# ---- design 1 ----
## src/rtl/demux_1x8_deserializer_if.sv

```systemverilog
// Serial-link and word-output signals of the 1:8 deserializer.
// Optional parity_err member exists only with DESER_PARITY_CHECK_EN defined.
interface demux_1x8_deserializer_if #(
   parameter int DATA_W = 8
);
   logic              ser_in;
   logic              ser_valid;
   logic              ser_sync;
   logic [DATA_W-1:0] data_out;
   logic              data_valid;
   logic              data_ready;
`ifdef DESER_PARITY_CHECK_EN
   logic              parity_err;
`endif

   // master: link transmitter plus word consumer; slave: the deserializer
   modport master (
      output ser_in, ser_valid, ser_sync, data_ready,
      input  data_out, data_valid
`ifdef DESER_PARITY_CHECK_EN
      , input parity_err
`endif
   );

   modport slave (
      input  ser_in, ser_valid, ser_sync, data_ready,
      output data_out, data_valid
`ifdef DESER_PARITY_CHECK_EN
      , output parity_err
`endif
   );
endinterface

```

## src/rtl/demux_1x8_deserializer.sv

```systemverilog
// Bit-serial receiver: a select counter steers each qualified bit into its word position.
// Define DESER_PARITY_CHECK_EN to append an even-parity bit to each frame.
module demux_1x8_deserializer #(
   parameter int DATA_W = 8,
   parameter int SEL_W  = 3
) (
   input  logic                     clk,
   input  logic                     rst_n,
   demux_1x8_deserializer_if.slave  bus,
   output logic [SEL_W-1:0]         sel_out,
   output logic                     busy,
   output logic                     overrun,
   input  logic                     overrun_clr
);

   localparam logic [SEL_W-1:0] LAST = SEL_W'(DATA_W - 1);

`ifdef DESER_PARITY_CHECK_EN
   typedef enum logic [1:0] {IDLE, SHIFT, PARITY} state_t;
`else
   typedef enum logic [1:0] {IDLE, SHIFT} state_t;
`endif

   state_t            state_q, state_d;
   logic [SEL_W-1:0]  sel_q, sel_d;
   logic [DATA_W-1:0] asm_q, asm_d;
   logic [DATA_W-1:0] dout_q, dout_d;
   logic              dvalid_q, dvalid_d;
   logic              ovr_q, ovr_d;
   logic              word_done;
   logic [DATA_W-1:0] word_new;
`ifdef DESER_PARITY_CHECK_EN
   logic              perr_q, perr_d, perr_new;
`endif

   always_ff @(posedge clk or negedge rst_n) begin
      if (!rst_n) begin
         state_q  <= IDLE;
         sel_q    <= '0;
         asm_q    <= '0;
         dout_q   <= '0;
         dvalid_q <= 1'b0;
         ovr_q    <= 1'b0;
`ifdef DESER_PARITY_CHECK_EN
         perr_q   <= 1'b0;
`endif
      end else begin
         state_q  <= state_d;
         sel_q    <= sel_d;
         asm_q    <= asm_d;
         dout_q   <= dout_d;
         dvalid_q <= dvalid_d;
         ovr_q    <= ovr_d;
`ifdef DESER_PARITY_CHECK_EN
         perr_q   <= perr_d;
`endif
      end
   end

   always_comb begin
      state_d   = state_q;
      sel_d     = sel_q;
      asm_d     = asm_q;
      dout_d    = dout_q;
      dvalid_d  = dvalid_q;
      ovr_d     = ovr_q & ~overrun_clr;
      word_done = 1'b0;
      word_new  = asm_q;
`ifdef DESER_PARITY_CHECK_EN
      perr_d    = perr_q;
      perr_new  = 1'b0;
`endif

      if (dvalid_q && bus.data_ready)
         dvalid_d = 1'b0;

      if (bus.ser_valid) begin
         // sync always (re)starts a frame at position 0, from any state
         if (bus.ser_sync) begin
            asm_d    = '0;
            asm_d[0] = bus.ser_in;
            sel_d    = SEL_W'(1);
            state_d  = SHIFT;
         end else begin
            case (state_q)
               SHIFT: begin
                  asm_d[sel_q] = bus.ser_in;
                  sel_d        = sel_q + SEL_W'(1);
                  if (sel_q == LAST) begin
`ifdef DESER_PARITY_CHECK_EN
                     state_d   = PARITY;
`else
                     state_d   = IDLE;
                     word_done = 1'b1;
                     word_new  = asm_d;
`endif
                  end
               end
`ifdef DESER_PARITY_CHECK_EN
               PARITY: begin
                  state_d   = IDLE;
                  word_done = 1'b1;
                  word_new  = asm_q;
                  perr_new  = (^asm_q) ^ bus.ser_in;
               end
`endif
               default: ;
            endcase
         end
      end

      // a slot frees up on the same edge it is read, so completion can refill it
      if (word_done) begin
         if (!dvalid_q || bus.data_ready) begin
            dout_d   = word_new;
            dvalid_d = 1'b1;
`ifdef DESER_PARITY_CHECK_EN
            perr_d   = perr_new;
`endif
         end else begin
            ovr_d = 1'b1;
         end
      end
   end

   assign bus.data_out   = dout_q;
   assign bus.data_valid = dvalid_q;
`ifdef DESER_PARITY_CHECK_EN
   assign bus.parity_err = perr_q;
`endif
   assign sel_out = sel_q;
   assign busy    = (state_q != IDLE);
   assign overrun = ovr_q;

endmodule

```

## src/flat_wrapper.sv

```systemverilog
// flat-port wrapper written by rule: the top's interface ports become plain ports
module demux_1x8_deserializer_flat 
#(
   parameter int DATA_W = 8,
   parameter int SEL_W  = 3
)
  (clk, rst_n, sel_out, busy, overrun, overrun_clr, bus_ser_in, bus_ser_valid, bus_ser_sync, bus_data_ready, bus_data_out, bus_data_valid);
  demux_1x8_deserializer_if #(.DATA_W(DATA_W)) bus_i ();
  input  logic clk;
  input  logic rst_n;
  output logic [SEL_W-1:0] sel_out;
  output logic busy;
  output logic overrun;
  input  logic overrun_clr;
  input wire logic [$bits(bus_i.ser_in)-1:0] bus_ser_in;
  input wire logic [$bits(bus_i.ser_valid)-1:0] bus_ser_valid;
  input wire logic [$bits(bus_i.ser_sync)-1:0] bus_ser_sync;
  input wire logic [$bits(bus_i.data_ready)-1:0] bus_data_ready;
  output wire logic [$bits(bus_i.data_out)-1:0] bus_data_out;
  output wire logic [$bits(bus_i.data_valid)-1:0] bus_data_valid;
  assign bus_i.ser_in = bus_ser_in;
  assign bus_i.ser_valid = bus_ser_valid;
  assign bus_i.ser_sync = bus_ser_sync;
  assign bus_i.data_ready = bus_data_ready;
  assign bus_data_out = bus_i.data_out;
  assign bus_data_valid = bus_i.data_valid;
  demux_1x8_deserializer #(.DATA_W(DATA_W), .SEL_W(SEL_W)) u_core (.clk(clk), .rst_n(rst_n), .bus(bus_i), .sel_out(sel_out), .busy(busy), .overrun(overrun), .overrun_clr(overrun_clr));
endmodule
```

## config.mk

```make
export PLATFORM = sky130hd
export DESIGN_NAME = demux_1x8_deserializer_flat
export DESIGN_NICKNAME = d
export VERILOG_FILES = /design/src/rtl/demux_1x8_deserializer_if.sv /design/src/rtl/demux_1x8_deserializer.sv /design/src/flat_wrapper.sv
export SDC_FILE = /design/constraint.sdc
export NUM_CORES = 1
export LEC_CHECK = 0
export CAP_MARGIN = 20
export CELL_PAD_IN_SITES_DETAIL_PLACEMENT = 0
export CELL_PAD_IN_SITES_GLOBAL_PLACEMENT = 2
export CORE_ASPECT_RATIO = 2
export CORE_MARGIN = 2
export CORE_UTILIZATION = 36
export CTS_BUF_LIST = sky130_fd_sc_hd__clkbuf_16
export DETAILED_ROUTE_END_ITERATION = 7
export DONT_BUFFER_PORTS = 1
export GPL_TIMING_DRIVEN = 0
export PLACE_DENSITY_LB_ADDON = 0.08
export SKIP_CTS_REPAIR_TIMING = 1
export SLEW_MARGIN = 20
export SYNTH_ARGS = -nofsm -noshare
export SYNTH_HDL_FRONTEND = slang
export SYNTH_SLANG_ARGS = --single-unit
```

## constraint.sdc

```tcl
create_clock -name clk -period 1.7 [get_ports clk]
set_clock_uncertainty 0.1 [all_clocks]
set_input_delay 0.17 -clock clk [delete_from_list [all_inputs] [get_ports clk]]
set_output_delay 0.17 -clock clk [all_outputs]
set_load 0.005 [all_outputs]
```

Design 1, clock wiring as the flow saved it:
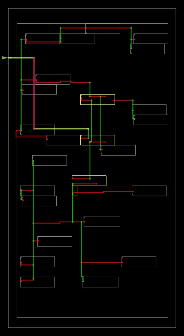
clkbuf count: 3
P_clk: 0.503 mW
TritonCTS Buffers: 3
clk sinks: 22
Insertion Delay late pin: 250 ps

Design 1, ports around the boundary:
The bar under the picture is 10 µm long. Pins as bars across the die edge, other pins in grey.
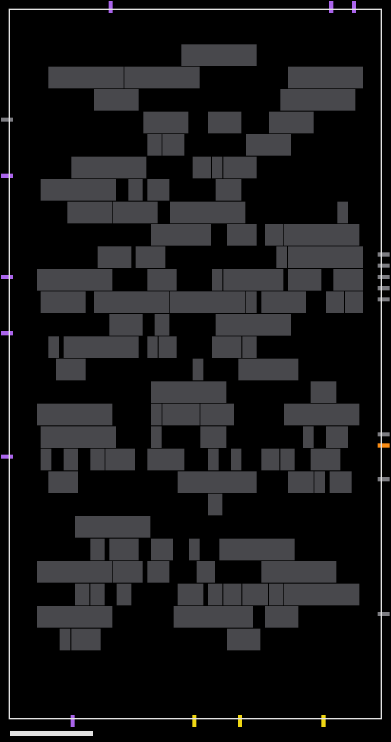
| port | colour | pins | direction | edge |
|---|---|---|---|---|
| `bus_data_out` | purple | 8 | output | 4 west, 3 north, 1 south |
| `bus_ser_valid` | orange | 1 | input | east |
| `sel_out` | yellow | 3 | output | south |
all pins by edge: 9 east, 5 west, 4 south, 3 north

==> out/metrics.cfg <==
[placement]
pre_cts_slack_ps=-257
port_buffers=0

[synthesis]
synth_top_cell_by_count=dfrtp_1
async_flop_share_pct=100
top_area_cell=dfrtp_1
edf_count=0
area_leaders=dfrtp_1 46%, mux2_4 7.5%, mux2i_1 5.0%
avgSynthCellArea_um2=11.7
ys_top_cells_by_count=22 x dfrtp_1, 8 x o21ai_0
yosys_warnings=0
ys_cells=103
synth_area_um2=1200

[final_layout]
seq_area_share_pct=39.1
bufAreaShareNonClock_pct=8.76
diodes=0
largest_cell_class=logic gates
buffers_excl_clock=13
fillers=313
ff_count=22
clkCellAreaFrac_pct=5.58
regArea_um2=553

[sta]
grt_setup_unrepaired=yes
setup_viol=5
hold_violations=0
finalWorstSetupSlack_ps=-34.7

[floorplan]
taps=31

[global_routing]
gr-usage-all-layers_pct=14.1
antenna_found_initial=0

[hold_path]
hp-class=input pin to flop
whs_endpoint=u_core.bus.data_valid

[critical_path]
path_max_fanout=6
endpoint=u_core.bus.data_out[5]
reg2reg_to=u_core.bus.data_out[5]
start_kind=flop
arrival_ps=1780

[route]
met1_length_um=1080
antenna_left=0
drt_first_pass_iters=4
top_layer=met4
dr_wl_met3_um=112

[outcome]
status=finished with violations
violations=setup timing

[power]
peakVddDrop_mv=0.612
p_leak_nw=0.646

[clock_network]
htreeDepth=1

==> cell families after synthesis <==
logic type | synth area share (%)
simple gates | 15.2
compound gates | 13.0
flops | 45.8
mux | 16.3
buf+inv | 7.60
fa+ha+maj | 2.08
==> routing by layer <==
metal | vias up | global-route usage (%)
li1 | 380 | -
met1 | 401 | 16.4
met2 | 18 | 24.8
met3 | 2 | 2.74
met4 | 0 | 4.81
met5 | - | 0
==> metrics by stage <==
step	util (%)	hold WS, ps	power (mW)
floorplan	-	-226	0.938
global placement	38.8	-225	1.00
detailed placement	38.8	-225	1.01
CTS	41.3	-500	1.52
global route	44.3	74.9	1.64
finish	44.3	46.2	1.55
==> critical path: stages, from the launching register on <==
cell and delay [ps]:
dfrtp_2 440, ha_4 160, ha_4 120, nand4b_1 150, nor2b_1 180, buf_6 160
mux2_4 300
==> report_power, final <==
group          switching (mW)  internal, mW  total, mW  leakage (nW)
logic                   0.183         0.193      0.377         0.330
clock network           0.189         0.314      0.503        0.0385
registers              0.0714         0.602      0.673         0.278
total                   0.444          1.11       1.55         0.646

# ---- design 2 ----
<file path="src/rtl/ex_stage_if.sv">
// ============================================================================
// ex_stage_if : ID/EX inputs and EX/MEM outputs of the execute stage
// Rev 1.0
// ============================================================================
`default_nettype none

interface ex_stage_if;
  logic        id_valid;
  logic        mem_read_n;
  logic        mem_write_n;
  logic        mem_to_reg_n;
  logic        jumpl_n;
  logic        branch_n;
  logic [31:0] A;
  logic [31:0] B;
  logic [3:0]  alu_select;
  logic [31:0] PC_n2;
  logic [31:0] rs2data;
  logic [31:0] instr_n;
  logic        mem_stall;

  logic        ex_stall;
  logic        exm_valid;
  logic [31:0] exm_alu_result;
  logic [31:0] exm_rs2data;
  logic [4:0]  exm_rd;
  logic        exm_reg_write;
  logic        exm_mem_read;
  logic        exm_mem_write;
  logic        exm_mem_to_reg;
  logic        redirect_valid;
  logic [31:0] redirect_pc;

  modport master (
    output id_valid, mem_read_n, mem_write_n, mem_to_reg_n, jumpl_n, branch_n,
    output A, B, alu_select, PC_n2, rs2data, instr_n, mem_stall,
    input  ex_stall, exm_valid, exm_alu_result, exm_rs2data, exm_rd,
    input  exm_reg_write, exm_mem_read, exm_mem_write, exm_mem_to_reg,
    input  redirect_valid, redirect_pc
  );

  modport slave (
    input  id_valid, mem_read_n, mem_write_n, mem_to_reg_n, jumpl_n, branch_n,
    input  A, B, alu_select, PC_n2, rs2data, instr_n, mem_stall,
    output ex_stall, exm_valid, exm_alu_result, exm_rs2data, exm_rd,
    output exm_reg_write, exm_mem_read, exm_mem_write, exm_mem_to_reg,
    output redirect_valid, redirect_pc
  );
endinterface

`default_nettype wire

</file>
<file path="src/rtl/ex_stage.sv">
// ============================================================================
// ex_stage : RV32 execute stage - ALU, branch/jump resolution, iterative MUL
// Rev 1.0
// ============================================================================
`default_nettype none

module ex_stage #(
  parameter int MUL_STEP = 4
) (
  input  logic       clk,
  input  logic       reset,
  ex_stage_if.slave  ex
);

  localparam int         N    = 32 / MUL_STEP;
  localparam logic [5:0] LAST = 6'(N - 1);

  typedef enum logic [0:0] {
    IDLE = 1'b0,
    MUL  = 1'b1
  } state_t;

  state_t      state;
  logic [5:0]  cnt;
  logic [31:0] acc;
  logic [31:0] mcand;
  logic [31:0] mplier;

  logic [31:0] alu_res;
  logic [31:0] step_sum;
  logic [31:0] acc_next;
  logic [31:0] result;
  logic [31:0] br_target;
  logic [31:0] jmp_target;
  logic [4:0]  shamt;
  logic [2:0]  funct3;
  logic        issue;
  logic        last_step;
  logic        mul_busy;
  logic        taken;
  logic        do_redirect;
  logic        reg_write;
  logic        unused_instr;

  assign shamt  = ex.B[4:0];
  assign funct3 = ex.instr_n[14:12];
  assign unused_instr = ^{ex.instr_n[24:15], ex.instr_n[6:0]};

  always_comb begin
    alu_res = ex.B;
    case (ex.alu_select)
      4'd0:    alu_res = ex.A + ex.B;
      4'd1:    alu_res = ex.A - ex.B;
      4'd2:    alu_res = ex.A & ex.B;
      4'd3:    alu_res = ex.A | ex.B;
      4'd4:    alu_res = ex.A ^ ex.B;
      4'd5:    alu_res = ex.A << shamt;
      4'd6:    alu_res = ex.A >> shamt;
      4'd7:    alu_res = $unsigned($signed(ex.A) >>> shamt);
      4'd8:    alu_res = {31'b0, $signed(ex.A) < $signed(ex.B)};
      4'd9:    alu_res = {31'b0, ex.A < ex.B};
      default: alu_res = ex.B;
    endcase
  end

  // Multiplicand walks left and multiplier walks right, MUL_STEP bits per cycle
  always_comb begin
    step_sum = '0;
    for (int j = 0; j < MUL_STEP; j++) begin
      if (mplier[j]) step_sum = step_sum + (mcand << j);
    end
  end

  assign acc_next  = acc + step_sum;
  assign issue     = (state == IDLE) && ex.id_valid && (ex.alu_select == 4'd10);
  assign last_step = (state == MUL) && (cnt == LAST);
  assign mul_busy  = issue || ((state == MUL) && (cnt != LAST));
  assign ex.ex_stall = ex.mem_stall | mul_busy;

  always_comb begin
    taken = 1'b0;
    case (funct3)
      3'b000:  taken = (ex.A == ex.rs2data);
      3'b001:  taken = (ex.A != ex.rs2data);
      3'b100:  taken = ($signed(ex.A) < $signed(ex.rs2data));
      3'b101:  taken = ($signed(ex.A) >= $signed(ex.rs2data));
      3'b110:  taken = (ex.A < ex.rs2data);
      3'b111:  taken = (ex.A >= ex.rs2data);
      default: taken = 1'b0;
    endcase
  end

  assign br_target  = ex.PC_n2 + {{19{ex.instr_n[31]}}, ex.instr_n[31], ex.instr_n[7],
                                  ex.instr_n[30:25], ex.instr_n[11:8], 1'b0};
  assign jmp_target = (ex.A + ex.B) & ~32'd1;

  assign result = ex.jumpl_n ? (ex.PC_n2 + 32'd4) :
                  last_step  ? acc_next : alu_res;

  assign do_redirect = ex.id_valid && (ex.jumpl_n || (ex.branch_n && taken));
  assign reg_write   = ex.id_valid && !ex.branch_n && !ex.mem_write_n &&
                       (ex.instr_n[11:7] != 5'd0);

  always_ff @(posedge clk) begin
    if (reset) begin
      state             <= IDLE;
      cnt               <= '0;
      acc               <= '0;
      mcand             <= '0;
      mplier            <= '0;
      ex.exm_valid      <= 1'b0;
      ex.exm_alu_result <= '0;
      ex.exm_rs2data    <= '0;
      ex.exm_rd         <= '0;
      ex.exm_reg_write  <= 1'b0;
      ex.exm_mem_read   <= 1'b0;
      ex.exm_mem_write  <= 1'b0;
      ex.exm_mem_to_reg <= 1'b0;
      ex.redirect_valid <= 1'b0;
      ex.redirect_pc    <= '0;
    end else if (ex.mem_stall) begin
      // Everything freezes, but the redirect must not repeat
      ex.redirect_valid <= 1'b0;
    end else begin
      ex.redirect_valid <= do_redirect && !mul_busy;
      ex.redirect_pc    <= ex.jumpl_n ? jmp_target : br_target;

      ex.exm_alu_result <= result;
      ex.exm_rs2data    <= ex.rs2data;
      ex.exm_rd         <= ex.instr_n[11:7];
      ex.exm_valid      <= ex.id_valid && !mul_busy;
      ex.exm_reg_write  <= reg_write && !mul_busy;
      ex.exm_mem_read   <= ex.id_valid && ex.mem_read_n && !mul_busy;
      ex.exm_mem_write  <= ex.id_valid && ex.mem_write_n && !mul_busy;
      ex.exm_mem_to_reg <= ex.id_valid && ex.mem_to_reg_n && !mul_busy;

      case (state)
        IDLE: begin
          if (issue) begin
            mcand  <= ex.A;
            mplier <= ex.B;
            acc    <= '0;
            cnt    <= '0;
            state  <= MUL;
          end
        end
        MUL: begin
          acc    <= acc_next;
          mcand  <= mcand << MUL_STEP;
          mplier <= mplier >> MUL_STEP;
          if (last_step) begin
            cnt   <= '0;
            state <= IDLE;
          end else begin
            cnt <= cnt + 6'd1;
          end
        end
        default: state <= IDLE;
      endcase
    end
  end

endmodule

`default_nettype wire

</file>
<file path="src/flat_wrapper.sv">
// flat-port wrapper written by rule: the top's interface ports become plain ports
module ex_stage_flat 
#(
  parameter int MUL_STEP = 4
)
  (clk, reset, ex_id_valid, ex_mem_read_n, ex_mem_write_n, ex_mem_to_reg_n, ex_jumpl_n, ex_branch_n, ex_A, ex_B, ex_alu_select, ex_PC_n2, ex_rs2data, ex_instr_n, ex_mem_stall, ex_ex_stall, ex_exm_valid, ex_exm_alu_result, ex_exm_rs2data, ex_exm_rd, ex_exm_reg_write, ex_exm_mem_read, ex_exm_mem_write, ex_exm_mem_to_reg, ex_redirect_valid, ex_redirect_pc);
  ex_stage_if ex_i ();
  input  logic clk;
  input  logic reset;
  input wire logic [$bits(ex_i.id_valid)-1:0] ex_id_valid;
  input wire logic [$bits(ex_i.mem_read_n)-1:0] ex_mem_read_n;
  input wire logic [$bits(ex_i.mem_write_n)-1:0] ex_mem_write_n;
  input wire logic [$bits(ex_i.mem_to_reg_n)-1:0] ex_mem_to_reg_n;
  input wire logic [$bits(ex_i.jumpl_n)-1:0] ex_jumpl_n;
  input wire logic [$bits(ex_i.branch_n)-1:0] ex_branch_n;
  input wire logic [$bits(ex_i.A)-1:0] ex_A;
  input wire logic [$bits(ex_i.B)-1:0] ex_B;
  input wire logic [$bits(ex_i.alu_select)-1:0] ex_alu_select;
  input wire logic [$bits(ex_i.PC_n2)-1:0] ex_PC_n2;
  input wire logic [$bits(ex_i.rs2data)-1:0] ex_rs2data;
  input wire logic [$bits(ex_i.instr_n)-1:0] ex_instr_n;
  input wire logic [$bits(ex_i.mem_stall)-1:0] ex_mem_stall;
  output wire logic [$bits(ex_i.ex_stall)-1:0] ex_ex_stall;
  output wire logic [$bits(ex_i.exm_valid)-1:0] ex_exm_valid;
  output wire logic [$bits(ex_i.exm_alu_result)-1:0] ex_exm_alu_result;
  output wire logic [$bits(ex_i.exm_rs2data)-1:0] ex_exm_rs2data;
  output wire logic [$bits(ex_i.exm_rd)-1:0] ex_exm_rd;
  output wire logic [$bits(ex_i.exm_reg_write)-1:0] ex_exm_reg_write;
  output wire logic [$bits(ex_i.exm_mem_read)-1:0] ex_exm_mem_read;
  output wire logic [$bits(ex_i.exm_mem_write)-1:0] ex_exm_mem_write;
  output wire logic [$bits(ex_i.exm_mem_to_reg)-1:0] ex_exm_mem_to_reg;
  output wire logic [$bits(ex_i.redirect_valid)-1:0] ex_redirect_valid;
  output wire logic [$bits(ex_i.redirect_pc)-1:0] ex_redirect_pc;
  assign ex_i.id_valid = ex_id_valid;
  assign ex_i.mem_read_n = ex_mem_read_n;
  assign ex_i.mem_write_n = ex_mem_write_n;
  assign ex_i.mem_to_reg_n = ex_mem_to_reg_n;
  assign ex_i.jumpl_n = ex_jumpl_n;
  assign ex_i.branch_n = ex_branch_n;
  assign ex_i.A = ex_A;
  assign ex_i.B = ex_B;
  assign ex_i.alu_select = ex_alu_select;
  assign ex_i.PC_n2 = ex_PC_n2;
  assign ex_i.rs2data = ex_rs2data;
  assign ex_i.instr_n = ex_instr_n;
  assign ex_i.mem_stall = ex_mem_stall;
  assign ex_ex_stall = ex_i.ex_stall;
  assign ex_exm_valid = ex_i.exm_valid;
  assign ex_exm_alu_result = ex_i.exm_alu_result;
  assign ex_exm_rs2data = ex_i.exm_rs2data;
  assign ex_exm_rd = ex_i.exm_rd;
  assign ex_exm_reg_write = ex_i.exm_reg_write;
  assign ex_exm_mem_read = ex_i.exm_mem_read;
  assign ex_exm_mem_write = ex_i.exm_mem_write;
  assign ex_exm_mem_to_reg = ex_i.exm_mem_to_reg;
  assign ex_redirect_valid = ex_i.redirect_valid;
  assign ex_redirect_pc = ex_i.redirect_pc;
  ex_stage #(.MUL_STEP(MUL_STEP)) u_core (.clk(clk), .reset(reset), .ex(ex_i));
endmodule
</file>
<file path="config.mk">
export PLATFORM = sky130hd
export DESIGN_NAME = ex_stage_flat
export DESIGN_NICKNAME = d
export VERILOG_FILES = /design/src/rtl/ex_stage_if.sv /design/src/rtl/ex_stage.sv /design/src/flat_wrapper.sv
export SDC_FILE = /design/constraint.sdc
export NUM_CORES = 1
export LEC_CHECK = 0
export CAP_MARGIN = 25
export CORE_ASPECT_RATIO = 0.75
export CORE_MARGIN = 10
export CORE_UTILIZATION = 44
export DETAILED_ROUTE_END_ITERATION = 8
export PLACE_DENSITY = 0.66
export SLEW_MARGIN = 20
export SYNTH_ARGS = -nofsm -noshare
export SYNTH_HDL_FRONTEND = slang
export SYNTH_SLANG_ARGS = --single-unit
</file>
<file path="constraint.sdc">
create_clock -name clk -period 20.4 [get_ports clk]
set_input_delay 6.12 -clock clk [delete_from_list [all_inputs] [get_ports clk]]
set_output_delay 6.12 -clock clk [all_outputs]
set_load 0.005 [all_outputs]
</file>
Design 2, the metal 1 layer:
The bar under the picture is 100 µm long.
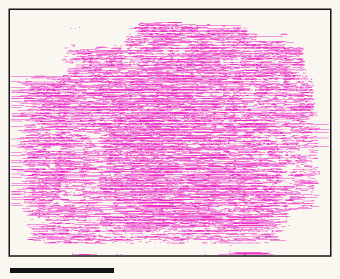
wire length on this layer: 55.0 mm
main direction: horizontal
DRT Wirelength: 120,000 µm
vias: 29,600

[power groups by stage]
stage	logic, mW	clock network (mW)	registers, mW
after floorplan	0.374	0	0.458
after global placement	0.604	0	0.470
after detailed placement	0.604	0	0.469
after CTS	0.609	0.526	0.461
after global routing	0.675	0.541	0.463
final	0.634	0.522	0.461
[critical path, cell delays in order]
cell	delay (ps)
clkdlybuf4s50_1	930
nand2b_1	380
nor4_1	680
nor3_1	200
inv_1	110
clkdlybuf4s50_1	510
[through the flow]
stage	hold WS (ps)	total power, mW
floorplan	432	0.832
global placement	441	1.07
detailed placement	446	1.07
CTS	454	1.60
global route	469	1.68
finish	455	1.62
[area by class of cell]
class | count | area share [%]
Tap cell | 810 | 3.20
Multi-Input combinational cell | 2987 | 68.6
Clock buffer | 32 | 2.18
Sequential cell | 210 | 13.3
Inverter | 198 | 2.35
Clock inverter | 14 | 0.723
Timing Repair Buffer | 323 | 9.69
[layer usage]
layer / wire length, µm / share of wire, % / up-vias / track usage [%]
met2: 45200 / 38 / 1755 / 41.0
met5: 50 / 0.042 / - / 0
li1: - / - / 13600 / -
met1: 55000 / 46 / 14000 / 47.0
met3: 17200 / 14 / 171 / 12.5
met4: 2400 / 2.0 / 6 / 5.51
==> out/metrics.cfg <==
[outcome]
status=completed

[critical_path]
r2r-start=u_core.mplier[0]
path_max_fanout=16
crit_start=ex_alu_select[1]

[synthesis]
ys.flop_type=dfxtp_1
area_leaders=dfxtp_1 15%, ha_1 13%, a21oi_1 6.2%
avgSynthCellArea_um2=7.61
syn_nets=4074
ys_area_um2=27500
synth-xor-area-share_pct=6.42
ys_top_cells_by_count=389 x nor2_1, 339 x a21oi_1, 280 x ha_1, 264 x nand2_1, 210 x dfxtp_1
ys_sh_mux_pct=12.2
async_flop_share_pct=0

[clock_network]
cts_resized=0
clock_latency_ps=600
cts_tree=yes
clk_pin_slew_ps=60

[final_layout]
layout.nets=4205
drive_gt1_share_pct=7.55
final_cell_mix=388 x nor2_1, 338 x a21oi_1, 280 x ha_1
comb_area_um2=21700

[hold_path]
whs_path_depth=2
hp-class=flop to flop
min-delay-start=u_core.mplier[30]

[power]
p_leak_nw=13.4
cellPowerDensity_nw_per_um2=51.0
share_comb_of_total_power_pct=39.2

[sta]
setup_viol=0
final_max_slew_viol_count=0
worst_pin_slew_ps=1050
fin_crit_ps=15060
fin_skew_ps=24.0
max_slew_margin_pct=29.3
finalClockPeriodUsage_pct=73.8
finalSetupTns_ps=0
finalWorstSetupSlack_ps=5340

[floorplan]
dieArea_um2=73000

[route]
drcViolationCount=0
drt_first_pass_iters=9
drt-initial-drc-count=3995

[placement]
port_buffers=263
place_hpwl_um=92100

[global_routing]
antenna_found_initial=7


# ---- design 3 ----
Design 3, the metal 1 layer:
The bar under the picture is 20 µm long.
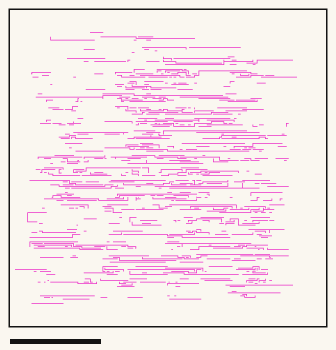
Design 3, ports around the boundary:
The bar under the picture is 20 µm long. Pins as bars across the die edge, other pins in grey.
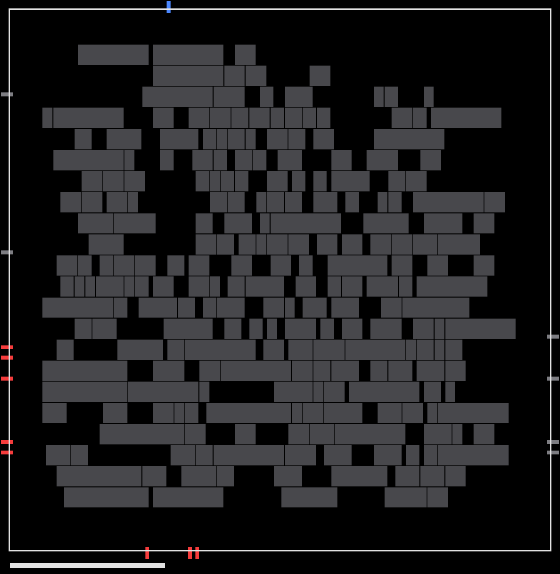
==> src/rtl/ppm_shift_two.sv <==
// 4-PPM modulator: splits each buffered byte into four 2-bit symbols (MSB pair first)
// and places one pulse per symbol in one of four slots, plus optional guard slots.
module ppm_shift_two #(
  parameter int SLOT_CYCLES = 4,
  parameter int GUARD_SLOTS = 0
) (
  input  logic       clk,
  input  logic       rst_n,
  input  logic       strobe,
  input  logic [7:0] data_in,
  output logic       data_send_done,
  output logic       ppm_out,
  output logic       busy,
  output logic       sym_start
);

  localparam logic [7:0] CYC_LAST  = 8'(SLOT_CYCLES - 1);
  localparam logic [4:0] SLOT_LAST = 5'(3 + GUARD_SLOTS);

  typedef enum logic [1:0] {IDLE, LOAD, SYMBOL, SETTLE} state_t;

  state_t     state, state_nxt;
  logic [7:0] shreg, shreg_nxt;
  logic [1:0] sym_cnt, sym_nxt;
  logic [4:0] slot_cnt, slot_nxt;
  logic [7:0] cyc_cnt, cyc_nxt;
  logic       settle_cnt, settle_nxt;
  logic       ppm_nxt, done_nxt, busy_nxt, start_nxt;

  always_comb begin
    state_nxt  = state;
    shreg_nxt  = shreg;
    sym_nxt    = sym_cnt;
    slot_nxt   = slot_cnt;
    cyc_nxt    = cyc_cnt;
    settle_nxt = settle_cnt;
    case (state)
      IDLE: begin
        if (strobe) state_nxt = LOAD;
      end
      LOAD: begin
        if (strobe) begin
          shreg_nxt = data_in;
          sym_nxt   = 2'd0;
          slot_nxt  = 5'd0;
          cyc_nxt   = 8'd0;
          state_nxt = SYMBOL;
        end else begin
          state_nxt = IDLE;
        end
      end
      SYMBOL: begin
        if (cyc_cnt == CYC_LAST) begin
          cyc_nxt = 8'd0;
          if (slot_cnt == SLOT_LAST) begin
            slot_nxt  = 5'd0;
            shreg_nxt = {shreg[5:0], 2'b00};
            sym_nxt   = sym_cnt + 2'd1;
            if (sym_cnt == 2'd3) begin
              state_nxt  = SETTLE;
              settle_nxt = 1'b0;
            end
          end else begin
            slot_nxt = slot_cnt + 5'd1;
          end
        end else begin
          cyc_nxt = cyc_cnt + 8'd1;
        end
      end
      SETTLE: begin
        // Two cycles let the buffer decrement and re-register data_out before LOAD samples it.
        if (settle_cnt) state_nxt = LOAD;
        else            settle_nxt = 1'b1;
      end
      default: state_nxt = IDLE;
    endcase

    // Outputs are decoded from next-state values so the registered copies line up with the state.
    ppm_nxt   = (state_nxt == SYMBOL) && ({3'b000, shreg_nxt[7:6]} == slot_nxt);
    start_nxt = (state_nxt == SYMBOL) && (slot_nxt == 5'd0) && (cyc_nxt == 8'd0);
    done_nxt  = (state_nxt == SYMBOL) && (sym_nxt == 2'd3) &&
                (slot_nxt == SLOT_LAST) && (cyc_nxt == CYC_LAST);
    busy_nxt  = (state_nxt != IDLE);
  end

  always_ff @(posedge clk or negedge rst_n) begin
    if (!rst_n) begin
      state          <= IDLE;
      sym_cnt        <= 2'd0;
      slot_cnt       <= 5'd0;
      cyc_cnt        <= 8'd0;
      settle_cnt     <= 1'b0;
      ppm_out        <= 1'b0;
      sym_start      <= 1'b0;
      data_send_done <= 1'b0;
      busy           <= 1'b0;
    end else begin
      state          <= state_nxt;
      sym_cnt        <= sym_nxt;
      slot_cnt       <= slot_nxt;
      cyc_cnt        <= cyc_nxt;
      settle_cnt     <= settle_nxt;
      ppm_out        <= ppm_nxt;
      sym_start      <= start_nxt;
      data_send_done <= done_nxt;
      busy           <= busy_nxt;
    end
  end

  // Byte shift register is pure data; it is always reloaded in LOAD before use.
  always_ff @(posedge clk) begin
    shreg <= shreg_nxt;
  end

endmodule

==> config.mk <==
export PLATFORM = sky130hd
export DESIGN_NAME = ppm_shift_two
export DESIGN_NICKNAME = d
export VERILOG_FILES = /design/src/rtl/ppm_shift_two.sv
export SDC_FILE = /design/constraint.sdc
export NUM_CORES = 1
export LEC_CHECK = 0
export ABC_CLOCK_PERIOD_IN_PS = 2180
export CORE_MARGIN = 4
export CORE_UTILIZATION = 45
export CTS_BUF_LIST = sky130_fd_sc_hd__clkbuf_4 sky130_fd_sc_hd__clkbuf_8
export CTS_CLUSTER_SIZE = 8
export DETAILED_ROUTE_END_ITERATION = 6
export DONT_BUFFER_PORTS = 1
export SETUP_SLACK_MARGIN = 0.05
export SLEW_MARGIN = 0
export SYNTH_ARGS = -nofsm -noshare
export SYNTH_HDL_FRONTEND = slang
export SYNTH_SLANG_ARGS = --single-unit
==> constraint.sdc <==
create_clock -name clk -period 2.18 [get_ports clk]
set_input_delay 0.436 -clock clk [delete_from_list [all_inputs] [get_ports clk]]
set_output_delay 0.436 -clock clk [all_outputs]
set_load 0.05 [all_outputs]
==> out/metrics.cfg <==
[floorplan]
die_h_um=69.7
dieArea_um2=4860
rows=22
top_level_ports=15

[critical_path]
start_kind=flop
crit_start=state[0]
cp_common_cell=buf_4
slowest_delay_ps=350
r2r_slack_ps=-240
worstSetupPathType=flop to flop

[synthesis]
ys_top_cells_by_count=22 x dfrtp_1, 12 x nand2_1, 11 x a21oi_1, 9 x nand3_1, 9 x nor2_1
top_area_share_pct=32.1
syn_nets=193
ys_types=46
ys_cells=175

[outcome]
status=finished with violations
violations=setup timing

[sta]
fin_skew_ps=4.17
setup_viol=3
hold_violations=0
finalWorstSetupSlack_ps=-237
grt_setup_unrepaired=yes

[power]
power_mw=1.02
clkPwrFrac_pct=43.3

[run]
warnings=32

[route]
wl_per_cell_um=16.8
vias_per_cell=5.75
drt_first_pass_iters=4

[global_routing]
gr-usage-all-layers_pct=20.8

[final_layout]
stdcell_count=283

[clock_network]
cts_tree=yes

About 'the metal 1 layer' of design 3:
wire length on this layer: 2,150 µm
nets with wire on the layer: 232

About 'ports around the boundary' of design 3:
| port | colour | pins | direction | edge |
|---|---|---|---|---|
| `busy` | blue | 1 | output | north |
| `data_in` | red | 8 | input | 5 west, 3 south |

-- registers in the layout, summed over array words and instances (netlist names) --
name	flops
sym_start	1
settle_cnt	1
shreg	8
state	2
ppm_out	1
slot_cnt	5
busy	1
sym_cnt	2
cyc_cnt	8
data_send_done	1
-- worst paths after layout --
path                         endpoint  cells after the start
min                          shreg[1]                      1
max reg2reg                 sym_start                      9
min reg2reg                  shreg[6]                      1
max in group asynchronous  cyc_cnt[3]                      1
min in group asynchronous  sym_cnt[1]                      1
max                         sym_start                      9
-- layout make-up --
| cell class | instances | area [µm²] |
|---|---|---|
| multi-input combinational | 131 | 991 |
| inverter | 8 | 30.0 |
| timing repair buffer | 58 | 449 |
| fill | 298 | 1270 |
| clock buffer | 5 | 68.8 |
| tap | 48 | 60.1 |
| sequential | 30 | 771 |
| clock inverter | 3 | 16.3 |
-- layer usage --
metal / routed length, µm / up-vias / part of all wire, % / global-route usage (%)
met1: 2150 / 797 / 45 / 25.9
met2: 2320 / 46 / 49 / 33.7
met3: 188 / 11 / 3.9 / 6.38
met5: 0 / - / 0 / 0
li1: - / 773 / - / -
met4: 111 / 0 / 2.3 / 8.09

# ---- design 4 ----
<file path="src/rtl/dbg_byte_bridge.sv">
// dbg_byte_bridge
// Host-side initiator for the core debug command port. It collects a 9-byte
// little-endian request (CMD, ADDR[4], DATA[4]) from a receive byte stream and
// issues it on dbg_cmd_o/dbg_addr_o/dbg_data_o. It then waits for dbg_ready_i
// and returns a 5-byte response (STATUS, RDATA[4]) on a transmit byte stream.
//
// Optional feature: define DBG_BRIDGE_TIMEOUT_EN to abort a command that has
// waited TIMEOUT cycles for dbg_ready_i. The response is then STATUS=8'hEE
// with zero read data. Without the macro the wait is unbounded and TIMEOUT is
// unused.
//
// Ports:
//   clk          system clock, rising edge
//   rstn_i       asynchronous active-low reset
//   rx_data_i    received byte, qualified by rx_valid_i (one-cycle strobe)
//   tx_data_o    byte to transmit, qualified by tx_valid_o
//   tx_valid_o   held high until tx_ready_i accepts the byte
//   tx_ready_i   transmitter accepts on tx_valid_o & tx_ready_i
//   dbg_cmd_o    debug command; 8'h00 = idle, nonzero only in ISSUE/WAIT
//   dbg_addr_o   debug address; holds its last value between commands
//   dbg_data_o   debug write data; holds its last value between commands
//   dbg_data_i   debug read data, valid while dbg_ready_i is high
//   dbg_ready_i  debug module completed the command (honoured in WAIT only)
module dbg_byte_bridge #(
    parameter int TIMEOUT = 1024
) (
    input  logic        clk,
    input  logic        rstn_i,
    input  logic [7:0]  rx_data_i,
    input  logic        rx_valid_i,
    output logic [7:0]  tx_data_o,
    output logic        tx_valid_o,
    input  logic        tx_ready_i,
    output logic [7:0]  dbg_cmd_o,
    output logic [31:0] dbg_addr_o,
    output logic [31:0] dbg_data_o,
    input  logic [31:0] dbg_data_i,
    input  logic        dbg_ready_i
);

    localparam logic [2:0] S_IDLE    = 3'd0;
    localparam logic [2:0] S_RX_ADDR = 3'd1;
    localparam logic [2:0] S_RX_DATA = 3'd2;
    localparam logic [2:0] S_ISSUE   = 3'd3;
    localparam logic [2:0] S_WAIT    = 3'd4;
    localparam logic [2:0] S_TX      = 3'd5;

    logic [2:0]  state_reg;
    logic [1:0]  byte_cnt_reg;
    logic [7:0]  cmd_lat_reg;
    logic [31:0] addr_sh_reg;
    logic [31:0] data_sh_reg;
    logic [7:0]  cmd_out_reg;
    logic [31:0] addr_out_reg;
    logic [31:0] data_out_reg;
    logic [7:0]  status_reg;
    logic [31:0] rdata_reg;
    logic [2:0]  tx_idx_reg;
    logic        timeout_hit;

`ifdef DBG_BRIDGE_TIMEOUT_EN
    logic [15:0] to_cnt_reg;
    // Success has priority: a timeout only fires while ready is still low.
    assign timeout_hit = (state_reg == S_WAIT) && !dbg_ready_i &&
                         (to_cnt_reg == 16'(TIMEOUT - 1));
`else
    assign timeout_hit = 1'b0;
`endif

    // Assembly shift registers are kept apart from the output registers so
    // dbg_addr_o/dbg_data_o do not ripple while a new frame is arriving.
    always_ff @(posedge clk or negedge rstn_i) begin
        if (!rstn_i) begin
            state_reg    <= S_IDLE;
            byte_cnt_reg <= 2'd0;
            cmd_lat_reg  <= 8'h00;
            addr_sh_reg  <= 32'h0;
            data_sh_reg  <= 32'h0;
            cmd_out_reg  <= 8'h00;
            addr_out_reg <= 32'h0;
            data_out_reg <= 32'h0;
            status_reg   <= 8'h00;
            rdata_reg    <= 32'h0;
            tx_idx_reg   <= 3'd0;
`ifdef DBG_BRIDGE_TIMEOUT_EN
            to_cnt_reg   <= 16'd0;
`endif
        end else begin
            case (state_reg)
                S_IDLE: begin
                    // A zero CMD byte is a resync filler and is discarded.
                    if (rx_valid_i && (rx_data_i != 8'h00)) begin
                        cmd_lat_reg  <= rx_data_i;
                        byte_cnt_reg <= 2'd0;
                        state_reg    <= S_RX_ADDR;
                    end
                end
                S_RX_ADDR: begin
                    if (rx_valid_i) begin
                        // Little-endian: first byte ends up in bits [7:0].
                        addr_sh_reg  <= {rx_data_i, addr_sh_reg[31:8]};
                        byte_cnt_reg <= byte_cnt_reg + 2'd1;
                        if (byte_cnt_reg == 2'd3) begin
                            state_reg <= S_RX_DATA;
                        end
                    end
                end
                S_RX_DATA: begin
                    if (rx_valid_i) begin
                        data_sh_reg  <= {rx_data_i, data_sh_reg[31:8]};
                        byte_cnt_reg <= byte_cnt_reg + 2'd1;
                        if (byte_cnt_reg == 2'd3) begin
                            cmd_out_reg  <= cmd_lat_reg;
                            addr_out_reg <= addr_sh_reg;
                            data_out_reg <= {rx_data_i, data_sh_reg[31:8]};
                            state_reg    <= S_ISSUE;
                        end
                    end
                end
                S_ISSUE: begin
`ifdef DBG_BRIDGE_TIMEOUT_EN
                    to_cnt_reg <= 16'd0;
`endif
                    state_reg <= S_WAIT;
                end
                S_WAIT: begin
`ifdef DBG_BRIDGE_TIMEOUT_EN
                    to_cnt_reg <= to_cnt_reg + 16'd1;
`endif
                    if (dbg_ready_i) begin
                        rdata_reg   <= dbg_data_i;
                        status_reg  <= 8'hA5;
                        cmd_out_reg <= 8'h00;
                        tx_idx_reg  <= 3'd0;
                        state_reg   <= S_TX;
                    end else if (timeout_hit) begin
                        rdata_reg   <= 32'h0;
                        status_reg  <= 8'hEE;
                        cmd_out_reg <= 8'h00;
                        tx_idx_reg  <= 3'd0;
                        state_reg   <= S_TX;
                    end
                end
                S_TX: begin
                    if (tx_ready_i) begin
                        if (tx_idx_reg == 3'd4) begin
                            tx_idx_reg <= 3'd0;
                            state_reg  <= S_IDLE;
                        end else begin
                            tx_idx_reg <= tx_idx_reg + 3'd1;
                        end
                    end
                end
                default: state_reg <= S_IDLE;
            endcase
        end
    end

    // Response frame as a byte array: STATUS then RDATA little-endian.
    logic [7:0] resp_bytes [5];
    assign resp_bytes[0] = status_reg;
    generate
        for (genvar gi = 0; gi < 4; gi++) begin : g_resp
            assign resp_bytes[gi + 1] = rdata_reg[8 * gi +: 8];
        end
    endgenerate

    always_comb begin
        tx_data_o = 8'h00;
        if (state_reg == S_TX) begin
            case (tx_idx_reg)
                3'd0:    tx_data_o = resp_bytes[0];
                3'd1:    tx_data_o = resp_bytes[1];
                3'd2:    tx_data_o = resp_bytes[2];
                3'd3:    tx_data_o = resp_bytes[3];
                3'd4:    tx_data_o = resp_bytes[4];
                default: tx_data_o = 8'h00;
            endcase
        end
    end

    assign tx_valid_o = (state_reg == S_TX);
    assign dbg_cmd_o  = cmd_out_reg;
    assign dbg_addr_o = addr_out_reg;
    assign dbg_data_o = data_out_reg;

endmodule

</file>
<file path="config.mk">
export PLATFORM = sky130hd
export DESIGN_NAME = dbg_byte_bridge
export DESIGN_NICKNAME = d
export VERILOG_FILES = /design/src/rtl/dbg_byte_bridge.sv
export SDC_FILE = /design/constraint.sdc
export NUM_CORES = 1
export LEC_CHECK = 0
export CORE_UTILIZATION = 53
export DETAILED_ROUTE_END_ITERATION = 8
export GPL_TIMING_DRIVEN = 0
export PLACE_DENSITY = 0.88
export SYNTH_ARGS = -nofsm -noshare
export SYNTH_HDL_FRONTEND = slang
export SYNTH_SLANG_ARGS = --single-unit
</file>
<file path="constraint.sdc">
create_clock -name clk -period 2 [get_ports clk]
set_input_delay 0.3 -clock clk [delete_from_list [all_inputs] [get_ports clk]]
set_output_delay 0.3 -clock clk [all_outputs]
set_load 0.01 [all_outputs]
</file>
Design 4, ports around the boundary:
The bar under the picture is 20 µm long. Pins as bars across the die edge, other pins in grey.
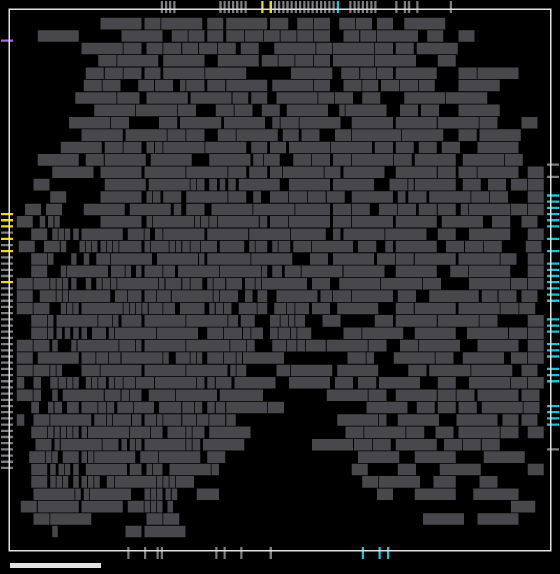
| port | colour | pins | direction | edge |
|---|---|---|---|---|
| `dbg_cmd_o` | yellow | 8 | output | 6 west, 2 north |
| `dbg_addr_o` | cyan | 32 | output | 28 east, 3 south, 1 north |
| `clk` | purple | 1 | input | west |
all pins by edge: 43 west, 41 north, 31 east, 11 south
Port Buffers: 125
die width: 119 µm
die y size: 119 µm

Design 4, where the registers sit:
The bar under the picture is 20 µm long. Other sequential cells in the stronger grey, the rest of the logic in the fainter grey.
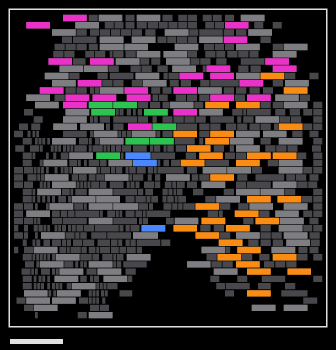
| netlist name | colour | sequential cells |
|---|---|---|
| `addr_sh_reg` | orange | 32 |
| `data_sh_reg` | magenta | 24 |
| `state_reg` | blue | 3 |
| `cmd_lat_reg` | green | 8 |
final core utilization: 72.4%
flop share of the area: 46.3%

Design 4, the metal 1 layer:
The bar under the picture is 20 µm long.
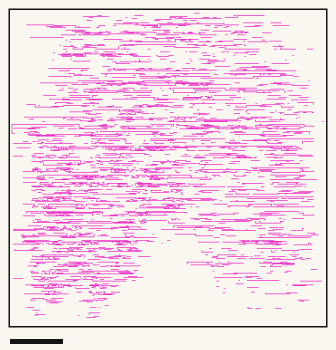
longest straight run: 41.9 µm
share of all routed wire: 40%
wire length on this layer: 7,050 µm
main direction: horizontal
nets with wire on the layer: 665

==> out/metrics.cfg <==
[power]
p_seq_mw=5.34
intPower_mw=8.30
cellPowerDensity_nw_per_um2=1250

[outcome]
status=finished with violations
violations=setup timing

[floorplan]
top_level_ports=126
fp-utilization_pct=54.4
core_area_um2=13200

[synthesis]
synth-xor-area-share_pct=0
ys_area_um2=7210
numSynthFlops=177
yosys.area_share.aoi_pct=4.83
postSynthSeqShare_pct=61.5
simple_gate_share_pct=9.41

[route]
met1_length_um=7050
drcViolationCount=0

[placement]
pre_cts_slack_ps=-673

[sta]
max_slew_margin_pct=54.8
finalClockPeriodUsage_pct=120
grt_setup_unrepaired=yes
setup_viol=8
finalWorstSetupSlack_ps=-398
fmaxAchievable_mhz=417
holdWs_ps=399

[global_routing]
antenna_found_initial=0
met3_usage_pct=4.87
grt_util_met1_pct=32.1
grt_max_degree=111
grt_use_met2_pct=42.7
grt_pass1_wl_um=27500
grt_pass1_vias=5236

[final_layout]
fin_area_um2=9580
layout.nets=762

[critical_path]
slowest_delay_ps=480
r2r-start=state_reg[0]
endpoint=tx_data_o[2]

[run]
warnings=33

==> synth_stat cells, types with 2 or more instances <==
cell        n
a211oi_1    4
a21oi_1     8
a22o_1      8
a22oi_1     4
a32o_1      6
and2_1      2
buf_1       2
buf_2       9
buf_4       5
clkbuf_1   17
dfrtp_1   177
ha_1        6
inv_1       3
mux2_2    132
mux2i_1     2
nand2_1   114
nand2b_1    4
nand3_1    11
nand4_1     2
nor2b_1     2
nor3_1      4
nor4_2      2
nor4bb_1    2
o21ai_0    10
==> layout make-up <==
cell class | instances | share of cell area (%)
plain buffers | 30 | 2.13
clock buffers | 24 | 5.03
multi-input cells | 339 | 28.7
repair buffers | 142 | 14.3
clock inverters | 8 | 1.04
well taps | 176 | 2.30
inverters | 4 | 0.209
flip-flops and latches | 177 | 46.3
==> timing repair <==
| item | 4_1_cts | 5_1_grt |
|---|---|---|
| gates cloned | 0 | 1 |
| gates resized | 72 | 24 |
| pin swaps | 2 | 1 |
| endpoints found under the hold margin | 67 | 0 |
| hold buffers | 1 | 0 |
| setup buffers | 12 | 3 |
| setup endpoints to repair | 68 | 88 |

# ---- design 5 ----
`src/rtl/uart_apb_regif.sv`:
```
// APB3 slave register block for the UART: CTRL/BAUD/INTR registers, TX push with backpressure,
// RX pop, programmable wait states and error responses.
module uart_apb_regif #(
    parameter int ADDR_W        = 12,
    parameter int BAUD_W        = 16,
    parameter int NUM_INTR      = 8,
    parameter int WAIT_STATES   = 0,
    parameter int STALL_ON_FULL = 1
) (
    input  logic                pclk_i,
    input  logic                prst_ni,
    input  logic [ADDR_W-1:0]   paddr_i,
    input  logic                psel_i,
    input  logic                penable_i,
    input  logic                pwrite_i,
    input  logic [31:0]         pwdata_i,
    output logic [31:0]         prdata_o,
    output logic                pready_o,
    output logic                pslverr_o,
    output logic [7:0]          tx_data_o,
    output logic                tx_valid_o,
    input  logic                tx_ready_i,
    input  logic [7:0]          rx_data_i,
    input  logic                rx_valid_i,
    output logic                rx_ready_o,
    output logic                tx_en_o,
    output logic                rx_en_o,
    output logic [BAUD_W-1:0]   baud_div_o,
    input  logic [NUM_INTR-1:0] evt_i,
    output logic [NUM_INTR-1:0] intr_o,
    output logic                irq_o
);

    // state  | meaning
    // IDLE   | waiting for an APB setup phase
    // ACCESS | counting wait states, or holding a TXDATA write until the byte is accepted
    // RESP   | pready_o high for one cycle with prdata_o/pslverr_o
    localparam logic [1:0] S_IDLE   = 2'd0;
    localparam logic [1:0] S_ACCESS = 2'd1;
    localparam logic [1:0] S_RESP   = 2'd2;

    localparam logic [3:0] WAIT_LOAD = (WAIT_STATES > 0) ? 4'(WAIT_STATES - 1) : 4'd0;

    logic [1:0]          state_q, state_d;
    logic [3:0]          cnt_q, cnt_d;
    logic                tx_phase_q, tx_phase_d;
    logic                pushed_q, pushed_d;
    logic                commit_q, commit_d;
    logic [31:0]         prdata_q, prdata_d;
    logic                pslverr_q, pslverr_d;
    logic                rx_ready_q, rx_ready_d;
    logic                tx_valid_q, tx_valid_d;
    logic [7:0]          tx_data_q, tx_data_d;
    logic [1:0]          ctrl_q, ctrl_d;
    logic [BAUD_W-1:0]   baud_q, baud_d;
    logic [NUM_INTR-1:0] en_q, en_d;
    logic [NUM_INTR-1:0] istate_q, istate_d;
    logic [NUM_INTR-1:0] intr_q;

    logic [2:0]          idx;
    logic                addr_ok;
    logic                acc_err;
    logic                is_tx_wr;
    logic                setup;
    logic                finish;
    logic                can_load;
    logic                load;
    logic [31:0]         rd_val;
    logic [NUM_INTR-1:0] w1c;
    logic [NUM_INTR-1:0] tset;
    logic                unused_bits;

    assign idx      = paddr_i[4:2];
    assign addr_ok  = (paddr_i[1:0] == 2'b00) && (paddr_i[ADDR_W-1:5] == '0);
    assign setup    = psel_i && !penable_i;
    assign can_load = !tx_valid_q || tx_ready_i;
    assign is_tx_wr = pwrite_i && (idx == 3'd2) && !acc_err;

    always_comb begin
        acc_err = !addr_ok;
        if (pwrite_i && (idx == 3'd3 || idx == 3'd4)) acc_err = 1'b1;
        if (!pwrite_i && (idx == 3'd2 || idx == 3'd7)) acc_err = 1'b1;
    end

    always_comb begin
        rd_val = '0;
        case (idx)
            3'd0:    rd_val[1:0]          = ctrl_q;
            3'd1:    rd_val[BAUD_W-1:0]   = baud_q;
            3'd3:    rd_val[7:0]          = rx_data_i;
            3'd4:    rd_val[1:0]          = {rx_valid_i, tx_ready_i};
            3'd5:    rd_val[NUM_INTR-1:0] = en_q;
            3'd6:    rd_val[NUM_INTR-1:0] = istate_q;
            default: rd_val = '0;
        endcase
    end

    always_comb begin
        state_d    = state_q;
        cnt_d      = cnt_q;
        tx_phase_d = tx_phase_q;
        pushed_d   = pushed_q;
        commit_d   = 1'b0;
        prdata_d   = '0;
        pslverr_d  = 1'b0;
        rx_ready_d = 1'b0;
        load       = 1'b0;
        finish     = 1'b0;
        case (state_q)
            S_IDLE: begin
                if (setup) begin
                    cnt_d      = WAIT_LOAD;
                    tx_phase_d = 1'b0;
                    pushed_d   = 1'b0;
                    if (WAIT_STATES == 0) finish = 1'b1;
                    else                  state_d = S_ACCESS;
                end
            end
            S_ACCESS: begin
                if (!psel_i) begin
                    state_d    = S_IDLE;
                    tx_phase_d = 1'b0;
                    pushed_d   = 1'b0;
                end else if (tx_phase_q) begin
                    // an older byte may still be pending; load ours once the slot frees up
                    if (!pushed_q && can_load) begin
                        load     = 1'b1;
                        pushed_d = 1'b1;
                    end else if (pushed_q && tx_valid_q && tx_ready_i) begin
                        state_d    = S_RESP;
                        tx_phase_d = 1'b0;
                        pushed_d   = 1'b0;
                    end
                end else if (cnt_q == 4'd0) begin
                    finish = 1'b1;
                end else begin
                    cnt_d = cnt_q - 4'd1;
                end
            end
            S_RESP:  state_d = S_IDLE;
            default: state_d = S_IDLE;
        endcase

        if (finish) begin
            if (is_tx_wr && (STALL_ON_FULL != 0)) begin
                state_d    = S_ACCESS;
                tx_phase_d = 1'b1;
                load       = can_load;
                pushed_d   = can_load;
            end else begin
                state_d = S_RESP;
                if (acc_err) begin
                    pslverr_d = 1'b1;
                end else if (is_tx_wr) begin
                    if (tx_ready_i) load = 1'b1;
                    else            pslverr_d = 1'b1;
                end else if (pwrite_i) begin
                    commit_d = 1'b1;
                end else if (idx == 3'd3 && !rx_valid_i) begin
                    pslverr_d = 1'b1;
                end else begin
                    prdata_d   = rd_val;
                    rx_ready_d = (idx == 3'd3);
                end
            end
        end
    end

    always_comb begin
        tx_valid_d = tx_valid_q;
        tx_data_d  = tx_data_q;
        if (load) begin
            tx_valid_d = 1'b1;
            tx_data_d  = pwdata_i[7:0];
        end else if (tx_valid_q && tx_ready_i) begin
            tx_valid_d = 1'b0;
        end
    end

    // register writes land on the edge that closes the response cycle
    always_comb begin
        ctrl_d = ctrl_q;
        baud_d = baud_q;
        en_d   = en_q;
        w1c    = '0;
        tset   = '0;
        if (state_q == S_RESP && commit_q) begin
            case (idx)
                3'd0:    ctrl_d = pwdata_i[1:0];
                3'd1:    baud_d = pwdata_i[BAUD_W-1:0];
                3'd5:    en_d   = pwdata_i[NUM_INTR-1:0];
                3'd6:    w1c    = pwdata_i[NUM_INTR-1:0];
                3'd7:    tset   = pwdata_i[NUM_INTR-1:0];
                default: ;
            endcase
        end
        istate_d = (istate_q & ~w1c) | evt_i | tset;
    end

    always_ff @(posedge pclk_i or negedge prst_ni) begin
        if (!prst_ni) begin
            state_q    <= S_IDLE;
            cnt_q      <= '0;
            tx_phase_q <= 1'b0;
            pushed_q   <= 1'b0;
            commit_q   <= 1'b0;
            prdata_q   <= '0;
            pslverr_q  <= 1'b0;
            rx_ready_q <= 1'b0;
            tx_valid_q <= 1'b0;
            tx_data_q  <= '0;
            ctrl_q     <= '0;
            baud_q     <= '0;
            en_q       <= '0;
            istate_q   <= '0;
            intr_q     <= '0;
        end else begin
            state_q    <= state_d;
            cnt_q      <= cnt_d;
            tx_phase_q <= tx_phase_d;
            pushed_q   <= pushed_d;
            commit_q   <= commit_d;
            prdata_q   <= prdata_d;
            pslverr_q  <= pslverr_d;
            rx_ready_q <= rx_ready_d;
            tx_valid_q <= tx_valid_d;
            tx_data_q  <= tx_data_d;
            ctrl_q     <= ctrl_d;
            baud_q     <= baud_d;
            en_q       <= en_d;
            istate_q   <= istate_d;
            intr_q     <= istate_d & en_d;
        end
    end

    assign prdata_o    = prdata_q;
    assign pready_o    = (state_q == S_RESP);
    assign pslverr_o   = pslverr_q;
    assign rx_ready_o  = rx_ready_q;
    assign tx_valid_o  = tx_valid_q;
    assign tx_data_o   = tx_data_q;
    assign tx_en_o     = ctrl_q[0];
    assign rx_en_o     = ctrl_q[1];
    assign baud_div_o  = baud_q;
    assign intr_o      = intr_q;
    assign irq_o       = |intr_q;
    assign unused_bits = ^pwdata_i;

endmodule

```
`config.mk`:
```
export PLATFORM = sky130hd
export DESIGN_NAME = uart_apb_regif
export DESIGN_NICKNAME = d
export VERILOG_FILES = /design/src/rtl/uart_apb_regif.sv
export SDC_FILE = /design/constraint.sdc
export NUM_CORES = 1
export LEC_CHECK = 0
export CORE_MARGIN = 2
export CORE_UTILIZATION = 49
export CTS_BUF_LIST = sky130_fd_sc_hd__clkbuf_2 sky130_fd_sc_hd__clkbuf_4 sky130_fd_sc_hd__clkbuf_8
export DETAILED_ROUTE_END_ITERATION = 6
export PLACE_DENSITY = 0.95
export SETUP_SLACK_MARGIN = 0.02
export SKIP_CTS_REPAIR_TIMING = 1
export SLEW_MARGIN = 20
export SYNTH_ARGS = -nofsm -noshare
export SYNTH_HDL_FRONTEND = slang
export SYNTH_SLANG_ARGS = --single-unit
```
`constraint.sdc`:
```
create_clock -name pclk_i -period 4.6 [get_ports pclk_i]
set_input_delay 1.38 -clock pclk_i [delete_from_list [all_inputs] [get_ports pclk_i]]
set_output_delay 1.38 -clock pclk_i [all_outputs]
set_load 0.01 [all_outputs]
```
Design 5, where the registers sit:
The bar under the picture is 20 µm long. Other sequential cells in the stronger grey, the rest of the logic in the fainter grey.
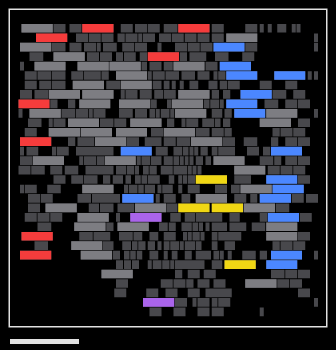
| netlist name | colour | sequential cells |
|---|---|---|
| `prdata_o` | blue | 16 |
| `tx_data_o` | red | 8 |
| `state_q` | purple | 2 |
| `cnt_q` | yellow | 4 |
not coloured: 48

Design 5, the metal 1 layer:
The bar under the picture is 20 µm long.
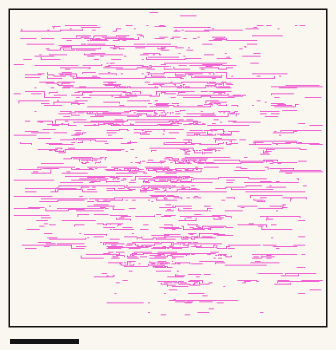
longest straight run: 20.7 µm
main direction: horizontal
share of all routed wire: 42%

state kept, by name (all words and copies together), names as in the netlist, 2 cells and up:
signal,cells
baud_div_o,16
cnt_q,4
ctrl_q,2
en_q,8
intr_o,8
istate_q,8
prdata_o,16
state_q,2
tx_data_o,8
placed cells by master (no fill, tap or decap), types with 9 or more instances in the layout:
cell type,Yosys,routed
clkdlybuf4s50_1,0,104
dfrtp_1,78,78
mux2_2,34,34
nand2_1,27,27
and2_1,16,16
conb_1,1,16
nor2_1,15,15
o21ai_0,10,10
a21oi_1,9,9
clkbuf_8,0,9
final timing paths:
check	start	end	slack, ps	cells past startpoint
setup / recovery	paddr_i[4]	prdata_o[12]	1080	7
hold / removal	baud_div_o[8]	prdata_o[8]	510	1
setup reg to reg	cnt_q[0]	prdata_o[12]	2140	7
hold reg to reg	baud_div_o[8]	prdata_o[8]	510	1
max in group asynchronous	prst_ni	baud_div_o[2]	2820	1
min in group asynchronous	prst_ni	baud_div_o[5]	1160	1
through the flow:
step	utilization, %	cells
after CTS	68.5	528
final	68.5	528
after global placement	65.6	512
after detailed placement	65.6	512
after floorplan	-	331
after global routing	68.5	528
==> out/metrics.cfg <==
[sta]
holdWs_ps=514
finalWorstSetupSlack_ps=1080
max_slew_margin_pct=36.0
final_max_slew_viol_count=0

[synthesis]
avgSynthCellArea_um2=11.7
synth_area_um2=3700
top_area_cell=dfrtp_1
simple_gate_share_pct=16.9
ys_cells=316

[route]
drt-initial-drc-count=256
met1_length_um=3860
vias=2920
dr_wl_met3_um=479
top_layer=met4

[floorplan]
top_level_ports=138
rows=31
taps=99

[placement]
place.gp.congestion=0.950
placed_cell_area_um2=4790

[global_routing]
top_usage_layer=met2

[critical_path]
worstSetupPathType=input pin to flop
slowest_delay_ps=550
cp_num_buf_inv=2
worstPathCellList=clkdlybuf4s50_1 > buf_4 > xnor2_1 > a211oi_1 > or4_4 > nor3_1 > and2_1

[power]
peakVddDrop_mv=0.215
p_comb_mw=0.141

[final_layout]
clkCellAreaFrac_pct=4.14
regArea_um2=1950
nNonClkInverters=5

[clock_network]
clk_pin_slew_ps=80
cts_tree=yes

[run]
drv_cap=0

[outcome]
status=completed

[hold_path]
hp-class=flop to flop


# ---- design 6 ----
==> src/rtl/ahb_arb_pkg.sv <==
// Shared definitions for the two-requester AHB command arbiter:
// FSM state encoding, burst type codes and the burst length decode.
package ahb_arb_pkg;

    localparam int CW_PKG = 5;

    typedef enum logic [1:0] {
        IDLE = 2'd0,
        BUSY = 2'd1,
        TURN = 2'd2
    } state_t;

    localparam logic [2:0] BT_SINGLE = 3'b000;
    localparam logic [2:0] BT_INCR4  = 3'b011;
    localparam logic [2:0] BT_INCR8  = 3'b101;
    localparam logic [2:0] BT_INCR16 = 3'b111;

    // Beats in a burst; any code we do not support degrades to a single beat.
    function automatic logic [CW_PKG-1:0] burst_len(input logic [2:0] bt);
        case (bt)
            BT_INCR4:  burst_len = 5'd4;
            BT_INCR8:  burst_len = 5'd8;
            BT_INCR16: burst_len = 5'd16;
            default:   burst_len = 5'd1;
        endcase
    endfunction

endpackage

==> src/rtl/ahb_req_arbiter_rr_pick2.sv <==
// Combinational round-robin pick between two requesters.
// sel=1 means requester 1 wins; on a tie the one that did not go last wins.
module rr_pick2 (
    input  logic req0,
    input  logic req1,
    input  logic last,
    output logic sel,
    output logic any
);

    assign any = req0 | req1;
    assign sel = (req0 & req1) ? ~last : req1;

endmodule

==> src/rtl/ahb_req_arbiter.sv <==
// Two-requester arbiter/sequencer in front of the AHB master datapath.
// Latches the winning command, steps the burst one beat per hready and
// inserts one idle TURN cycle after each burst before re-arbitrating.
module ahb_req_arbiter
    import ahb_arb_pkg::*;
#(
    parameter int DW = 8,
    parameter int AW = 11,
    parameter int CW = 5
) (
    input  logic          hclk,
    input  logic          resetn,
    input  logic          req0,
    input  logic [AW-1:0] addr0,
    input  logic          wr0,
    input  logic [2:0]    burst0,
    input  logic [DW-1:0] wdata0,
    input  logic          req1,
    input  logic [AW-1:0] addr1,
    input  logic          wr1,
    input  logic [2:0]    burst1,
    input  logic [DW-1:0] wdata1,
    output logic          gnt0,
    output logic          gnt1,
    output logic          ack0,
    output logic          ack1,
    output logic          done0,
    output logic          done1,
    output logic [DW-1:0] rdata,
    output logic          m_valid,
    output logic [AW-1:0] m_addr,
    output logic          m_wr,
    output logic [2:0]    m_burst,
    output logic [DW-1:0] m_din,
    input  logic          hready,
    input  logic [DW-1:0] leitura
);

    state_t        r_state, w_state_nxt;
    logic          r_gnt0, r_gnt1, r_done0, r_done1, r_m_valid, r_wr, r_last;
    logic [AW-1:0] r_base;
    logic [2:0]    r_burst;
    logic [CW-1:0] r_len, r_beat_cnt;
    logic          w_sel, w_any, w_beat, w_last_beat;

    rr_pick2 u_pick (
        .req0 (req0),
        .req1 (req1),
        .last (r_last),
        .sel  (w_sel),
        .any  (w_any)
    );

    assign w_beat      = (r_state == BUSY) & hready;
    assign w_last_beat = w_beat & (r_beat_cnt == r_len - CW'(1));

    // Next-state decode: arbitrate in IDLE, run the burst, one idle turn cycle.
    always_comb begin
        w_state_nxt = r_state;
        case (r_state)
            IDLE:    if (w_any) w_state_nxt = BUSY;
            BUSY:    if (w_last_beat) w_state_nxt = TURN;
            TURN:    w_state_nxt = IDLE;
            default: w_state_nxt = IDLE;
        endcase
    end

    // State register.
    always_ff @(posedge hclk or negedge resetn) begin
        if (!resetn) r_state <= IDLE;
        else         r_state <= w_state_nxt;
    end

    // Command latch, beat counter, grants, done pulses and fairness memory.
    always_ff @(posedge hclk or negedge resetn) begin
        if (!resetn) begin
            r_gnt0     <= 1'b0;
            r_gnt1     <= 1'b0;
            r_done0    <= 1'b0;
            r_done1    <= 1'b0;
            r_m_valid  <= 1'b0;
            r_wr       <= 1'b0;
            r_last     <= 1'b1;
            r_base     <= '0;
            r_burst    <= '0;
            r_len      <= '0;
            r_beat_cnt <= '0;
        end else begin
            r_done0 <= 1'b0;
            r_done1 <= 1'b0;
            case (r_state)
                IDLE: if (w_any) begin
                    r_gnt0     <= ~w_sel;
                    r_gnt1     <= w_sel;
                    r_m_valid  <= 1'b1;
                    r_beat_cnt <= '0;
                    r_base     <= w_sel ? addr1  : addr0;
                    r_wr       <= w_sel ? wr1    : wr0;
                    r_burst    <= w_sel ? burst1 : burst0;
                    r_len      <= CW'(burst_len(w_sel ? burst1 : burst0));
                end
                BUSY: if (hready) begin
                    r_beat_cnt <= r_beat_cnt + CW'(1);
                    if (w_last_beat) begin
                        r_m_valid <= 1'b0;
                        r_gnt0    <= 1'b0;
                        r_gnt1    <= 1'b0;
                        r_done0   <= r_gnt0;
                        r_done1   <= r_gnt1;
                        r_last    <= r_gnt1;
                    end
                end
                default: ;
            endcase
        end
    end

    assign gnt0    = r_gnt0;
    assign gnt1    = r_gnt1;
    assign done0   = r_done0;
    assign done1   = r_done1;
    assign m_valid = r_m_valid;
    assign m_wr    = r_wr;
    assign m_burst = r_burst;
    // Address wraps naturally at the AW-bit boundary.
    assign m_addr  = r_base + AW'(r_beat_cnt);
    assign m_din   = r_gnt1 ? wdata1 : wdata0;
    assign ack0    = r_gnt0 & w_beat;
    assign ack1    = r_gnt1 & w_beat;
    assign rdata   = leitura;

endmodule

==> config.mk <==
export PLATFORM = sky130hd
export DESIGN_NAME = ahb_req_arbiter
export DESIGN_NICKNAME = d
export VERILOG_FILES = /design/src/rtl/ahb_arb_pkg.sv /design/src/rtl/ahb_req_arbiter_rr_pick2.sv /design/src/rtl/ahb_req_arbiter.sv
export SDC_FILE = /design/constraint.sdc
export NUM_CORES = 1
export LEC_CHECK = 0
export CAP_MARGIN = 20
export CORE_MARGIN = 2
export CORE_UTILIZATION = 44
export CTS_CLUSTER_SIZE = 12
export DETAILED_ROUTE_END_ITERATION = 6
export PLACE_DENSITY = 0.86
export SYNTH_ARGS = -nofsm -noshare
export SYNTH_HDL_FRONTEND = slang
export SYNTH_SLANG_ARGS = --single-unit
export TNS_END_PERCENT = 10
==> constraint.sdc <==
create_clock -name hclk -period 3.07 [get_ports hclk]
set_clock_uncertainty 0.05 [all_clocks]
set_input_delay 0.307 -clock hclk [delete_from_list [all_inputs] [get_ports hclk]]
set_output_delay 0.307 -clock hclk [all_outputs]
set_load 0.05 [all_outputs]
Design 6, signal metal coverage by tile:
The bar under the picture is 20 µm long. The die is cut into 14 by 14 equal tiles; dark blue is low, red is high, scaled to the fullest tile. Values are wire area over tile area, all layers added.
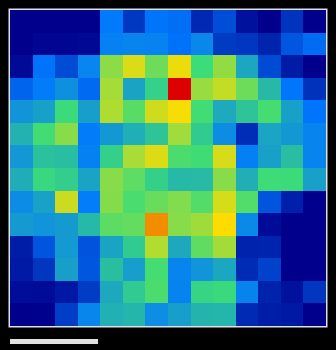
nearly empty tiles: 11%
densest ninth of the die: centre
mean over tiles: 0.16
tiles over half the peak: 25%
emptiest ninth of the die: south-east

==> out/metrics.cfg <==
[outcome]
status=completed

[synthesis]
synth-xor-area-share_pct=6.44
syn_nets=271
area_leaders=dfrtp_1 38%, a222oi_1 5.9%, mux2_2 5.0%

[clock_network]
htreeDepth=2
cts.sink_count=32

[floorplan]
fp.dieW_um=71.8
die_h_um=71.8

[route]
drcViolationCount=0

[power]
switching_share_pct=50.4
p_seq_mw=0.816
clkPwrFrac_pct=10.3

[final_layout]
fillers=353
fin_area_um2=2930
area_growth_pct=45.1
final_common_cell=clkdlybuf4s50_1

[critical_path]
crit_start=r_beat_cnt[0]

sequential cells by signal, indices dropped and copies added (netlist names):
| name | flops |
|---|---|
| m_wr | 1 |
| r_len | 4 |
| gnt1 | 1 |
| done1 | 1 |
| r_last | 1 |
| r_state | 2 |
| r_beat_cnt | 5 |
| m_valid | 1 |
| m_burst | 3 |
| r_base | 11 |
| done0 | 1 |
| gnt0 | 1 |
layout make-up:
type	instances	area, µm²	share of cell area [%]
Multi-Input combinational cell	132	1030	35.1
Timing Repair Buffer	83	843	28.8
Sequential cell	32	802	27.3
Clock buffer	8	100	3.41
Inverter	25	93.8	3.20
Tap cell	52	65.1	2.22
logic make-up (layout without fill, tap and decap cells):
logic type,Yosys count,count (layout)
AOI/OAI and AO/OA,43,43
xor gates and xnor gates,14,14
adders and majority gates,8,8
buffers and inverters,40,116
DFF,32,32
muxes,13,13
and+or+nand+nor,54,54
worst min path at each step:
stage                     from            end
floorplan               resetn          done0
global placement    m_burst[2]     m_burst[2]
detailed placement  m_burst[2]     m_burst[2]
CTS                     resetn  r_beat_cnt[2]
global route            resetn  r_beat_cnt[2]
finish                  resetn     m_burst[2]

# ---- design 7 ----
Design 7, layout detail:
The bar under the picture is 20 µm long. Window x 126 to 176, y 187 to 237 µm. Cells in grey, sequential cells in the stronger grey; small squares are vias.
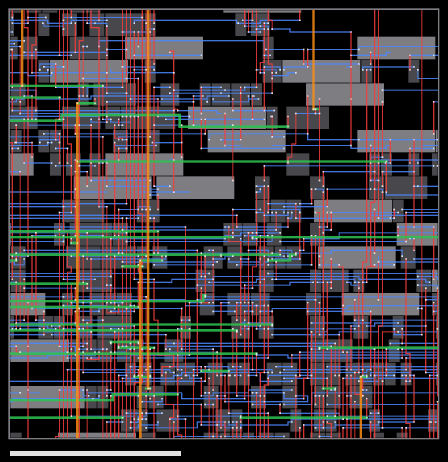
Design 7, ports around the boundary:
The bar under the picture is 100 µm long. Pins as bars across the die edge, other pins in grey.
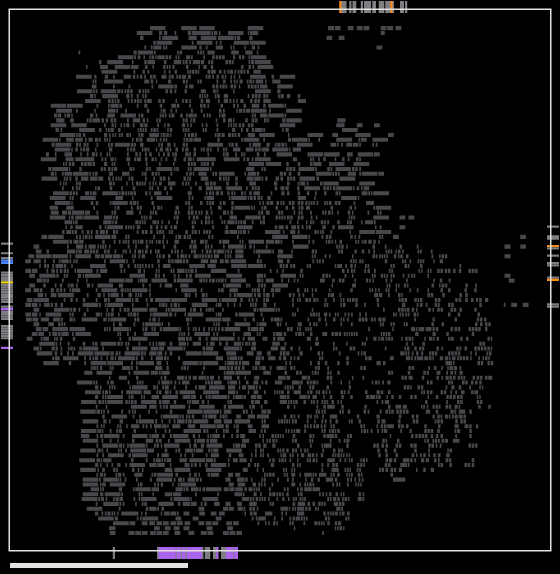
Design 7, clock wiring as the flow saved it:
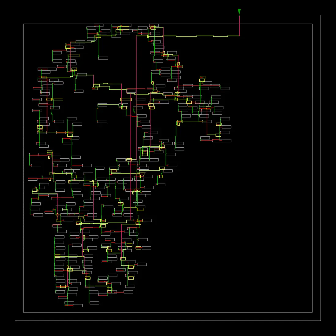
==> src/rtl/alu_mc_if.sv <==
// Handshake bundle for alu_mc: operand channel (in_valid/in_ready) and
// result channel (out_valid/out_ready), plus a read-only FSM state tap.
//
// Handshake rule for both channels: a transfer happens on a rising clock edge
// where valid and ready are both 1. The producer holds its payload stable from
// raising valid until that edge. Ready may change without regard to valid.
interface alu_mc_if #(
  parameter int WIDTH = 32
);
  logic             in_valid;
  logic             in_ready;
  logic [3:0]       op;
  logic [WIDTH-1:0] a;
  logic [WIDTH-1:0] b;
  logic             out_valid;
  logic             out_ready;
  logic [WIDTH-1:0] result;
  logic [3:0]       flags;
  logic             illegal;
  logic [1:0]       dbg_state;

  // ALU side
  modport slave (
    input  in_valid, op, a, b, out_ready,
    output in_ready, out_valid, result, flags, illegal, dbg_state
  );

  // Execute-stage side
  modport master (
    output in_valid, op, a, b, out_ready,
    input  in_ready, out_valid, result, flags, illegal, dbg_state
  );
endinterface

==> src/rtl/alu_mc.sv <==
// Multi-cycle ALU: add/sub/logic/barrel shifts in two cycles, iterative
// shift-add multiplier (low or high product) in WIDTH+1 cycles.
// Flags are {Z,C,N,V}. One operation in flight at a time.
module alu_mc #(
  parameter  int WIDTH = 32,
  localparam int CNT_W = $clog2(WIDTH + 1)
) (
  input logic     clk,
  input logic     rst,
  alu_mc_if.slave io_bus
);
  localparam int SH_W = $clog2(WIDTH);

  localparam logic [3:0] OP_ADD   = 4'b0000;
  localparam logic [3:0] OP_SUB   = 4'b0001;
  localparam logic [3:0] OP_SLL   = 4'b0010;
  localparam logic [3:0] OP_SRL   = 4'b0100;
  localparam logic [3:0] OP_SRA   = 4'b0101;
  localparam logic [3:0] OP_MUL   = 4'b0110;
  localparam logic [3:0] OP_MULHU = 4'b0111;
  localparam logic [3:0] OP_XOR   = 4'b1000;
  localparam logic [3:0] OP_OR    = 4'b1100;
  localparam logic [3:0] OP_AND   = 4'b1110;

  // EXEC is the one-cycle evaluation step for non-multiply ops, working on
  // the operands captured in IDLE.
  typedef enum logic [1:0] {
    S_IDLE    = 2'd0,
    S_EXEC    = 2'd1,
    S_MUL_RUN = 2'd2,
    S_DONE    = 2'd3
  } state_t;

  state_t               r_state;
  logic [3:0]           r_op;
  logic [WIDTH-1:0]     r_a;
  logic [WIDTH-1:0]     r_b;
  logic [2*WIDTH-1:0]   r_acc;
  logic [2*WIDTH-1:0]   r_mcand;
  logic [WIDTH-1:0]     r_mplier;
  logic [CNT_W-1:0]     r_cnt;
  logic                 r_in_ready;
  logic                 r_out_valid;
  logic [WIDTH-1:0]     r_result;
  logic [3:0]           r_flags;
  logic                 r_illegal;

  logic [SH_W-1:0]      w_sh;
  logic                 w_sub;
  logic [WIDTH-1:0]     w_b_eff;
  logic [WIDTH:0]       w_sum;
  logic [WIDTH-1:0]     w_res;
  logic                 w_c;
  logic                 w_v;
  logic                 w_ill;
  logic [3:0]           w_flags;
  logic [2*WIDTH-1:0]   w_acc_next;
  logic [WIDTH-1:0]     w_mul_res;
  logic                 w_is_mul_in;

  // SUB reuses the adder as a + ~b + 1 so C reads as "no borrow"
  assign w_sh    = r_b[SH_W-1:0];
  assign w_sub   = (r_op == OP_SUB);
  assign w_b_eff = w_sub ? ~r_b : r_b;
  assign w_sum   = {1'b0, r_a} + {1'b0, w_b_eff} + {{WIDTH{1'b0}}, w_sub};

  // Single-cycle datapath on captured operands
  always_comb begin
    w_res = '0;
    w_c   = 1'b0;
    w_v   = 1'b0;
    w_ill = 1'b0;
    case (r_op)
      OP_ADD, OP_SUB: begin
        w_res = w_sum[WIDTH-1:0];
        w_c   = w_sum[WIDTH];
        // Overflow when effective operands agree in sign and the sum does not
        w_v   = (r_a[WIDTH-1] == w_b_eff[WIDTH-1]) && (w_sum[WIDTH-1] != r_a[WIDTH-1]);
      end
      OP_SLL:  w_res = r_a << w_sh;
      OP_SRL:  w_res = r_a >> w_sh;
      OP_SRA:  w_res = $signed(r_a) >>> w_sh;
      OP_XOR:  w_res = r_a ^ r_b;
      OP_OR:   w_res = r_a | r_b;
      OP_AND:  w_res = r_a & r_b;
      // Multiplies never reach EXEC; listed so they are not flagged illegal
      OP_MUL, OP_MULHU: w_res = '0;
      default: w_ill = 1'b1;
    endcase
  end

  // Illegal ops report all-zero flags, so Z is suppressed for them
  assign w_flags = {(~w_ill) & (w_res == '0), w_c, w_res[WIDTH-1], w_v};

  // One shift-add step and final half selection
  assign w_acc_next  = r_mplier[0] ? (r_acc + r_mcand) : r_acc;
  assign w_mul_res   = (r_op == OP_MULHU) ? r_acc[2*WIDTH-1:WIDTH] : r_acc[WIDTH-1:0];
  assign w_is_mul_in = (io_bus.op == OP_MUL) || (io_bus.op == OP_MULHU);

  // Control FSM with registered handshake and result outputs
  always_ff @(posedge clk or posedge rst) begin
    if (rst) begin
      r_state     <= S_IDLE;
      r_op        <= '0;
      r_a         <= '0;
      r_b         <= '0;
      r_acc       <= '0;
      r_mcand     <= '0;
      r_mplier    <= '0;
      r_cnt       <= '0;
      r_in_ready  <= 1'b1;
      r_out_valid <= 1'b0;
      r_result    <= '0;
      r_flags     <= '0;
      r_illegal   <= 1'b0;
    end else begin
      case (r_state)
        S_IDLE: begin
          if (io_bus.in_valid) begin
            r_op       <= io_bus.op;
            r_a        <= io_bus.a;
            r_b        <= io_bus.b;
            r_in_ready <= 1'b0;
            if (w_is_mul_in) begin
              r_acc    <= '0;
              r_mcand  <= {{WIDTH{1'b0}}, io_bus.a};
              r_mplier <= io_bus.b;
              r_cnt    <= '0;
              r_state  <= S_MUL_RUN;
            end else begin
              r_state  <= S_EXEC;
            end
          end
        end
        S_EXEC: begin
          r_result    <= w_res;
          r_flags     <= w_flags;
          r_illegal   <= w_ill;
          r_out_valid <= 1'b1;
          r_state     <= S_DONE;
        end
        S_MUL_RUN: begin
          if (r_cnt == CNT_W'(WIDTH)) begin
            r_result    <= w_mul_res;
            r_flags     <= {(w_mul_res == '0), 1'b0, w_mul_res[WIDTH-1], 1'b0};
            r_illegal   <= 1'b0;
            r_out_valid <= 1'b1;
            r_state     <= S_DONE;
          end else begin
            r_acc    <= w_acc_next;
            r_mcand  <= r_mcand << 1;
            r_mplier <= r_mplier >> 1;
            r_cnt    <= r_cnt + 1'b1;
          end
        end
        S_DONE: begin
          if (io_bus.out_ready) begin
            r_out_valid <= 1'b0;
            r_in_ready  <= 1'b1;
            r_state     <= S_IDLE;
          end
        end
        default: r_state <= S_IDLE;
      endcase
    end
  end

  assign io_bus.in_ready  = r_in_ready;
  assign io_bus.out_valid = r_out_valid;
  assign io_bus.result    = r_result;
  assign io_bus.flags     = r_flags;
  assign io_bus.illegal   = r_illegal;
  assign io_bus.dbg_state = r_state;

endmodule

==> src/flat_wrapper.sv <==
// flat-port wrapper written by rule: the top's interface ports become plain ports
module alu_mc_flat 
#(
  parameter  int WIDTH = 32,
  localparam int CNT_W = $clog2(WIDTH + 1)
)
  (clk, rst, io_bus_in_valid, io_bus_op, io_bus_a, io_bus_b, io_bus_out_ready, io_bus_in_ready, io_bus_out_valid, io_bus_result, io_bus_flags, io_bus_illegal, io_bus_dbg_state);
  alu_mc_if #(.WIDTH(WIDTH)) io_bus_i ();
  input logic clk;
  input logic rst;
  input wire logic [$bits(io_bus_i.in_valid)-1:0] io_bus_in_valid;
  input wire logic [$bits(io_bus_i.op)-1:0] io_bus_op;
  input wire logic [$bits(io_bus_i.a)-1:0] io_bus_a;
  input wire logic [$bits(io_bus_i.b)-1:0] io_bus_b;
  input wire logic [$bits(io_bus_i.out_ready)-1:0] io_bus_out_ready;
  output wire logic [$bits(io_bus_i.in_ready)-1:0] io_bus_in_ready;
  output wire logic [$bits(io_bus_i.out_valid)-1:0] io_bus_out_valid;
  output wire logic [$bits(io_bus_i.result)-1:0] io_bus_result;
  output wire logic [$bits(io_bus_i.flags)-1:0] io_bus_flags;
  output wire logic [$bits(io_bus_i.illegal)-1:0] io_bus_illegal;
  output wire logic [$bits(io_bus_i.dbg_state)-1:0] io_bus_dbg_state;
  assign io_bus_i.in_valid = io_bus_in_valid;
  assign io_bus_i.op = io_bus_op;
  assign io_bus_i.a = io_bus_a;
  assign io_bus_i.b = io_bus_b;
  assign io_bus_i.out_ready = io_bus_out_ready;
  assign io_bus_in_ready = io_bus_i.in_ready;
  assign io_bus_out_valid = io_bus_i.out_valid;
  assign io_bus_result = io_bus_i.result;
  assign io_bus_flags = io_bus_i.flags;
  assign io_bus_illegal = io_bus_i.illegal;
  assign io_bus_dbg_state = io_bus_i.dbg_state;
  alu_mc #(.WIDTH(WIDTH)) u_core (.clk(clk), .rst(rst), .io_bus(io_bus_i));
endmodule
==> config.mk <==
export PLATFORM = sky130hd
export DESIGN_NAME = alu_mc_flat
export DESIGN_NICKNAME = d
export VERILOG_FILES = /design/src/rtl/alu_mc_if.sv /design/src/rtl/alu_mc.sv /design/src/flat_wrapper.sv
export SDC_FILE = /design/constraint.sdc
export NUM_CORES = 1
export LEC_CHECK = 0
export ABC_AREA = 1
export CAP_MARGIN = 30
export CORE_MARGIN = 8
export CORE_UTILIZATION = 29
export CTS_BUF_LIST = sky130_fd_sc_hd__clkbuf_8
export DETAILED_ROUTE_END_ITERATION = 12
export GPL_TIMING_DRIVEN = 0
export SLEW_MARGIN = 20
export SYNTH_ARGS = -nofsm -noshare
export SYNTH_HDL_FRONTEND = slang
export SYNTH_SLANG_ARGS = --single-unit
export TNS_END_PERCENT = 20
==> constraint.sdc <==
create_clock -name clk -period 10.75 [get_ports clk]
set_input_delay 2.15 -clock clk [delete_from_list [all_inputs] [get_ports clk]]
set_output_delay 2.15 -clock clk [all_outputs]
set_load 0.01 [all_outputs]
==> out/metrics.cfg <==
[outcome]
status=completed

[final_layout]
clkCellAreaFrac_pct=3.89
drive_gt1_share_pct=5.73
regArea_um2=6860
largest_cell_class=logic gates
comb_area_um2=14700
bufAreaShareNonClock_pct=7.15
layout.nets=4081

[critical_path]
arrival_ps=5170
r2r_slack_ps=6380
endpoint=u_core.r_acc[15]
worstSetupPathType=input pin to flop
slowest_delay_ps=680

[synthesis]
synth_top_cell_by_count=nand2_1
yosys_warnings=0
logic_family=simple AND/OR/NAND/NOR gates
async_flop_share_pct=100
ys_sh_mux_pct=0

[power]
peakVddDrop_mv=0.158
p_seq_share_pct=19.5
cellPowerDensity_nw_per_um2=379
switching_share_pct=59.7

[route]
vias_per_cell=5.51
drt-initial-drc-count=3192
wl_per_cell_um=24.1
wl_um=119000
drt_first_pass_iters=7

[placement]
place_hpwl_um=97900
pre_cts_slack_ps=5550

[sta]
max_slew_margin_pct=28.9
worst_pin_slew_ps=1070
finalClockPeriodUsage_pct=43.0

[global_routing]
grt_use_met2_pct=38.8
grt_max_degree=98
gr-usage-all-layers_pct=25.2
top_usage_layer=met2

[floorplan]
taps=1070
fp-utilization_pct=29.1
top_level_ports=113

[clock_network]
cts_setup_buffers=0
clk_pin_slew_ps=60

About 'layout detail' of design 7:
| layer | colour |
|---|---|
| met4 | orange |
| met3 | green |
| met2 | red |
| met1 | blue |
most frequent: o21ai_0 (29), nand2_1 (23), dfrtp_1 (17)
cells with their middle in the window: 159
sequential cells in the window: 17
netlist names of flops here include: `u_core.io_bus.result` (6), `u_core.r_acc` (6), `u_core.r_mcand` (4)

About 'ports around the boundary' of design 7:
| port | colour | pins | direction | edge |
|---|---|---|---|---|
| `io_bus_b` | purple | 32 | input | 30 south, 2 west |
| `io_bus_out_valid` | yellow | 1 | output | west |
| `io_bus_dbg_state` | blue | 2 | output | west |
| `io_bus_flags` | orange | 4 | output | 2 east, 2 north |
all pins by edge: 45 south, 31 west, 25 north, 12 east
Port Buffers: 112
die y size: 303 µm
die width: 303 µm

About 'clock wiring as the flow saved it' of design 7:
Insertion Delay late pin: 670 ps
Seq Cell Count: 274
P_clk: 1.08 mW
TritonCTS Buffers: 49

-- layer usage --
| metal | up-vias | share of wire (%) |
|---|---|---|
| met5 | - | 0.0059 |
| met4 | 2 | 5.2 |
| met3 | 280 | 9.7 |
| met2 | 1428 | 43 |
| met1 | 13000 | 42 |
| li1 | 12600 | - |
-- power by group through the flow --
stage	Clock (mW)	Combinational (mW)	Sequential, mW
6_report	1.08	7.29	2.03
2_1_floorplan	0	4.63	1.75
5_1_grt	1.14	7.92	2.05
4_1_cts	1.10	7.08	2.00
3_5_place_dp	0	7.05	2.01
3_3_place_gp	0	7.03	2.01
-- cells in the final DEF (no fill, tap or decap), types with 23 or more instances in the layout --
master             n
o21ai_0          241
nand2_1          899
clkbuf_8          59
clkdlybuf4s50_1  112
buf_2             53
inv_1            394
a21oi_1          267
clkbuf_1          68
nor3_1            24
xor2_1            41
nor2_1           430
nand2_2           31
a31oi_1           91
nand3_1          393
o211ai_1          23
dfrtp_1          273
o22ai_1           46
ha_1             170
nand4_1           28
-- critical path: cells and delay by family --
kind,cells,cell delay [ps]
buffers and inverters,4,1540
and+or+nand+nor,4,950
AOI/OAI and AO/OA,3,500

# ---- design 8 ----
[src/rtl/traffic_phase_scheduler.sv]
// Timed NS/EW intersection sequencer with a pedestrian walk phase.
// Moore outputs; green timing adapts to demand between min and max green.
module traffic_phase_scheduler #(
  parameter int MIN_GREEN    = 8,
  parameter int MAX_GREEN    = 32,
  parameter int YELLOW_TIME  = 4,
  parameter int ALL_RED_TIME = 2,
  parameter int WALK_TIME    = 10,
  parameter int CNT_W        = 6
) (
  input  logic       clock,
  input  logic       resetn,
  input  logic       NSCar,
  input  logic       EWCar,
  input  logic       PedReq,
  output logic [1:0] NSLite,
  output logic [1:0] EWLite,
  output logic       Walk,
  output logic       PedAck,
  output logic [2:0] Phase
);

  typedef enum logic [2:0] {
    NS_G    = 3'd0,
    NS_Y    = 3'd1,
    ALL_RED = 3'd2,
    EW_G    = 3'd3,
    EW_Y    = 3'd4,
    WALK    = 3'd5
  } state_t;

  typedef enum logic {
    DIR_NS = 1'b0,
    DIR_EW = 1'b1
  } dir_t;

  localparam logic [1:0] RED = 2'b00;
  localparam logic [1:0] YEL = 2'b01;
  localparam logic [1:0] GRN = 2'b10;

  localparam logic [CNT_W-1:0] T_MIN = CNT_W'(MIN_GREEN - 1);
  localparam logic [CNT_W-1:0] T_MAX = CNT_W'(MAX_GREEN - 1);
  localparam logic [CNT_W-1:0] T_YEL = CNT_W'(YELLOW_TIME - 1);
  localparam logic [CNT_W-1:0] T_AR  = CNT_W'(ALL_RED_TIME - 1);
  localparam logic [CNT_W-1:0] T_WK  = CNT_W'(WALK_TIME - 1);
  localparam logic [CNT_W-1:0] T_SAT = {CNT_W{1'b1}};

  state_t           state, state_n;
  dir_t             next_dir, dir_n;
  logic [CNT_W-1:0] timer;
  logic             ped_pending, ped_n;
  logic             ns_go, ew_go;

  // Leave green only once min green has elapsed and someone else is waiting.
  assign ns_go = (timer >= T_MIN) && (EWCar || ped_pending)
               && (!NSCar || timer >= T_MAX);
  assign ew_go = (timer >= T_MIN) && (NSCar || ped_pending)
               && (!EWCar || timer >= T_MAX);

  always_comb begin
    state_n = state;
    dir_n   = next_dir;
    case (state)
      NS_G: if (ns_go) state_n = NS_Y;
      NS_Y: begin
        if (timer == T_YEL) begin
          state_n = ALL_RED;
          dir_n   = DIR_EW;
        end
      end
      EW_G: if (ew_go) state_n = EW_Y;
      EW_Y: begin
        if (timer == T_YEL) begin
          state_n = ALL_RED;
          dir_n   = DIR_NS;
        end
      end
      ALL_RED: begin
        if (timer == T_AR) begin
          if (ped_pending)
            state_n = WALK;
          else
            state_n = (next_dir == DIR_EW) ? EW_G : NS_G;
        end
      end
      WALK: begin
        if (timer == T_WK)
          state_n = (next_dir == DIR_EW) ? EW_G : NS_G;
      end
      default: state_n = ALL_RED;
    endcase
  end

  // Entering WALK clears the request even if the button is held that cycle.
  always_comb begin
    ped_n = ped_pending;
    if (state_n == WALK && state != WALK)
      ped_n = 1'b0;
    else if (PedReq && state != WALK)
      ped_n = 1'b1;
  end

  always_ff @(posedge clock or negedge resetn) begin
    if (!resetn) begin
      state       <= NS_G;
      next_dir    <= DIR_EW;
      timer       <= '0;
      ped_pending <= 1'b0;
    end else begin
      state       <= state_n;
      next_dir    <= dir_n;
      ped_pending <= ped_n;
      if (state_n != state)
        timer <= '0;
      else if (timer != T_SAT)
        timer <= timer + 1'b1;
    end
  end

  always_comb begin
    NSLite = RED;
    EWLite = RED;
    Walk   = 1'b0;
    case (state)
      NS_G:    NSLite = GRN;
      NS_Y:    NSLite = YEL;
      EW_G:    EWLite = GRN;
      EW_Y:    EWLite = YEL;
      WALK:    Walk   = 1'b1;
      default: ;
    endcase
  end

  assign PedAck = ped_pending;
  assign Phase  = state;

endmodule
[config.mk]
export PLATFORM = sky130hd
export DESIGN_NAME = traffic_phase_scheduler
export DESIGN_NICKNAME = d
export VERILOG_FILES = /design/src/rtl/traffic_phase_scheduler.sv
export SDC_FILE = /design/constraint.sdc
export NUM_CORES = 1
export LEC_CHECK = 0
export ABC_AREA = 0
export CAP_MARGIN = 20
export CORE_ASPECT_RATIO = 0.9
export CORE_MARGIN = 2
export CORE_UTILIZATION = 30
export DETAILED_ROUTE_END_ITERATION = 8
export SYNTH_ARGS = -nofsm -noshare
export SYNTH_HDL_FRONTEND = slang
export SYNTH_SLANG_ARGS = --single-unit
[constraint.sdc]
create_clock -name clock -period 5.45 [get_ports clock]
set_input_delay 1.09 -clock clock [delete_from_list [all_inputs] [get_ports clock]]
set_output_delay 1.09 -clock clock [all_outputs]
set_load 0.03 [all_outputs]
==> out/metrics.cfg <==
[clock_network]
clock_latency_ps=280
cts_tree=yes

[synthesis]
syn_nets=106
area_leaders=dfrtp_1 30%, o21ai_0 5.4%, nor4_1 4.5%
ys_top_cells_by_count=10 x dfrtp_1, 9 x nand2_1, 9 x o21ai_0, 8 x nor2_1, 6 x nor4_1
netlist_instances=99
async_flop_share_pct=100
yosys_warnings=0

[sta]
holdWs_ps=519
finalSetupTns_ps=0
finalWorstSetupSlack_ps=2380

[power]
switching_share_pct=50.0
p_leak_nw=0.386
share_comb_of_total_power_pct=57.6
p_seq_mw=0.176
p_sw_mw=0.278
intPower_mw=0.278

[placement]
pre_cts_slack_ps=2430
port_buffers=13
placed_cells=137

[critical_path]
required_ps=4360
worstPathCellList=or2b_2 > nor2_1 > clkdlybuf4s50_1
reg2reg_depth=7
crit_family=buffers and inverters
path_max_fanout=9

[run]
drv_cap=0

[final_layout]
largest_reg_flops=6
stdcell_count=141

[route]
drcViolationCount=0

[floorplan]
top_level_ports=14
fp.dieW_um=59.3

[outcome]
status=completed

==> cell usage in the layout (no fill, tap or decap), types with 2 or more instances in the layout <==
| master | n |
|---|---|
| a21oi_1 | 3 |
| a22oi_1 | 2 |
| clkbuf_4 | 3 |
| clkdlybuf4s50_1 | 13 |
| dfrtp_1 | 10 |
| ha_1 | 2 |
| inv_1 | 5 |
| nand2_1 | 9 |
| nand2b_1 | 3 |
| nand3_1 | 4 |
| nor2_1 | 8 |
| nor3_1 | 2 |
| nor4_1 | 6 |
| nor4b_1 | 2 |
| o21ai_0 | 9 |
| o22ai_1 | 2 |
==> routing by layer <==
| metal | up-vias | part of all wire, % |
|---|---|---|
| li1 | 404 | - |
| met1 | 395 | 46 |
| met2 | 42 | 45 |
| met3 | 2 | 8.5 |
| met4 | 0 | 0.49 |
| met5 | - | 0 |
==> area by class of cell <==
| cell class | count | area (µm²) |
|---|---|---|
| clock inverters | 1 | 5.00 |
| inverters | 5 | 18.8 |
| repair buffers | 13 | 130 |
| clock buffers | 3 | 22.5 |
| flip-flops and latches | 11 | 277 |
| well taps | 30 | 37.5 |
| multi-input cells | 78 | 509 |
| fillers | 281 | 1680 |
Design 8, where the registers sit:
The bar under the picture is 20 µm long. Other sequential cells in the stronger grey, the rest of the logic in the fainter grey.
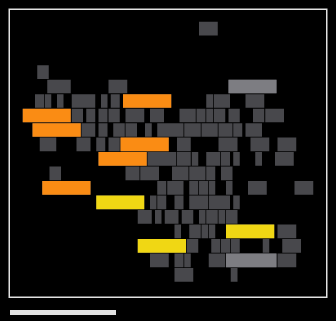
| netlist name | colour | sequential cells |
|---|---|---|
| `Phase` | yellow | 3 |
| `timer` | orange | 6 |
not coloured: 2

Design 8, signal metal coverage by tile:
The bar under the picture is 20 µm long. The die is cut into 12 by 11 equal tiles; dark blue is low, red is high, scaled to the fullest tile. Values are wire area over tile area, all layers added.
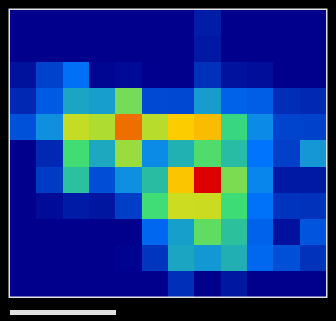
emptiest ninth of the die: south-west
nearly empty tiles: 38%
mean over tiles: 0.10
densest ninth of the die: centre
drt wl/cell: 14.4 µm
total track usage: 14.5%
vias: 843
DRT Wirelength: 2030 µm

Design 8, the metal 1 layer:
The bar under the picture is 20 µm long.
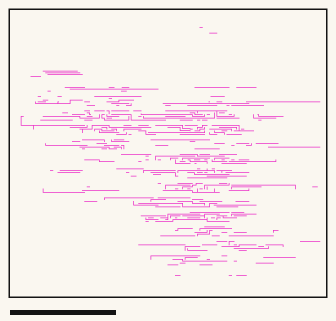
main direction: horizontal
wire length on this layer: 944 µm
GR Util met1: 19.0%


# ---- design 9 ----
Design 9, where the registers sit:
The bar under the picture is 10 µm long. Other sequential cells in the stronger grey, the rest of the logic in the fainter grey.
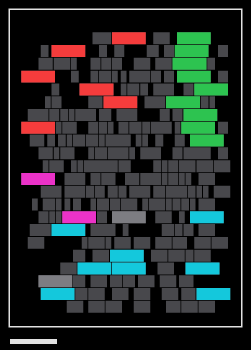
Design 9, signal metal coverage by tile:
The bar under the picture is 10 µm long. The die is cut into 10 by 13 equal tiles; dark blue is low, red is high, scaled to the fullest tile. Values are wire area over tile area, all layers added.
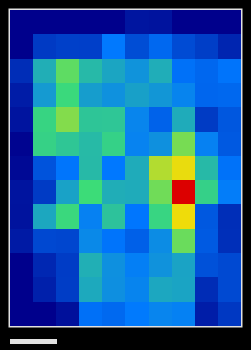
Design 9, ports around the boundary:
The bar under the picture is 10 µm long. Pins as bars across the die edge, other pins in grey.
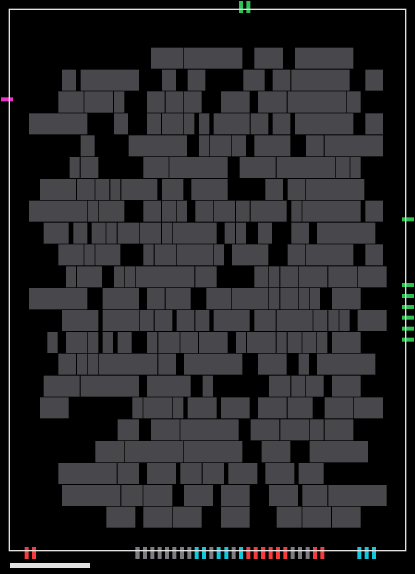
`config.mk`:
```
export PLATFORM = sky130hd
export DESIGN_NAME = room_gate_renderer
export DESIGN_NICKNAME = d
export VERILOG_FILES = /design/src/rtl/room_gate_renderer.sv
export SDC_FILE = /design/constraint.sdc
export NUM_CORES = 1
export LEC_CHECK = 0
export CORE_ASPECT_RATIO = 1.4
export CORE_MARGIN = 2
export CORE_UTILIZATION = 53
export CTS_BUF_LIST = sky130_fd_sc_hd__clkbuf_4 sky130_fd_sc_hd__clkbuf_8
export DETAILED_ROUTE_END_ITERATION = 8
export GPL_TIMING_DRIVEN = 0
export PLACE_DENSITY = 0.87
export SYNTH_ARGS = -nofsm -noshare
export SYNTH_HDL_FRONTEND = slang
export SYNTH_SLANG_ARGS = --single-unit
```
`constraint.sdc`:
```
create_clock -name clk_vga -period 5.7 [get_ports clk_vga]
set_input_delay 0.855 -clock clk_vga [delete_from_list [all_inputs] [get_ports clk_vga]]
set_output_delay 0.855 -clock clk_vga [all_outputs]
set_load 0.01 [all_outputs]
```
`src/rtl/room_gate_renderer.sv`:
```
// room_gate_renderer
//   Renders a walled room with optional door openings and an animated top gate.
//   The gate slides in GATE_STEP pixels per frame between fully closed
//   (gate height WALL_T) and fully open (height 0) under lock/unlock requests.
//
// Ports
//   clk_vga     in   pixel clock, sole clock
//   rst         in   synchronous active-high reset
//   CurrentX    in   current pixel column
//   CurrentY    in   current pixel row
//   wall        in   wall colour
//   unlock      in   level request to open the top gate
//   lock        in   level request to close the top gate
//   mapData     out  registered pixel colour (1 cycle after CurrentX/CurrentY)
//   gate_open   out  registered: gate FSM is OPEN
//   gate_closed out  registered: gate FSM is CLOSED
module room_gate_renderer #(
    parameter int unsigned WALL_T      = 40,
    parameter int unsigned SCR_W       = 640,
    parameter int unsigned SCR_H       = 480,
    parameter int unsigned DOOR_X_LO   = 260,
    parameter int unsigned DOOR_X_HI   = 380,
    parameter int unsigned DOOR_Y_LO   = 180,
    parameter int unsigned DOOR_Y_HI   = 300,
    parameter logic [3:0]  DOOR_MASK   = 4'b0001,
    parameter logic [7:0]  FLOOR_COLOR = 8'b10110110,
    parameter logic [7:0]  GATE_COLOR  = 8'b00000000,
    parameter int unsigned GATE_STEP   = 4
) (
    input  logic       clk_vga,
    input  logic       rst,
    input  logic [9:0] CurrentX,
    input  logic [8:0] CurrentY,
    input  logic [7:0] wall,
    input  logic       unlock,
    input  logic       lock,
    output logic [7:0] mapData,
    output logic       gate_open,
    output logic       gate_closed
);

    // Wide enough that gate height plus one step never wraps.
    localparam int unsigned GW = $clog2(WALL_T + GATE_STEP + 1);

    localparam logic [GW-1:0] WALL_H = GW'(WALL_T);
    localparam logic [GW-1:0] STEP_H = GW'(GATE_STEP);

    localparam logic [9:0] X_END   = 10'(SCR_W);
    localparam logic [8:0] Y_END   = 9'(SCR_H);
    localparam logic [9:0] X_WALL  = 10'(WALL_T);
    localparam logic [8:0] Y_WALL  = 9'(WALL_T);
    localparam logic [9:0] X_RIGHT = 10'(SCR_W - WALL_T);
    localparam logic [8:0] Y_BOT   = 9'(SCR_H - WALL_T);
    localparam logic [9:0] XD_LO   = 10'(DOOR_X_LO);
    localparam logic [9:0] XD_HI   = 10'(DOOR_X_HI);
    localparam logic [8:0] YD_LO   = 9'(DOOR_Y_LO);
    localparam logic [8:0] YD_HI   = 9'(DOOR_Y_HI);

    typedef enum logic [1:0] {StClosed, StOpening, StOpen, StClosing} state_e;

    state_e        stateQ, stateD;
    logic [GW-1:0] gateHQ, gateHD;
    logic [8:0]    prevYQ;
    logic          frameTick;
    logic          openReq, closeReq;
    logic [GW-1:0] gateDec, gateInc;

    // prevYQ clears to 0 on reset, so the first cycle after reset cannot tick.
    assign frameTick = (CurrentY == 9'd0) && (prevYQ != 9'd0);

    assign openReq  = unlock & ~lock;
    assign closeReq = lock & ~unlock;

    assign gateDec = (gateHQ > STEP_H) ? gateHQ - STEP_H : '0;
    assign gateInc = (gateHQ + STEP_H >= WALL_H) ? WALL_H : gateHQ + STEP_H;

    always_comb begin
        stateD = stateQ;
        gateHD = gateHQ;
        unique case (stateQ)
            StClosed: begin
                if (openReq) stateD = StOpening;
            end
            StOpening: begin
                // Reversal wins over a coincident tick: height frozen this edge.
                if (closeReq) begin
                    stateD = StClosing;
                end else if (frameTick) begin
                    gateHD = gateDec;
                    if (gateDec == '0) stateD = StOpen;
                end
            end
            StOpen: begin
                if (closeReq) stateD = StClosing;
            end
            StClosing: begin
                if (openReq) begin
                    stateD = StOpening;
                end else if (frameTick) begin
                    gateHD = gateInc;
                    if (gateInc == WALL_H) stateD = StClosed;
                end
            end
            default: begin
                stateD = StClosed;
                gateHD = WALL_H;
            end
        endcase
    end

    // Pixel classification.
    logic inXDoor, inYDoor, offScreen, wallPix, gatePix;
    logic [7:0] pixD;

    assign inXDoor   = (CurrentX >= XD_LO) && (CurrentX < XD_HI);
    assign inYDoor   = (CurrentY >= YD_LO) && (CurrentY < YD_HI);
    assign offScreen = (CurrentX >= X_END) || (CurrentY >= Y_END);

    assign wallPix = ((CurrentY < Y_WALL)   && !(DOOR_MASK[0] && inXDoor)) ||
                     ((CurrentX < X_WALL)   && !(DOOR_MASK[1] && inYDoor)) ||
                     ((CurrentX >= X_RIGHT) && !(DOOR_MASK[2] && inYDoor)) ||
                     ((CurrentY >= Y_BOT)   && !(DOOR_MASK[3] && inXDoor));

    assign gatePix = DOOR_MASK[0] && inXDoor && ({1'b0, CurrentY} < 10'(gateHQ));

    always_comb begin
        pixD = FLOOR_COLOR;
        if (offScreen)    pixD = 8'h00;
        else if (gatePix) pixD = GATE_COLOR;
        else if (wallPix) pixD = wall;
    end

    always_ff @(posedge clk_vga) begin
        if (rst) begin
            stateQ      <= StClosed;
            gateHQ      <= WALL_H;
            prevYQ      <= 9'd0;
            mapData     <= 8'h00;
            gate_open   <= 1'b0;
            gate_closed <= 1'b1;
        end else begin
            stateQ      <= stateD;
            gateHQ      <= gateHD;
            prevYQ      <= CurrentY;
            mapData     <= pixD;
            gate_open   <= (stateQ == StOpen);
            gate_closed <= (stateQ == StClosed);
        end
    end

endmodule

```
==> out/metrics.cfg <==
[synthesis]
async_flop_share_pct=0
numSynthFlops=27
ys_types=49

[route]
wl_per_cell_um=15.6
drt-initial-drc-count=84
antenna_left=0
vias=1394

[sta]
final_max_slew_viol_count=0
grt_setup_unrepaired=no

[placement]
place_hpwl_um=3070
port_buffers=37

[floorplan]
top_level_ports=41
core_area_um2=2670

[critical_path]
critPathCaptureType=flop
crit_slowest_cell=clkdlybuf4s50_1
cp.depth=6

[global_routing]
met3_usage_pct=2.88
top_usage_layer=met2
antenna_found_initial=0

[outcome]
status=completed

[final_layout]
clkCellAreaFrac_pct=1.41
sh_comb_area_pct=45.9

[clock_network]
clock_latency_ps=320
htreeDepth=1

[power]
p_seq_mw=0.202

About 'where the registers sit' of design 9:
| netlist name | colour | sequential cells |
|---|---|---|
| `prevYQ` | green | 9 |
| `gateHQ` | red | 6 |
| `stateQ` | magenta | 2 |
| `mapData` | cyan | 8 |

About 'signal metal coverage by tile' of design 9:
nearly empty tiles: 12%
fullest tile: 0.71
mean over tiles: 0.18
emptiest ninth of the die: south-west
tiles over half the peak: 6.9%

About 'ports around the boundary' of design 9:
| port | colour | pins | direction | edge |
|---|---|---|---|---|
| `CurrentX` | red | 10 | input | south |
| `clk_vga` | magenta | 1 | input | west |
| `mapData` | cyan | 8 | output | south |
| `CurrentY` | green | 9 | input | 7 east, 2 north |
all pins by edge: 31 south, 7 east, 2 north, 1 west

-- cell usage after synthesis, drive strengths merged (2+ instances only) --
| library cell | number |
|---|---|
| nand2b | 5 |
| and2 | 3 |
| nor2 | 15 |
| nor2b | 10 |
| a21oi | 8 |
| clkbuf | 2 |
| buf | 3 |
| inv | 13 |
| ha | 13 |
| a31oi | 3 |
| dfxtp | 27 |
| o21ai | 8 |
| nor4 | 4 |
| nor3 | 3 |
| nand2 | 7 |
| nand3 | 4 |
| nand4 | 2 |
| a221oi | 2 |
| o22ai | 2 |
| a221o | 2 |
| o21a | 7 |
| or3 | 2 |
| a211oi | 4 |
| and3b | 3 |
-- state kept, by name, indices dropped and copies added, names as in the netlist --
name	count
gateHQ	6
gate_closed	1
gate_open	1
mapData	8
prevYQ	9
stateQ	2
-- layer usage --
layer  vias to the layer above  routed length (µm)
met1                       663                1540
met5                         -                   0
li1                        687                   -
met3                         8                 152
met2                        36                2110
met4                         0                  41
-- stage by stage --
step | setup WS, ps | hold WS (ps) | power, mW
floorplan | 3490 | 469 | 0.240
global placement | 2730 | 490 | 0.278
detailed placement | 2720 | 497 | 0.282
CTS | 3060 | 516 | 0.362
global route | 2980 | 530 | 0.379
finish | 3030 | 512 | 0.360

# ---- design 10 ----
===== config.mk =====
export PLATFORM = sky130hd
export DESIGN_NAME = mluart_tx
export DESIGN_NICKNAME = d
export VERILOG_FILES = /design/src/rtl/mluart_tx.sv
export SDC_FILE = /design/constraint.sdc
export NUM_CORES = 1
export LEC_CHECK = 0
export ABC_AREA = 1
export ABC_CLOCK_PERIOD_IN_PS = 1610
export CORE_MARGIN = 1
export CORE_UTILIZATION = 40
export DETAILED_ROUTE_END_ITERATION = 8
export GPL_TIMING_DRIVEN = 1
export PLACE_DENSITY = 0.61
export SLEW_MARGIN = 0
export SYNTH_ARGS = -nofsm -noshare
export SYNTH_HDL_FRONTEND = slang
export SYNTH_SLANG_ARGS = --single-unit

===== constraint.sdc =====
create_clock -name CLK_100MHZ -period 1.61 [get_ports CLK_100MHZ]
set_input_delay 0.2415 -clock CLK_100MHZ [delete_from_list [all_inputs] [get_ports CLK_100MHZ]]
set_output_delay 0.2415 -clock CLK_100MHZ [all_outputs]
set_load 0.01 [all_outputs]

===== src/rtl/mluart_tx.sv =====
// -----------------------------------------------------------------------------
// mluart_tx -- UART transmitter, 8 data bits, LSB first, 1 or 2 stop bits.
//
// Transmit-side partner of the team UART receiver. It runs from the same
// 100 MHz clock and the same 16x-baud clock-enable pulse. Each bit lasts
// 16 enable pulses.
//
// Optional feature: define MLUART_TX_PARITY_EN to insert a parity bit between
// data bit 7 and the stop bit(s). ODD_PARITY selects the parity sense. With
// the macro undefined the frame is plain 8-N-1 and no parity logic exists.
//
// Parameters:
//   STOP_BITS   1 or 2 stop bits, each 16 enable pulses long
//   ODD_PARITY  0 = even, 1 = odd (only meaningful with MLUART_TX_PARITY_EN)
//
// Ports:
//   CLK_100MHZ        in   system clock, rising edge
//   reset             in   synchronous, active-high reset
//   clk_en_16_x_baud  in   one-cycle enable pulse at 16x baud
//   write_strobe      in   request to send data_in (one cycle)
//   data_in[7:0]      in   byte to send, sampled only on the accepting cycle
//   UART_TX           out  serial line, idle high, registered
//   tx_busy           out  high whenever the FSM is not idle
//   tx_complete       out  one-cycle pulse after the last stop bit
//   state_dbg_o[3:0]  out  current FSM state encoding, for observation
//
// Handshake: write_strobe is a one-cycle request that is accepted only when
// tx_busy is low in that same cycle. A strobe while tx_busy is high is
// dropped, not queued, and leaves the latched byte untouched. tx_busy rises
// on the cycle after acceptance and falls on the cycle after tx_complete.
// -----------------------------------------------------------------------------
module mluart_tx #(
  parameter int STOP_BITS  = 1,
  parameter int ODD_PARITY = 0
) (
  input  logic       CLK_100MHZ,
  input  logic       reset,
  input  logic       clk_en_16_x_baud,
  input  logic       write_strobe,
  input  logic [7:0] data_in,
  output logic       UART_TX,
  output logic       tx_busy,
  output logic       tx_complete,
  output logic [3:0] state_dbg_o
);

  // Elaboration-time guards on the parameter ranges.
  if (STOP_BITS != 1 && STOP_BITS != 2) begin : g_bad_stop_bits
    $error("mluart_tx: STOP_BITS must be 1 or 2");
  end
  if (ODD_PARITY != 0 && ODD_PARITY != 1) begin : g_bad_odd_parity
    $error("mluart_tx: ODD_PARITY must be 0 or 1");
  end

  typedef enum logic [3:0] {
    S_IDLE   = 4'd0,
    S_START  = 4'd1,
    S_D0     = 4'd2,
    S_D1     = 4'd3,
    S_D2     = 4'd4,
    S_D3     = 4'd5,
    S_D4     = 4'd6,
    S_D5     = 4'd7,
    S_D6     = 4'd8,
    S_D7     = 4'd9,
`ifdef MLUART_TX_PARITY_EN
    S_PARITY = 4'd10,
`endif
    S_STOP   = 4'd11,
    S_DONE   = 4'd12
  } state_e;

  state_e     state_q, state_d;
  logic [3:0] cnt_q, cnt_d;
  logic [7:0] shift_q, shift_d;
  logic       stop_pass_q, stop_pass_d;
  logic       tx_q, tx_d;
`ifdef MLUART_TX_PARITY_EN
  logic       parity_q, parity_d;
`endif

  logic is_data;
  logic bit_end;

  assign is_data = (state_q inside {S_D0, S_D1, S_D2, S_D3, S_D4, S_D5, S_D6, S_D7});
  // Last enable pulse of the current bit period.
  assign bit_end = clk_en_16_x_baud && (cnt_q == 4'd15);

  // ---------------------------------------------------------------------------
  // State register
  // ---------------------------------------------------------------------------
  always_ff @(posedge CLK_100MHZ) begin
    if (reset) begin
      state_q     <= S_IDLE;
      cnt_q       <= 4'd0;
      shift_q     <= 8'd0;
      stop_pass_q <= 1'b0;
      tx_q        <= 1'b1;
`ifdef MLUART_TX_PARITY_EN
      parity_q    <= 1'b0;
`endif
    end else begin
      state_q     <= state_d;
      cnt_q       <= cnt_d;
      shift_q     <= shift_d;
      stop_pass_q <= stop_pass_d;
      tx_q        <= tx_d;
`ifdef MLUART_TX_PARITY_EN
      parity_q    <= parity_d;
`endif
    end
  end

  // ---------------------------------------------------------------------------
  // Next-state logic
  // ---------------------------------------------------------------------------
  always_comb begin
    state_d     = state_q;
    cnt_d       = cnt_q;
    shift_d     = shift_q;
    stop_pass_d = stop_pass_q;
`ifdef MLUART_TX_PARITY_EN
    parity_d    = parity_q;
`endif

    case (state_q)
      S_IDLE: begin
        if (write_strobe) begin
          shift_d     = data_in;
          cnt_d       = 4'd0;
          stop_pass_d = 1'b0;
`ifdef MLUART_TX_PARITY_EN
          parity_d    = (^data_in) ^ (ODD_PARITY != 0);
`endif
          state_d     = S_START;
        end
      end

      // tdone is exactly one clock, independent of the enable.
      S_DONE: state_d = S_IDLE;

      // Every other state times a bit on the enable pulses. Unused encodings
      // also land here and fall back to idle at the next bit boundary.
      default: begin
        if (clk_en_16_x_baud) cnt_d = cnt_q + 4'd1;

        // The byte is shifted out LSB first; bit 0 of the register is always
        // the bit currently on the line.
        if (bit_end && is_data) shift_d = {1'b0, shift_q[7:1]};

        if (bit_end) begin
          case (state_q)
            S_START:  state_d = S_D0;
            S_D0:     state_d = S_D1;
            S_D1:     state_d = S_D2;
            S_D2:     state_d = S_D3;
            S_D3:     state_d = S_D4;
            S_D4:     state_d = S_D5;
            S_D5:     state_d = S_D6;
            S_D6:     state_d = S_D7;
`ifdef MLUART_TX_PARITY_EN
            S_D7:     state_d = S_PARITY;
            S_PARITY: state_d = S_STOP;
`else
            S_D7:     state_d = S_STOP;
`endif
            S_STOP: begin
              // Two stop bits: first pass through the counter sets the flag
              // and stays in tstop; the second pass finishes the frame.
              if (STOP_BITS == 2 && !stop_pass_q) begin
                stop_pass_d = 1'b1;
              end else begin
                stop_pass_d = 1'b0;
                state_d     = S_DONE;
              end
            end
            default:  state_d = S_IDLE;
          endcase
        end
      end
    endcase
  end

  // ---------------------------------------------------------------------------
  // Line value, one clock behind the state that selects it.
  // ---------------------------------------------------------------------------
  always_comb begin
    tx_d = 1'b1;
    if (state_q == S_START) begin
      tx_d = 1'b0;
    end else if (is_data) begin
      tx_d = shift_q[0];
`ifdef MLUART_TX_PARITY_EN
    end else if (state_q == S_PARITY) begin
      tx_d = parity_q;
`endif
    end
  end

  assign UART_TX     = tx_q;
  assign tx_busy     = (state_q != S_IDLE);
  assign tx_complete = (state_q == S_DONE);
  assign state_dbg_o = state_q;

endmodule

Design 10, where the registers sit:
The bar under the picture is 20 µm long. Other sequential cells in the stronger grey, the rest of the logic in the fainter grey.
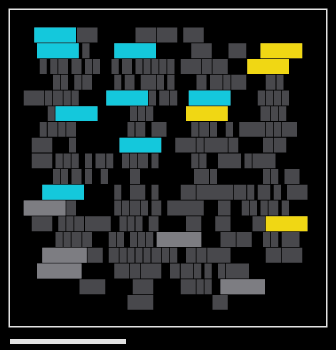
| netlist name | colour | sequential cells |
|---|---|---|
| `cnt_q` | yellow | 4 |
| `shift_q` | cyan | 8 |
Reg area: 345 µm²
flop share of the area: 24.4%
Seq group: 0.625 mW
final core utilization: 55.6%

Design 10, clock wiring as the flow saved it:
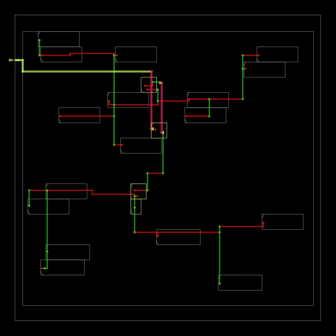
Setup Skew: 3.31 ps
Insertion Delay late pin: 290 ps
clk sinks: 17

## metal layers
layer	wire, µm	up-vias
met5	0	-
met1	1210	506
li1	-	597
met3	105	4
met2	1230	30
met4	19	0
## power breakdown
group          switching, mW  internal [mW]
Combinational          0.694          0.516
Sequential            0.0745          0.551
Clock                  0.141         0.0924
## how the worst max path moves through the flow
stage	startpoint	to	slack, ps	cells after the start
floorplan	cnt_q[0]	shift_q[0]	270	7
global placement	clk_en_16_x_baud	shift_q[4]	8	6
detailed placement	clk_en_16_x_baud	shift_q[6]	-50	6
CTS	state_dbg_o[3]	state_dbg_o[3]	0.9	2
global route	state_dbg_o[3]	state_dbg_o[3]	7	2
finish	state_dbg_o[3]	state_dbg_o[3]	50	2
## area by class of cell
cell class / count / area [µm²] / share of cell area (%)
Tap cell: 30 / 37.5 / 2.65
Timing Repair Buffer: 32 / 290 / 20.5
Clock buffer: 3 / 22.5 / 1.59
Multi-Input combinational cell: 128 / 631 / 44.6
Inverter: 22 / 82.6 / 5.84
Clock inverter: 1 / 5.00 / 0.354
Sequential cell: 17 / 345 / 24.4
## worst max-delay path, delay by kind of cell, from the launching register on
kind | cells | cell delay, ps
buffers and inverters | 2 | 670
DFF | 1 | 360
==> out/metrics.cfg <==
[outcome]
status=completed

[synthesis]
synth_area_um2=1110
logic_family=simple AND/OR/NAND/NOR gates
ys_top_cells_by_count=58 x nand2_1, 21 x inv_1, 19 x nor2_1, 17 x dfxtp_1
async_flop_share_pct=0
ys.flop_type=dfxtp_1
simple_gate_share_pct=46.7

[final_layout]
fillers=264
area_growth_pct=27.5
largest_reg_flops=8
drive_gt1_share_pct=17.7
layout.nets=217
final_common_cell=nand2_1
final_cell_mix=58 x nand2_1, 21 x inv_1, 18 x nor2_1

[critical_path]
worstPathCellList=buf_4 > clkdlybuf4s50_1
reg2reg_to=shift_q[1]
slowest_delay_ps=530
critPathCaptureType=output pin

[sta]
grt_setup_unrepaired=no
finalWorstSetupSlack_ps=52.9
final_max_slew_viol_count=0
hold_violations=0
fmaxAchievable_mhz=642
holdWs_ps=496

[route]
wl_um=2560
drt-initial-drc-count=23
vias_per_cell=4.88
drcViolationCount=0

[placement]
place.gp.congestion=0.762

[clock_network]
clock_path_buffers=2
clk_pin_slew_ps=100
cts_resized=5
cts_tree=yes

[power]
cellPowerDensity_nw_per_um2=1460
peakVddDrop_mv=1.06
power_mw=2.07

[global_routing]
met3_usage_pct=2.50
grt_pass1_vias=925
grt_max_degree=17
gr-usage-all-layers_pct=19.2

[floorplan]
top_level_ports=19
dieArea_um2=2990


# ---- design 11 ----
Design 11, layout detail:
The bar under the picture is 20 µm long. Window x 34 to 84, y 42 to 92 µm. Cells in grey, sequential cells in the stronger grey; small squares are vias.
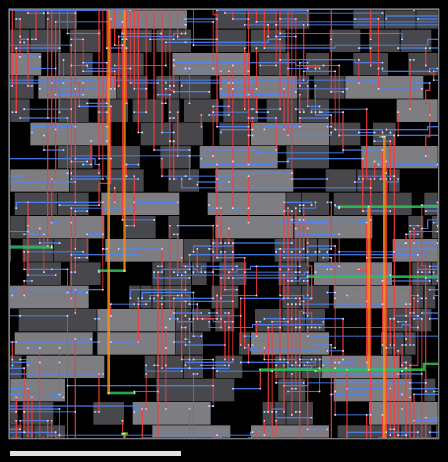
Design 11, ports around the boundary:
The bar under the picture is 20 µm long. Pins as bars across the die edge, other pins in grey.
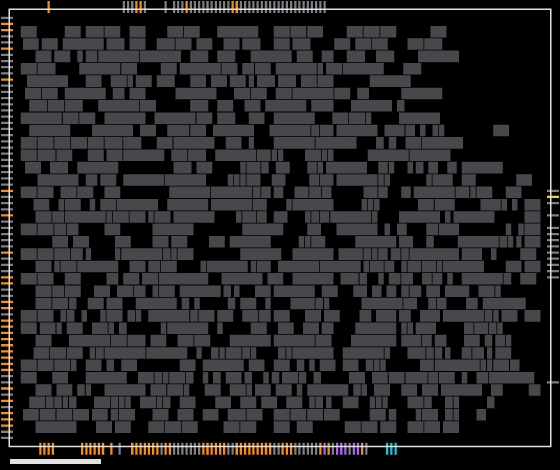
<file path="config.mk">
export PLATFORM = sky130hd
export DESIGN_NAME = i2c_arbiter
export DESIGN_NICKNAME = d
export VERILOG_FILES = /design/src/rtl/i2c_arbiter.sv
export SDC_FILE = /design/constraint.sdc
export NUM_CORES = 1
export LEC_CHECK = 0
export ABC_AREA = 0
export CAP_MARGIN = 20
export CORE_ASPECT_RATIO = 0.8
export CORE_MARGIN = 2
export CORE_UTILIZATION = 42
export CTS_CLUSTER_DIAMETER = 50
export DETAILED_ROUTE_END_ITERATION = 8
export GPL_TIMING_DRIVEN = 0
export HOLD_SLACK_MARGIN = 0.03
export PLACE_DENSITY_LB_ADDON = 0.2
export REMOVE_ABC_BUFFERS = 1
export SLEW_MARGIN = 10
export SYNTH_ARGS = -nofsm -noshare
export SYNTH_HDL_FRONTEND = slang
export SYNTH_SLANG_ARGS = --single-unit
</file>
<file path="constraint.sdc">
create_clock -name clk -period 3.4 [get_ports clk]
set_input_delay 0.51 -clock clk [delete_from_list [all_inputs] [get_ports clk]]
set_output_delay 0.51 -clock clk [all_outputs]
set_load 0.02 [all_outputs]
</file>
<file path="src/rtl/i2c_arbiter.sv">
// i2c_arbiter: round-robin sharing of one i2c_master between NUM_REQ clients.
// The owner's request is latched into the master command port, completion is the
// rising edge of transaction_done, and a watchdog turns a missing edge into err.
module i2c_arbiter #(
    parameter int unsigned NUM_REQ                   = 3,
    parameter int unsigned MAX_BYTES_PER_TRANSACTION = 3,
    parameter int unsigned TIMEOUT_CYCLES            = 100000,
    localparam int unsigned BW = $clog2(MAX_BYTES_PER_TRANSACTION + 1),
    localparam int unsigned MB = 8 * MAX_BYTES_PER_TRANSACTION
) (
    input  logic                  clk,
    input  logic                  reset,
    input  logic [NUM_REQ-1:0]    req,
    input  logic [NUM_REQ-1:0]    req_rd_nwr,
    input  logic [7*NUM_REQ-1:0]  req_addr,
    input  logic [BW*NUM_REQ-1:0] req_bytes_num,
    input  logic [MB*NUM_REQ-1:0] req_din,
    output logic [NUM_REQ-1:0]    grant,
    output logic [NUM_REQ-1:0]    done,
    output logic [NUM_REQ-1:0]    err,
    output logic [MB-1:0]         rd_data,
    output logic                  m_transaction_start,
    output logic                  m_rd_nwr,
    output logic [6:0]            m_slave_addr,
    output logic [BW-1:0]         m_bytes_num,
    output logic [MB-1:0]         m_din,
    input  logic [MB-1:0]         m_dout,
    input  logic                  m_transaction_done
);

    localparam int unsigned IW = $clog2(NUM_REQ);
    localparam int unsigned TW = $clog2(TIMEOUT_CYCLES + 1);

    typedef enum logic [1:0] {ST_IDLE, ST_LAUNCH, ST_WAIT, ST_FINISH} state_e;

    state_e            state_q, state_d;
    logic [IW-1:0]     rr_ptr_q, owner_q;
    logic [TW-1:0]     timer_q;
    logic              done_q;
    logic [NUM_REQ-1:0] err_q;
    logic              m_rd_nwr_q;
    logic [6:0]        m_addr_q;
    logic [BW-1:0]     m_bytes_q;
    logic [MB-1:0]     m_din_q;
    logic [MB-1:0]     rd_data_q;

    logic [6:0]        addr_a  [NUM_REQ];
    logic [BW-1:0]     bytes_a [NUM_REQ];
    logic [MB-1:0]     din_a   [NUM_REQ];

    logic              pick_found;
    logic [IW-1:0]     pick_idx;
    logic [IW-1:0]     cand_idx;
    int unsigned       cand;
    logic              len_ok, accept, done_edge, timeout;
    logic [NUM_REQ-1:0] owner_oh, pick_oh;

    for (genvar g = 0; g < NUM_REQ; g++) begin : g_unpack
        assign addr_a[g]  = req_addr[7*g +: 7];
        assign bytes_a[g] = req_bytes_num[BW*g +: BW];
        assign din_a[g]   = req_din[MB*g +: MB];
    end

    function automatic logic [IW-1:0] wrap_inc(input logic [IW-1:0] p);
        return (p == IW'(NUM_REQ - 1)) ? '0 : p + 1'b1;
    endfunction

    // Round-robin search for the first requester starting at rr_ptr_q
    always_comb begin
        pick_found = 1'b0;
        pick_idx   = '0;
        cand       = 0;
        cand_idx   = '0;
        for (int unsigned i = 0; i < NUM_REQ; i++) begin
            cand = 32'(rr_ptr_q) + i;
            if (cand >= NUM_REQ) cand = cand - NUM_REQ;
            cand_idx = IW'(cand);
            if (!pick_found && req[cand_idx]) begin
                pick_found = 1'b1;
                pick_idx   = cand_idx;
            end
        end
    end

    // A client whose err is still pulsing is given one cycle to drop req,
    // so arbitration pauses while err_q is set.
    assign len_ok    = (bytes_a[pick_idx] != '0) &&
                       (32'(bytes_a[pick_idx]) <= MAX_BYTES_PER_TRANSACTION);
    assign accept    = (state_q == ST_IDLE) && pick_found && (err_q == '0);
    assign done_edge = m_transaction_done & ~done_q;
    assign timeout   = (timer_q == TW'(TIMEOUT_CYCLES - 1));
    assign owner_oh  = {{(NUM_REQ-1){1'b0}}, 1'b1} << owner_q;
    assign pick_oh   = {{(NUM_REQ-1){1'b0}}, 1'b1} << pick_idx;

    // State register
    always_ff @(posedge clk or negedge reset) begin
        if (!reset) state_q <= ST_IDLE;
        else        state_q <= state_d;
    end

    // Next-state logic
    always_comb begin
        state_d = state_q;
        case (state_q)
            ST_IDLE:   if (accept && len_ok) state_d = ST_LAUNCH;
            ST_LAUNCH: state_d = ST_WAIT;
            ST_WAIT:   if (done_edge || timeout) state_d = ST_FINISH;
            ST_FINISH: state_d = ST_IDLE;
            default:   state_d = ST_IDLE;
        endcase
    end

    // Datapath: request latch, watchdog, read capture, error pulse, rr pointer
    always_ff @(posedge clk or negedge reset) begin
        if (!reset) begin
            rr_ptr_q   <= '0;
            owner_q    <= '0;
            timer_q    <= '0;
            done_q     <= 1'b0;
            err_q      <= '0;
            m_rd_nwr_q <= 1'b0;
            m_addr_q   <= '0;
            m_bytes_q  <= '0;
            m_din_q    <= '0;
            rd_data_q  <= '0;
        end else begin
            done_q <= m_transaction_done;
            err_q  <= '0;
            case (state_q)
                ST_IDLE: begin
                    timer_q <= '0;
                    if (accept) begin
                        owner_q    <= pick_idx;
                        m_rd_nwr_q <= req_rd_nwr[pick_idx];
                        m_addr_q   <= addr_a[pick_idx];
                        m_bytes_q  <= bytes_a[pick_idx];
                        m_din_q    <= din_a[pick_idx];
                        if (!len_ok) begin
                            err_q    <= pick_oh;
                            rr_ptr_q <= wrap_inc(pick_idx);
                        end
                    end
                end
                ST_LAUNCH: timer_q <= timer_q + 1'b1;
                ST_WAIT: begin
                    timer_q <= timer_q + 1'b1;
                    if (done_edge) begin
                        if (m_rd_nwr_q) rd_data_q <= m_dout;
                    end else if (timeout) begin
                        err_q <= owner_oh;
                    end
                end
                ST_FINISH: rr_ptr_q <= wrap_inc(owner_q);
                default: ;
            endcase
        end
    end

    // Outputs decoded from state; done is suppressed when the watchdog fired
    always_comb begin
        grant               = '0;
        done                = '0;
        m_transaction_start = 1'b0;
        case (state_q)
            ST_LAUNCH: begin
                grant               = owner_oh;
                m_transaction_start = 1'b1;
            end
            ST_WAIT:   grant = owner_oh;
            ST_FINISH: if (err_q == '0) done = owner_oh;
            default: ;
        endcase
    end

    assign err          = err_q;
    assign rd_data      = rd_data_q;
    assign m_rd_nwr     = m_rd_nwr_q;
    assign m_slave_addr = m_addr_q;
    assign m_bytes_num  = m_bytes_q;
    assign m_din        = m_din_q;

endmodule
</file>
==> out/metrics.cfg <==
[route]
antenna_left=0
drcViolationCount=0

[synthesis]
ys_sh_adder_pct=2.82
async_flop_share_pct=100
ys_area_um2=4430
simple_gate_share_pct=15.3
synth-xor-area-share_pct=2.77
postSynthSeqShare_pct=48.0
synth_top_cell_by_count=dfrtp_1

[sta]
hold_violations=0
fmaxAchievable_mhz=316
max_slew_margin_pct=41.0
setup_viol=0
finalClockPeriodUsage_pct=93.1

[final_layout]
final_common_cell=clkdlybuf4s50_1
regArea_um2=2130
buffers_excl_clock=209
drive_gt1_share_pct=8.89
clkCellAreaFrac_pct=4.67
bufAreaShareNonClock_pct=30.7
stdcell_count=781
seq_area_share_pct=30.4
nNonClkInverters=9

[run]
drv_cap=0

[floorplan]
taps=140
dieArea_um2=11400
fp.dieW_um=119
top_level_ports=200

[critical_path]
required_ps=3630
reg2reg_to=rr_ptr_q[0]
worstSetupPathType=flop to flop

[power]
intPower_mw=3.82
p_sw_mw=2.62
switching_share_pct=40.7

[clock_network]
clk_pin_slew_ps=60
clock_path_buffers=2
cts_hold_buf=0
htreeDepth=3
cts.sink_count=85
cts_root_buf=clkbuf_16

[placement]
placed_cell_area_um2=6660

[global_routing]
gr-usage-all-layers_pct=24.2

[outcome]
status=completed

[hold_path]
hp-class=input pin to async pin

## Picture notes: 'layout detail' of design 11
| layer | colour |
|---|---|
| met1 | blue |
| met2 | red |
| met3 | green |
| met4 | orange |
cells with their middle in the window: 161
sequential cells in the window: 34
most frequent: clkdlybuf4s50_1 (39), dfrtp_1 (34), nor2_1 (20)
netlist names of flops here include: `timer_q` (14), `rd_data` (12), `m_din` (3)

## Picture notes: 'ports around the boundary' of design 11
| port | colour | pins | direction | edge |
|---|---|---|---|---|
| `req_bytes_num` | purple | 6 | input | south |
| `req_din` | orange | 72 | input | 41 south, 25 west, 6 north |
| `m_rd_nwr` | yellow | 1 | output | east |
| `req` | cyan | 3 | input | south |
all pins by edge: 72 south, 69 west, 45 north, 14 east

## worst reg2reg max path: stages (launching register included)
cell      delay, ps
dfrtp_1         410
inv_1            90
ha_1            330
mux2i_1         270
o22ai_1         190
a211o_1         360
and2_2          380
buf_16          250
or4_1           510
nand2b_1        170
o221ai_1        110
## sequential cells by signal, indices dropped and copies added, names as in the netlist
register / cells
owner_q: 2
m_slave_addr: 7
m_bytes_num: 2
rr_ptr_q: 2
state_q: 2
rd_data: 24
m_rd_nwr: 1
m_din: 24
done_q: 1
err: 3
timer_q: 17
## stage by stage
| stage | util, % | TNS [ps] | setup slack [ps] |
|---|---|---|---|
| 5_1_grt | 68.0 | 0 | 36.3 |
| 3_3_place_gp | 63.1 | -315820 | -5090 |
| 4_1_cts | 67.9 | 0 | 172 |
| 3_5_place_dp | 64.8 | 0 | 65.8 |
| 6_report | 68.0 | 0 | 233 |
| 2_1_floorplan | - | -103840 | -2640 |
## metal layers
layer / routed length [µm] / up-vias / track usage (%)
li1: - / 1971 / -
met1: 5630 / 2011 / 28.6
met2: 6490 / 137 / 41.8
met3: 858 / 24 / 7.70
met4: 333 / 0 / 9.62
met5: 0 / - / 0


==> layout pictures side by side <==
The metal 1 layer.
picture 1
The bar under the picture is 100 µm long.
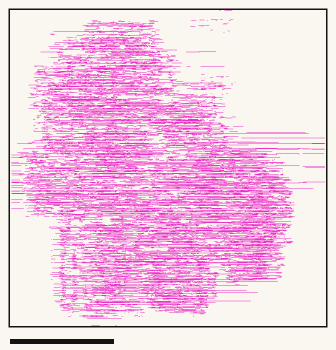
picture 2
The bar under the picture is 20 µm long.
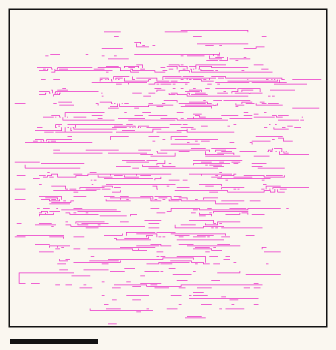
picture 3
The bar under the picture is 10 µm long.
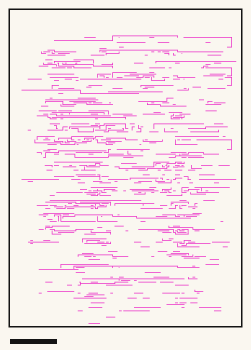
picture 4
The bar under the picture is 20 µm long.
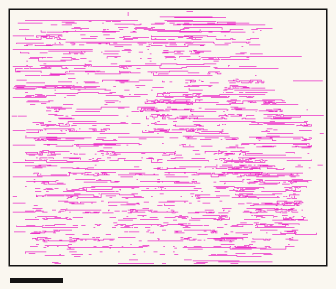
picture 5
The bar under the picture is 10 µm long.
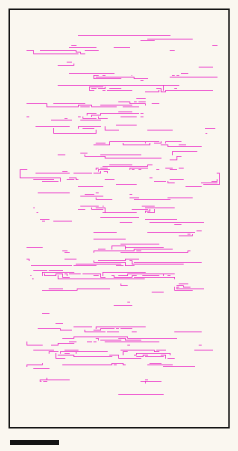
picture 6
The bar under the picture is 20 µm long.
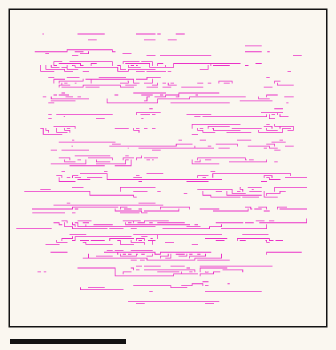
The one with the largest die is picture 1.
- design 9 = picture 3
- design 11 = picture 4
- design 7 = picture 1
- design 1 = picture 5
- design 6 = picture 2
- design 10 = picture 6


==> screenshots <==
Layout detail.
Plate I
The bar under the picture is 20 µm long. Window x 34 to 84, y 58 to 108 µm. Cells in grey, sequential cells in the stronger grey; small squares are vias.
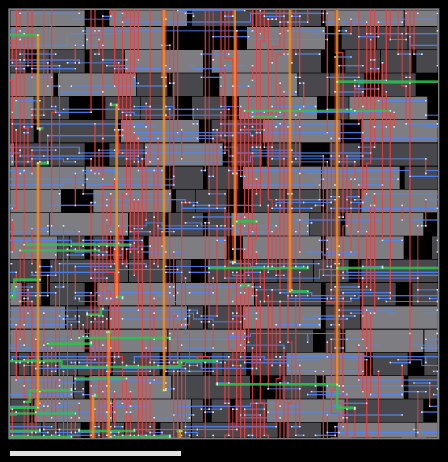
Plate II
The bar under the picture is 20 µm long. Window x 20 to 70, y 39 to 89 µm. Cells in grey, sequential cells in the stronger grey; small squares are vias.
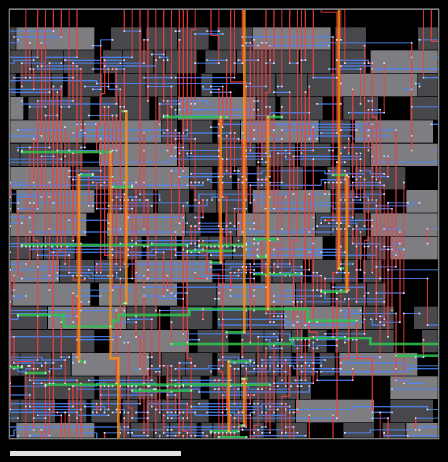
Plate III
The bar under the picture is 20 µm long. Window x 129 to 179, y 141 to 191 µm. Cells in grey, sequential cells in the stronger grey; small squares are vias.
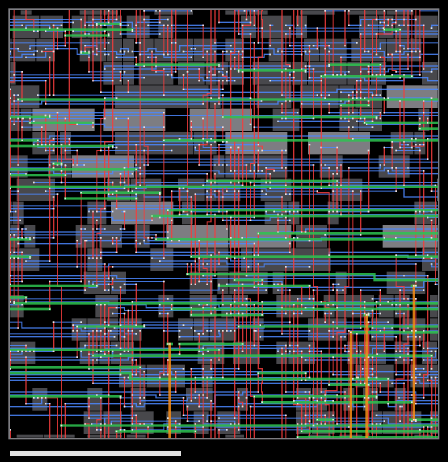
| picture | from |
|---|---|
| Plate II | design 5 |
| Plate III | design 2 |
| Plate I | design 4 |
Of these, smallest die: Plate II
Of these, largest die: Plate III

Power figures rest on the tool's default switching activity, not on a simulated workload.
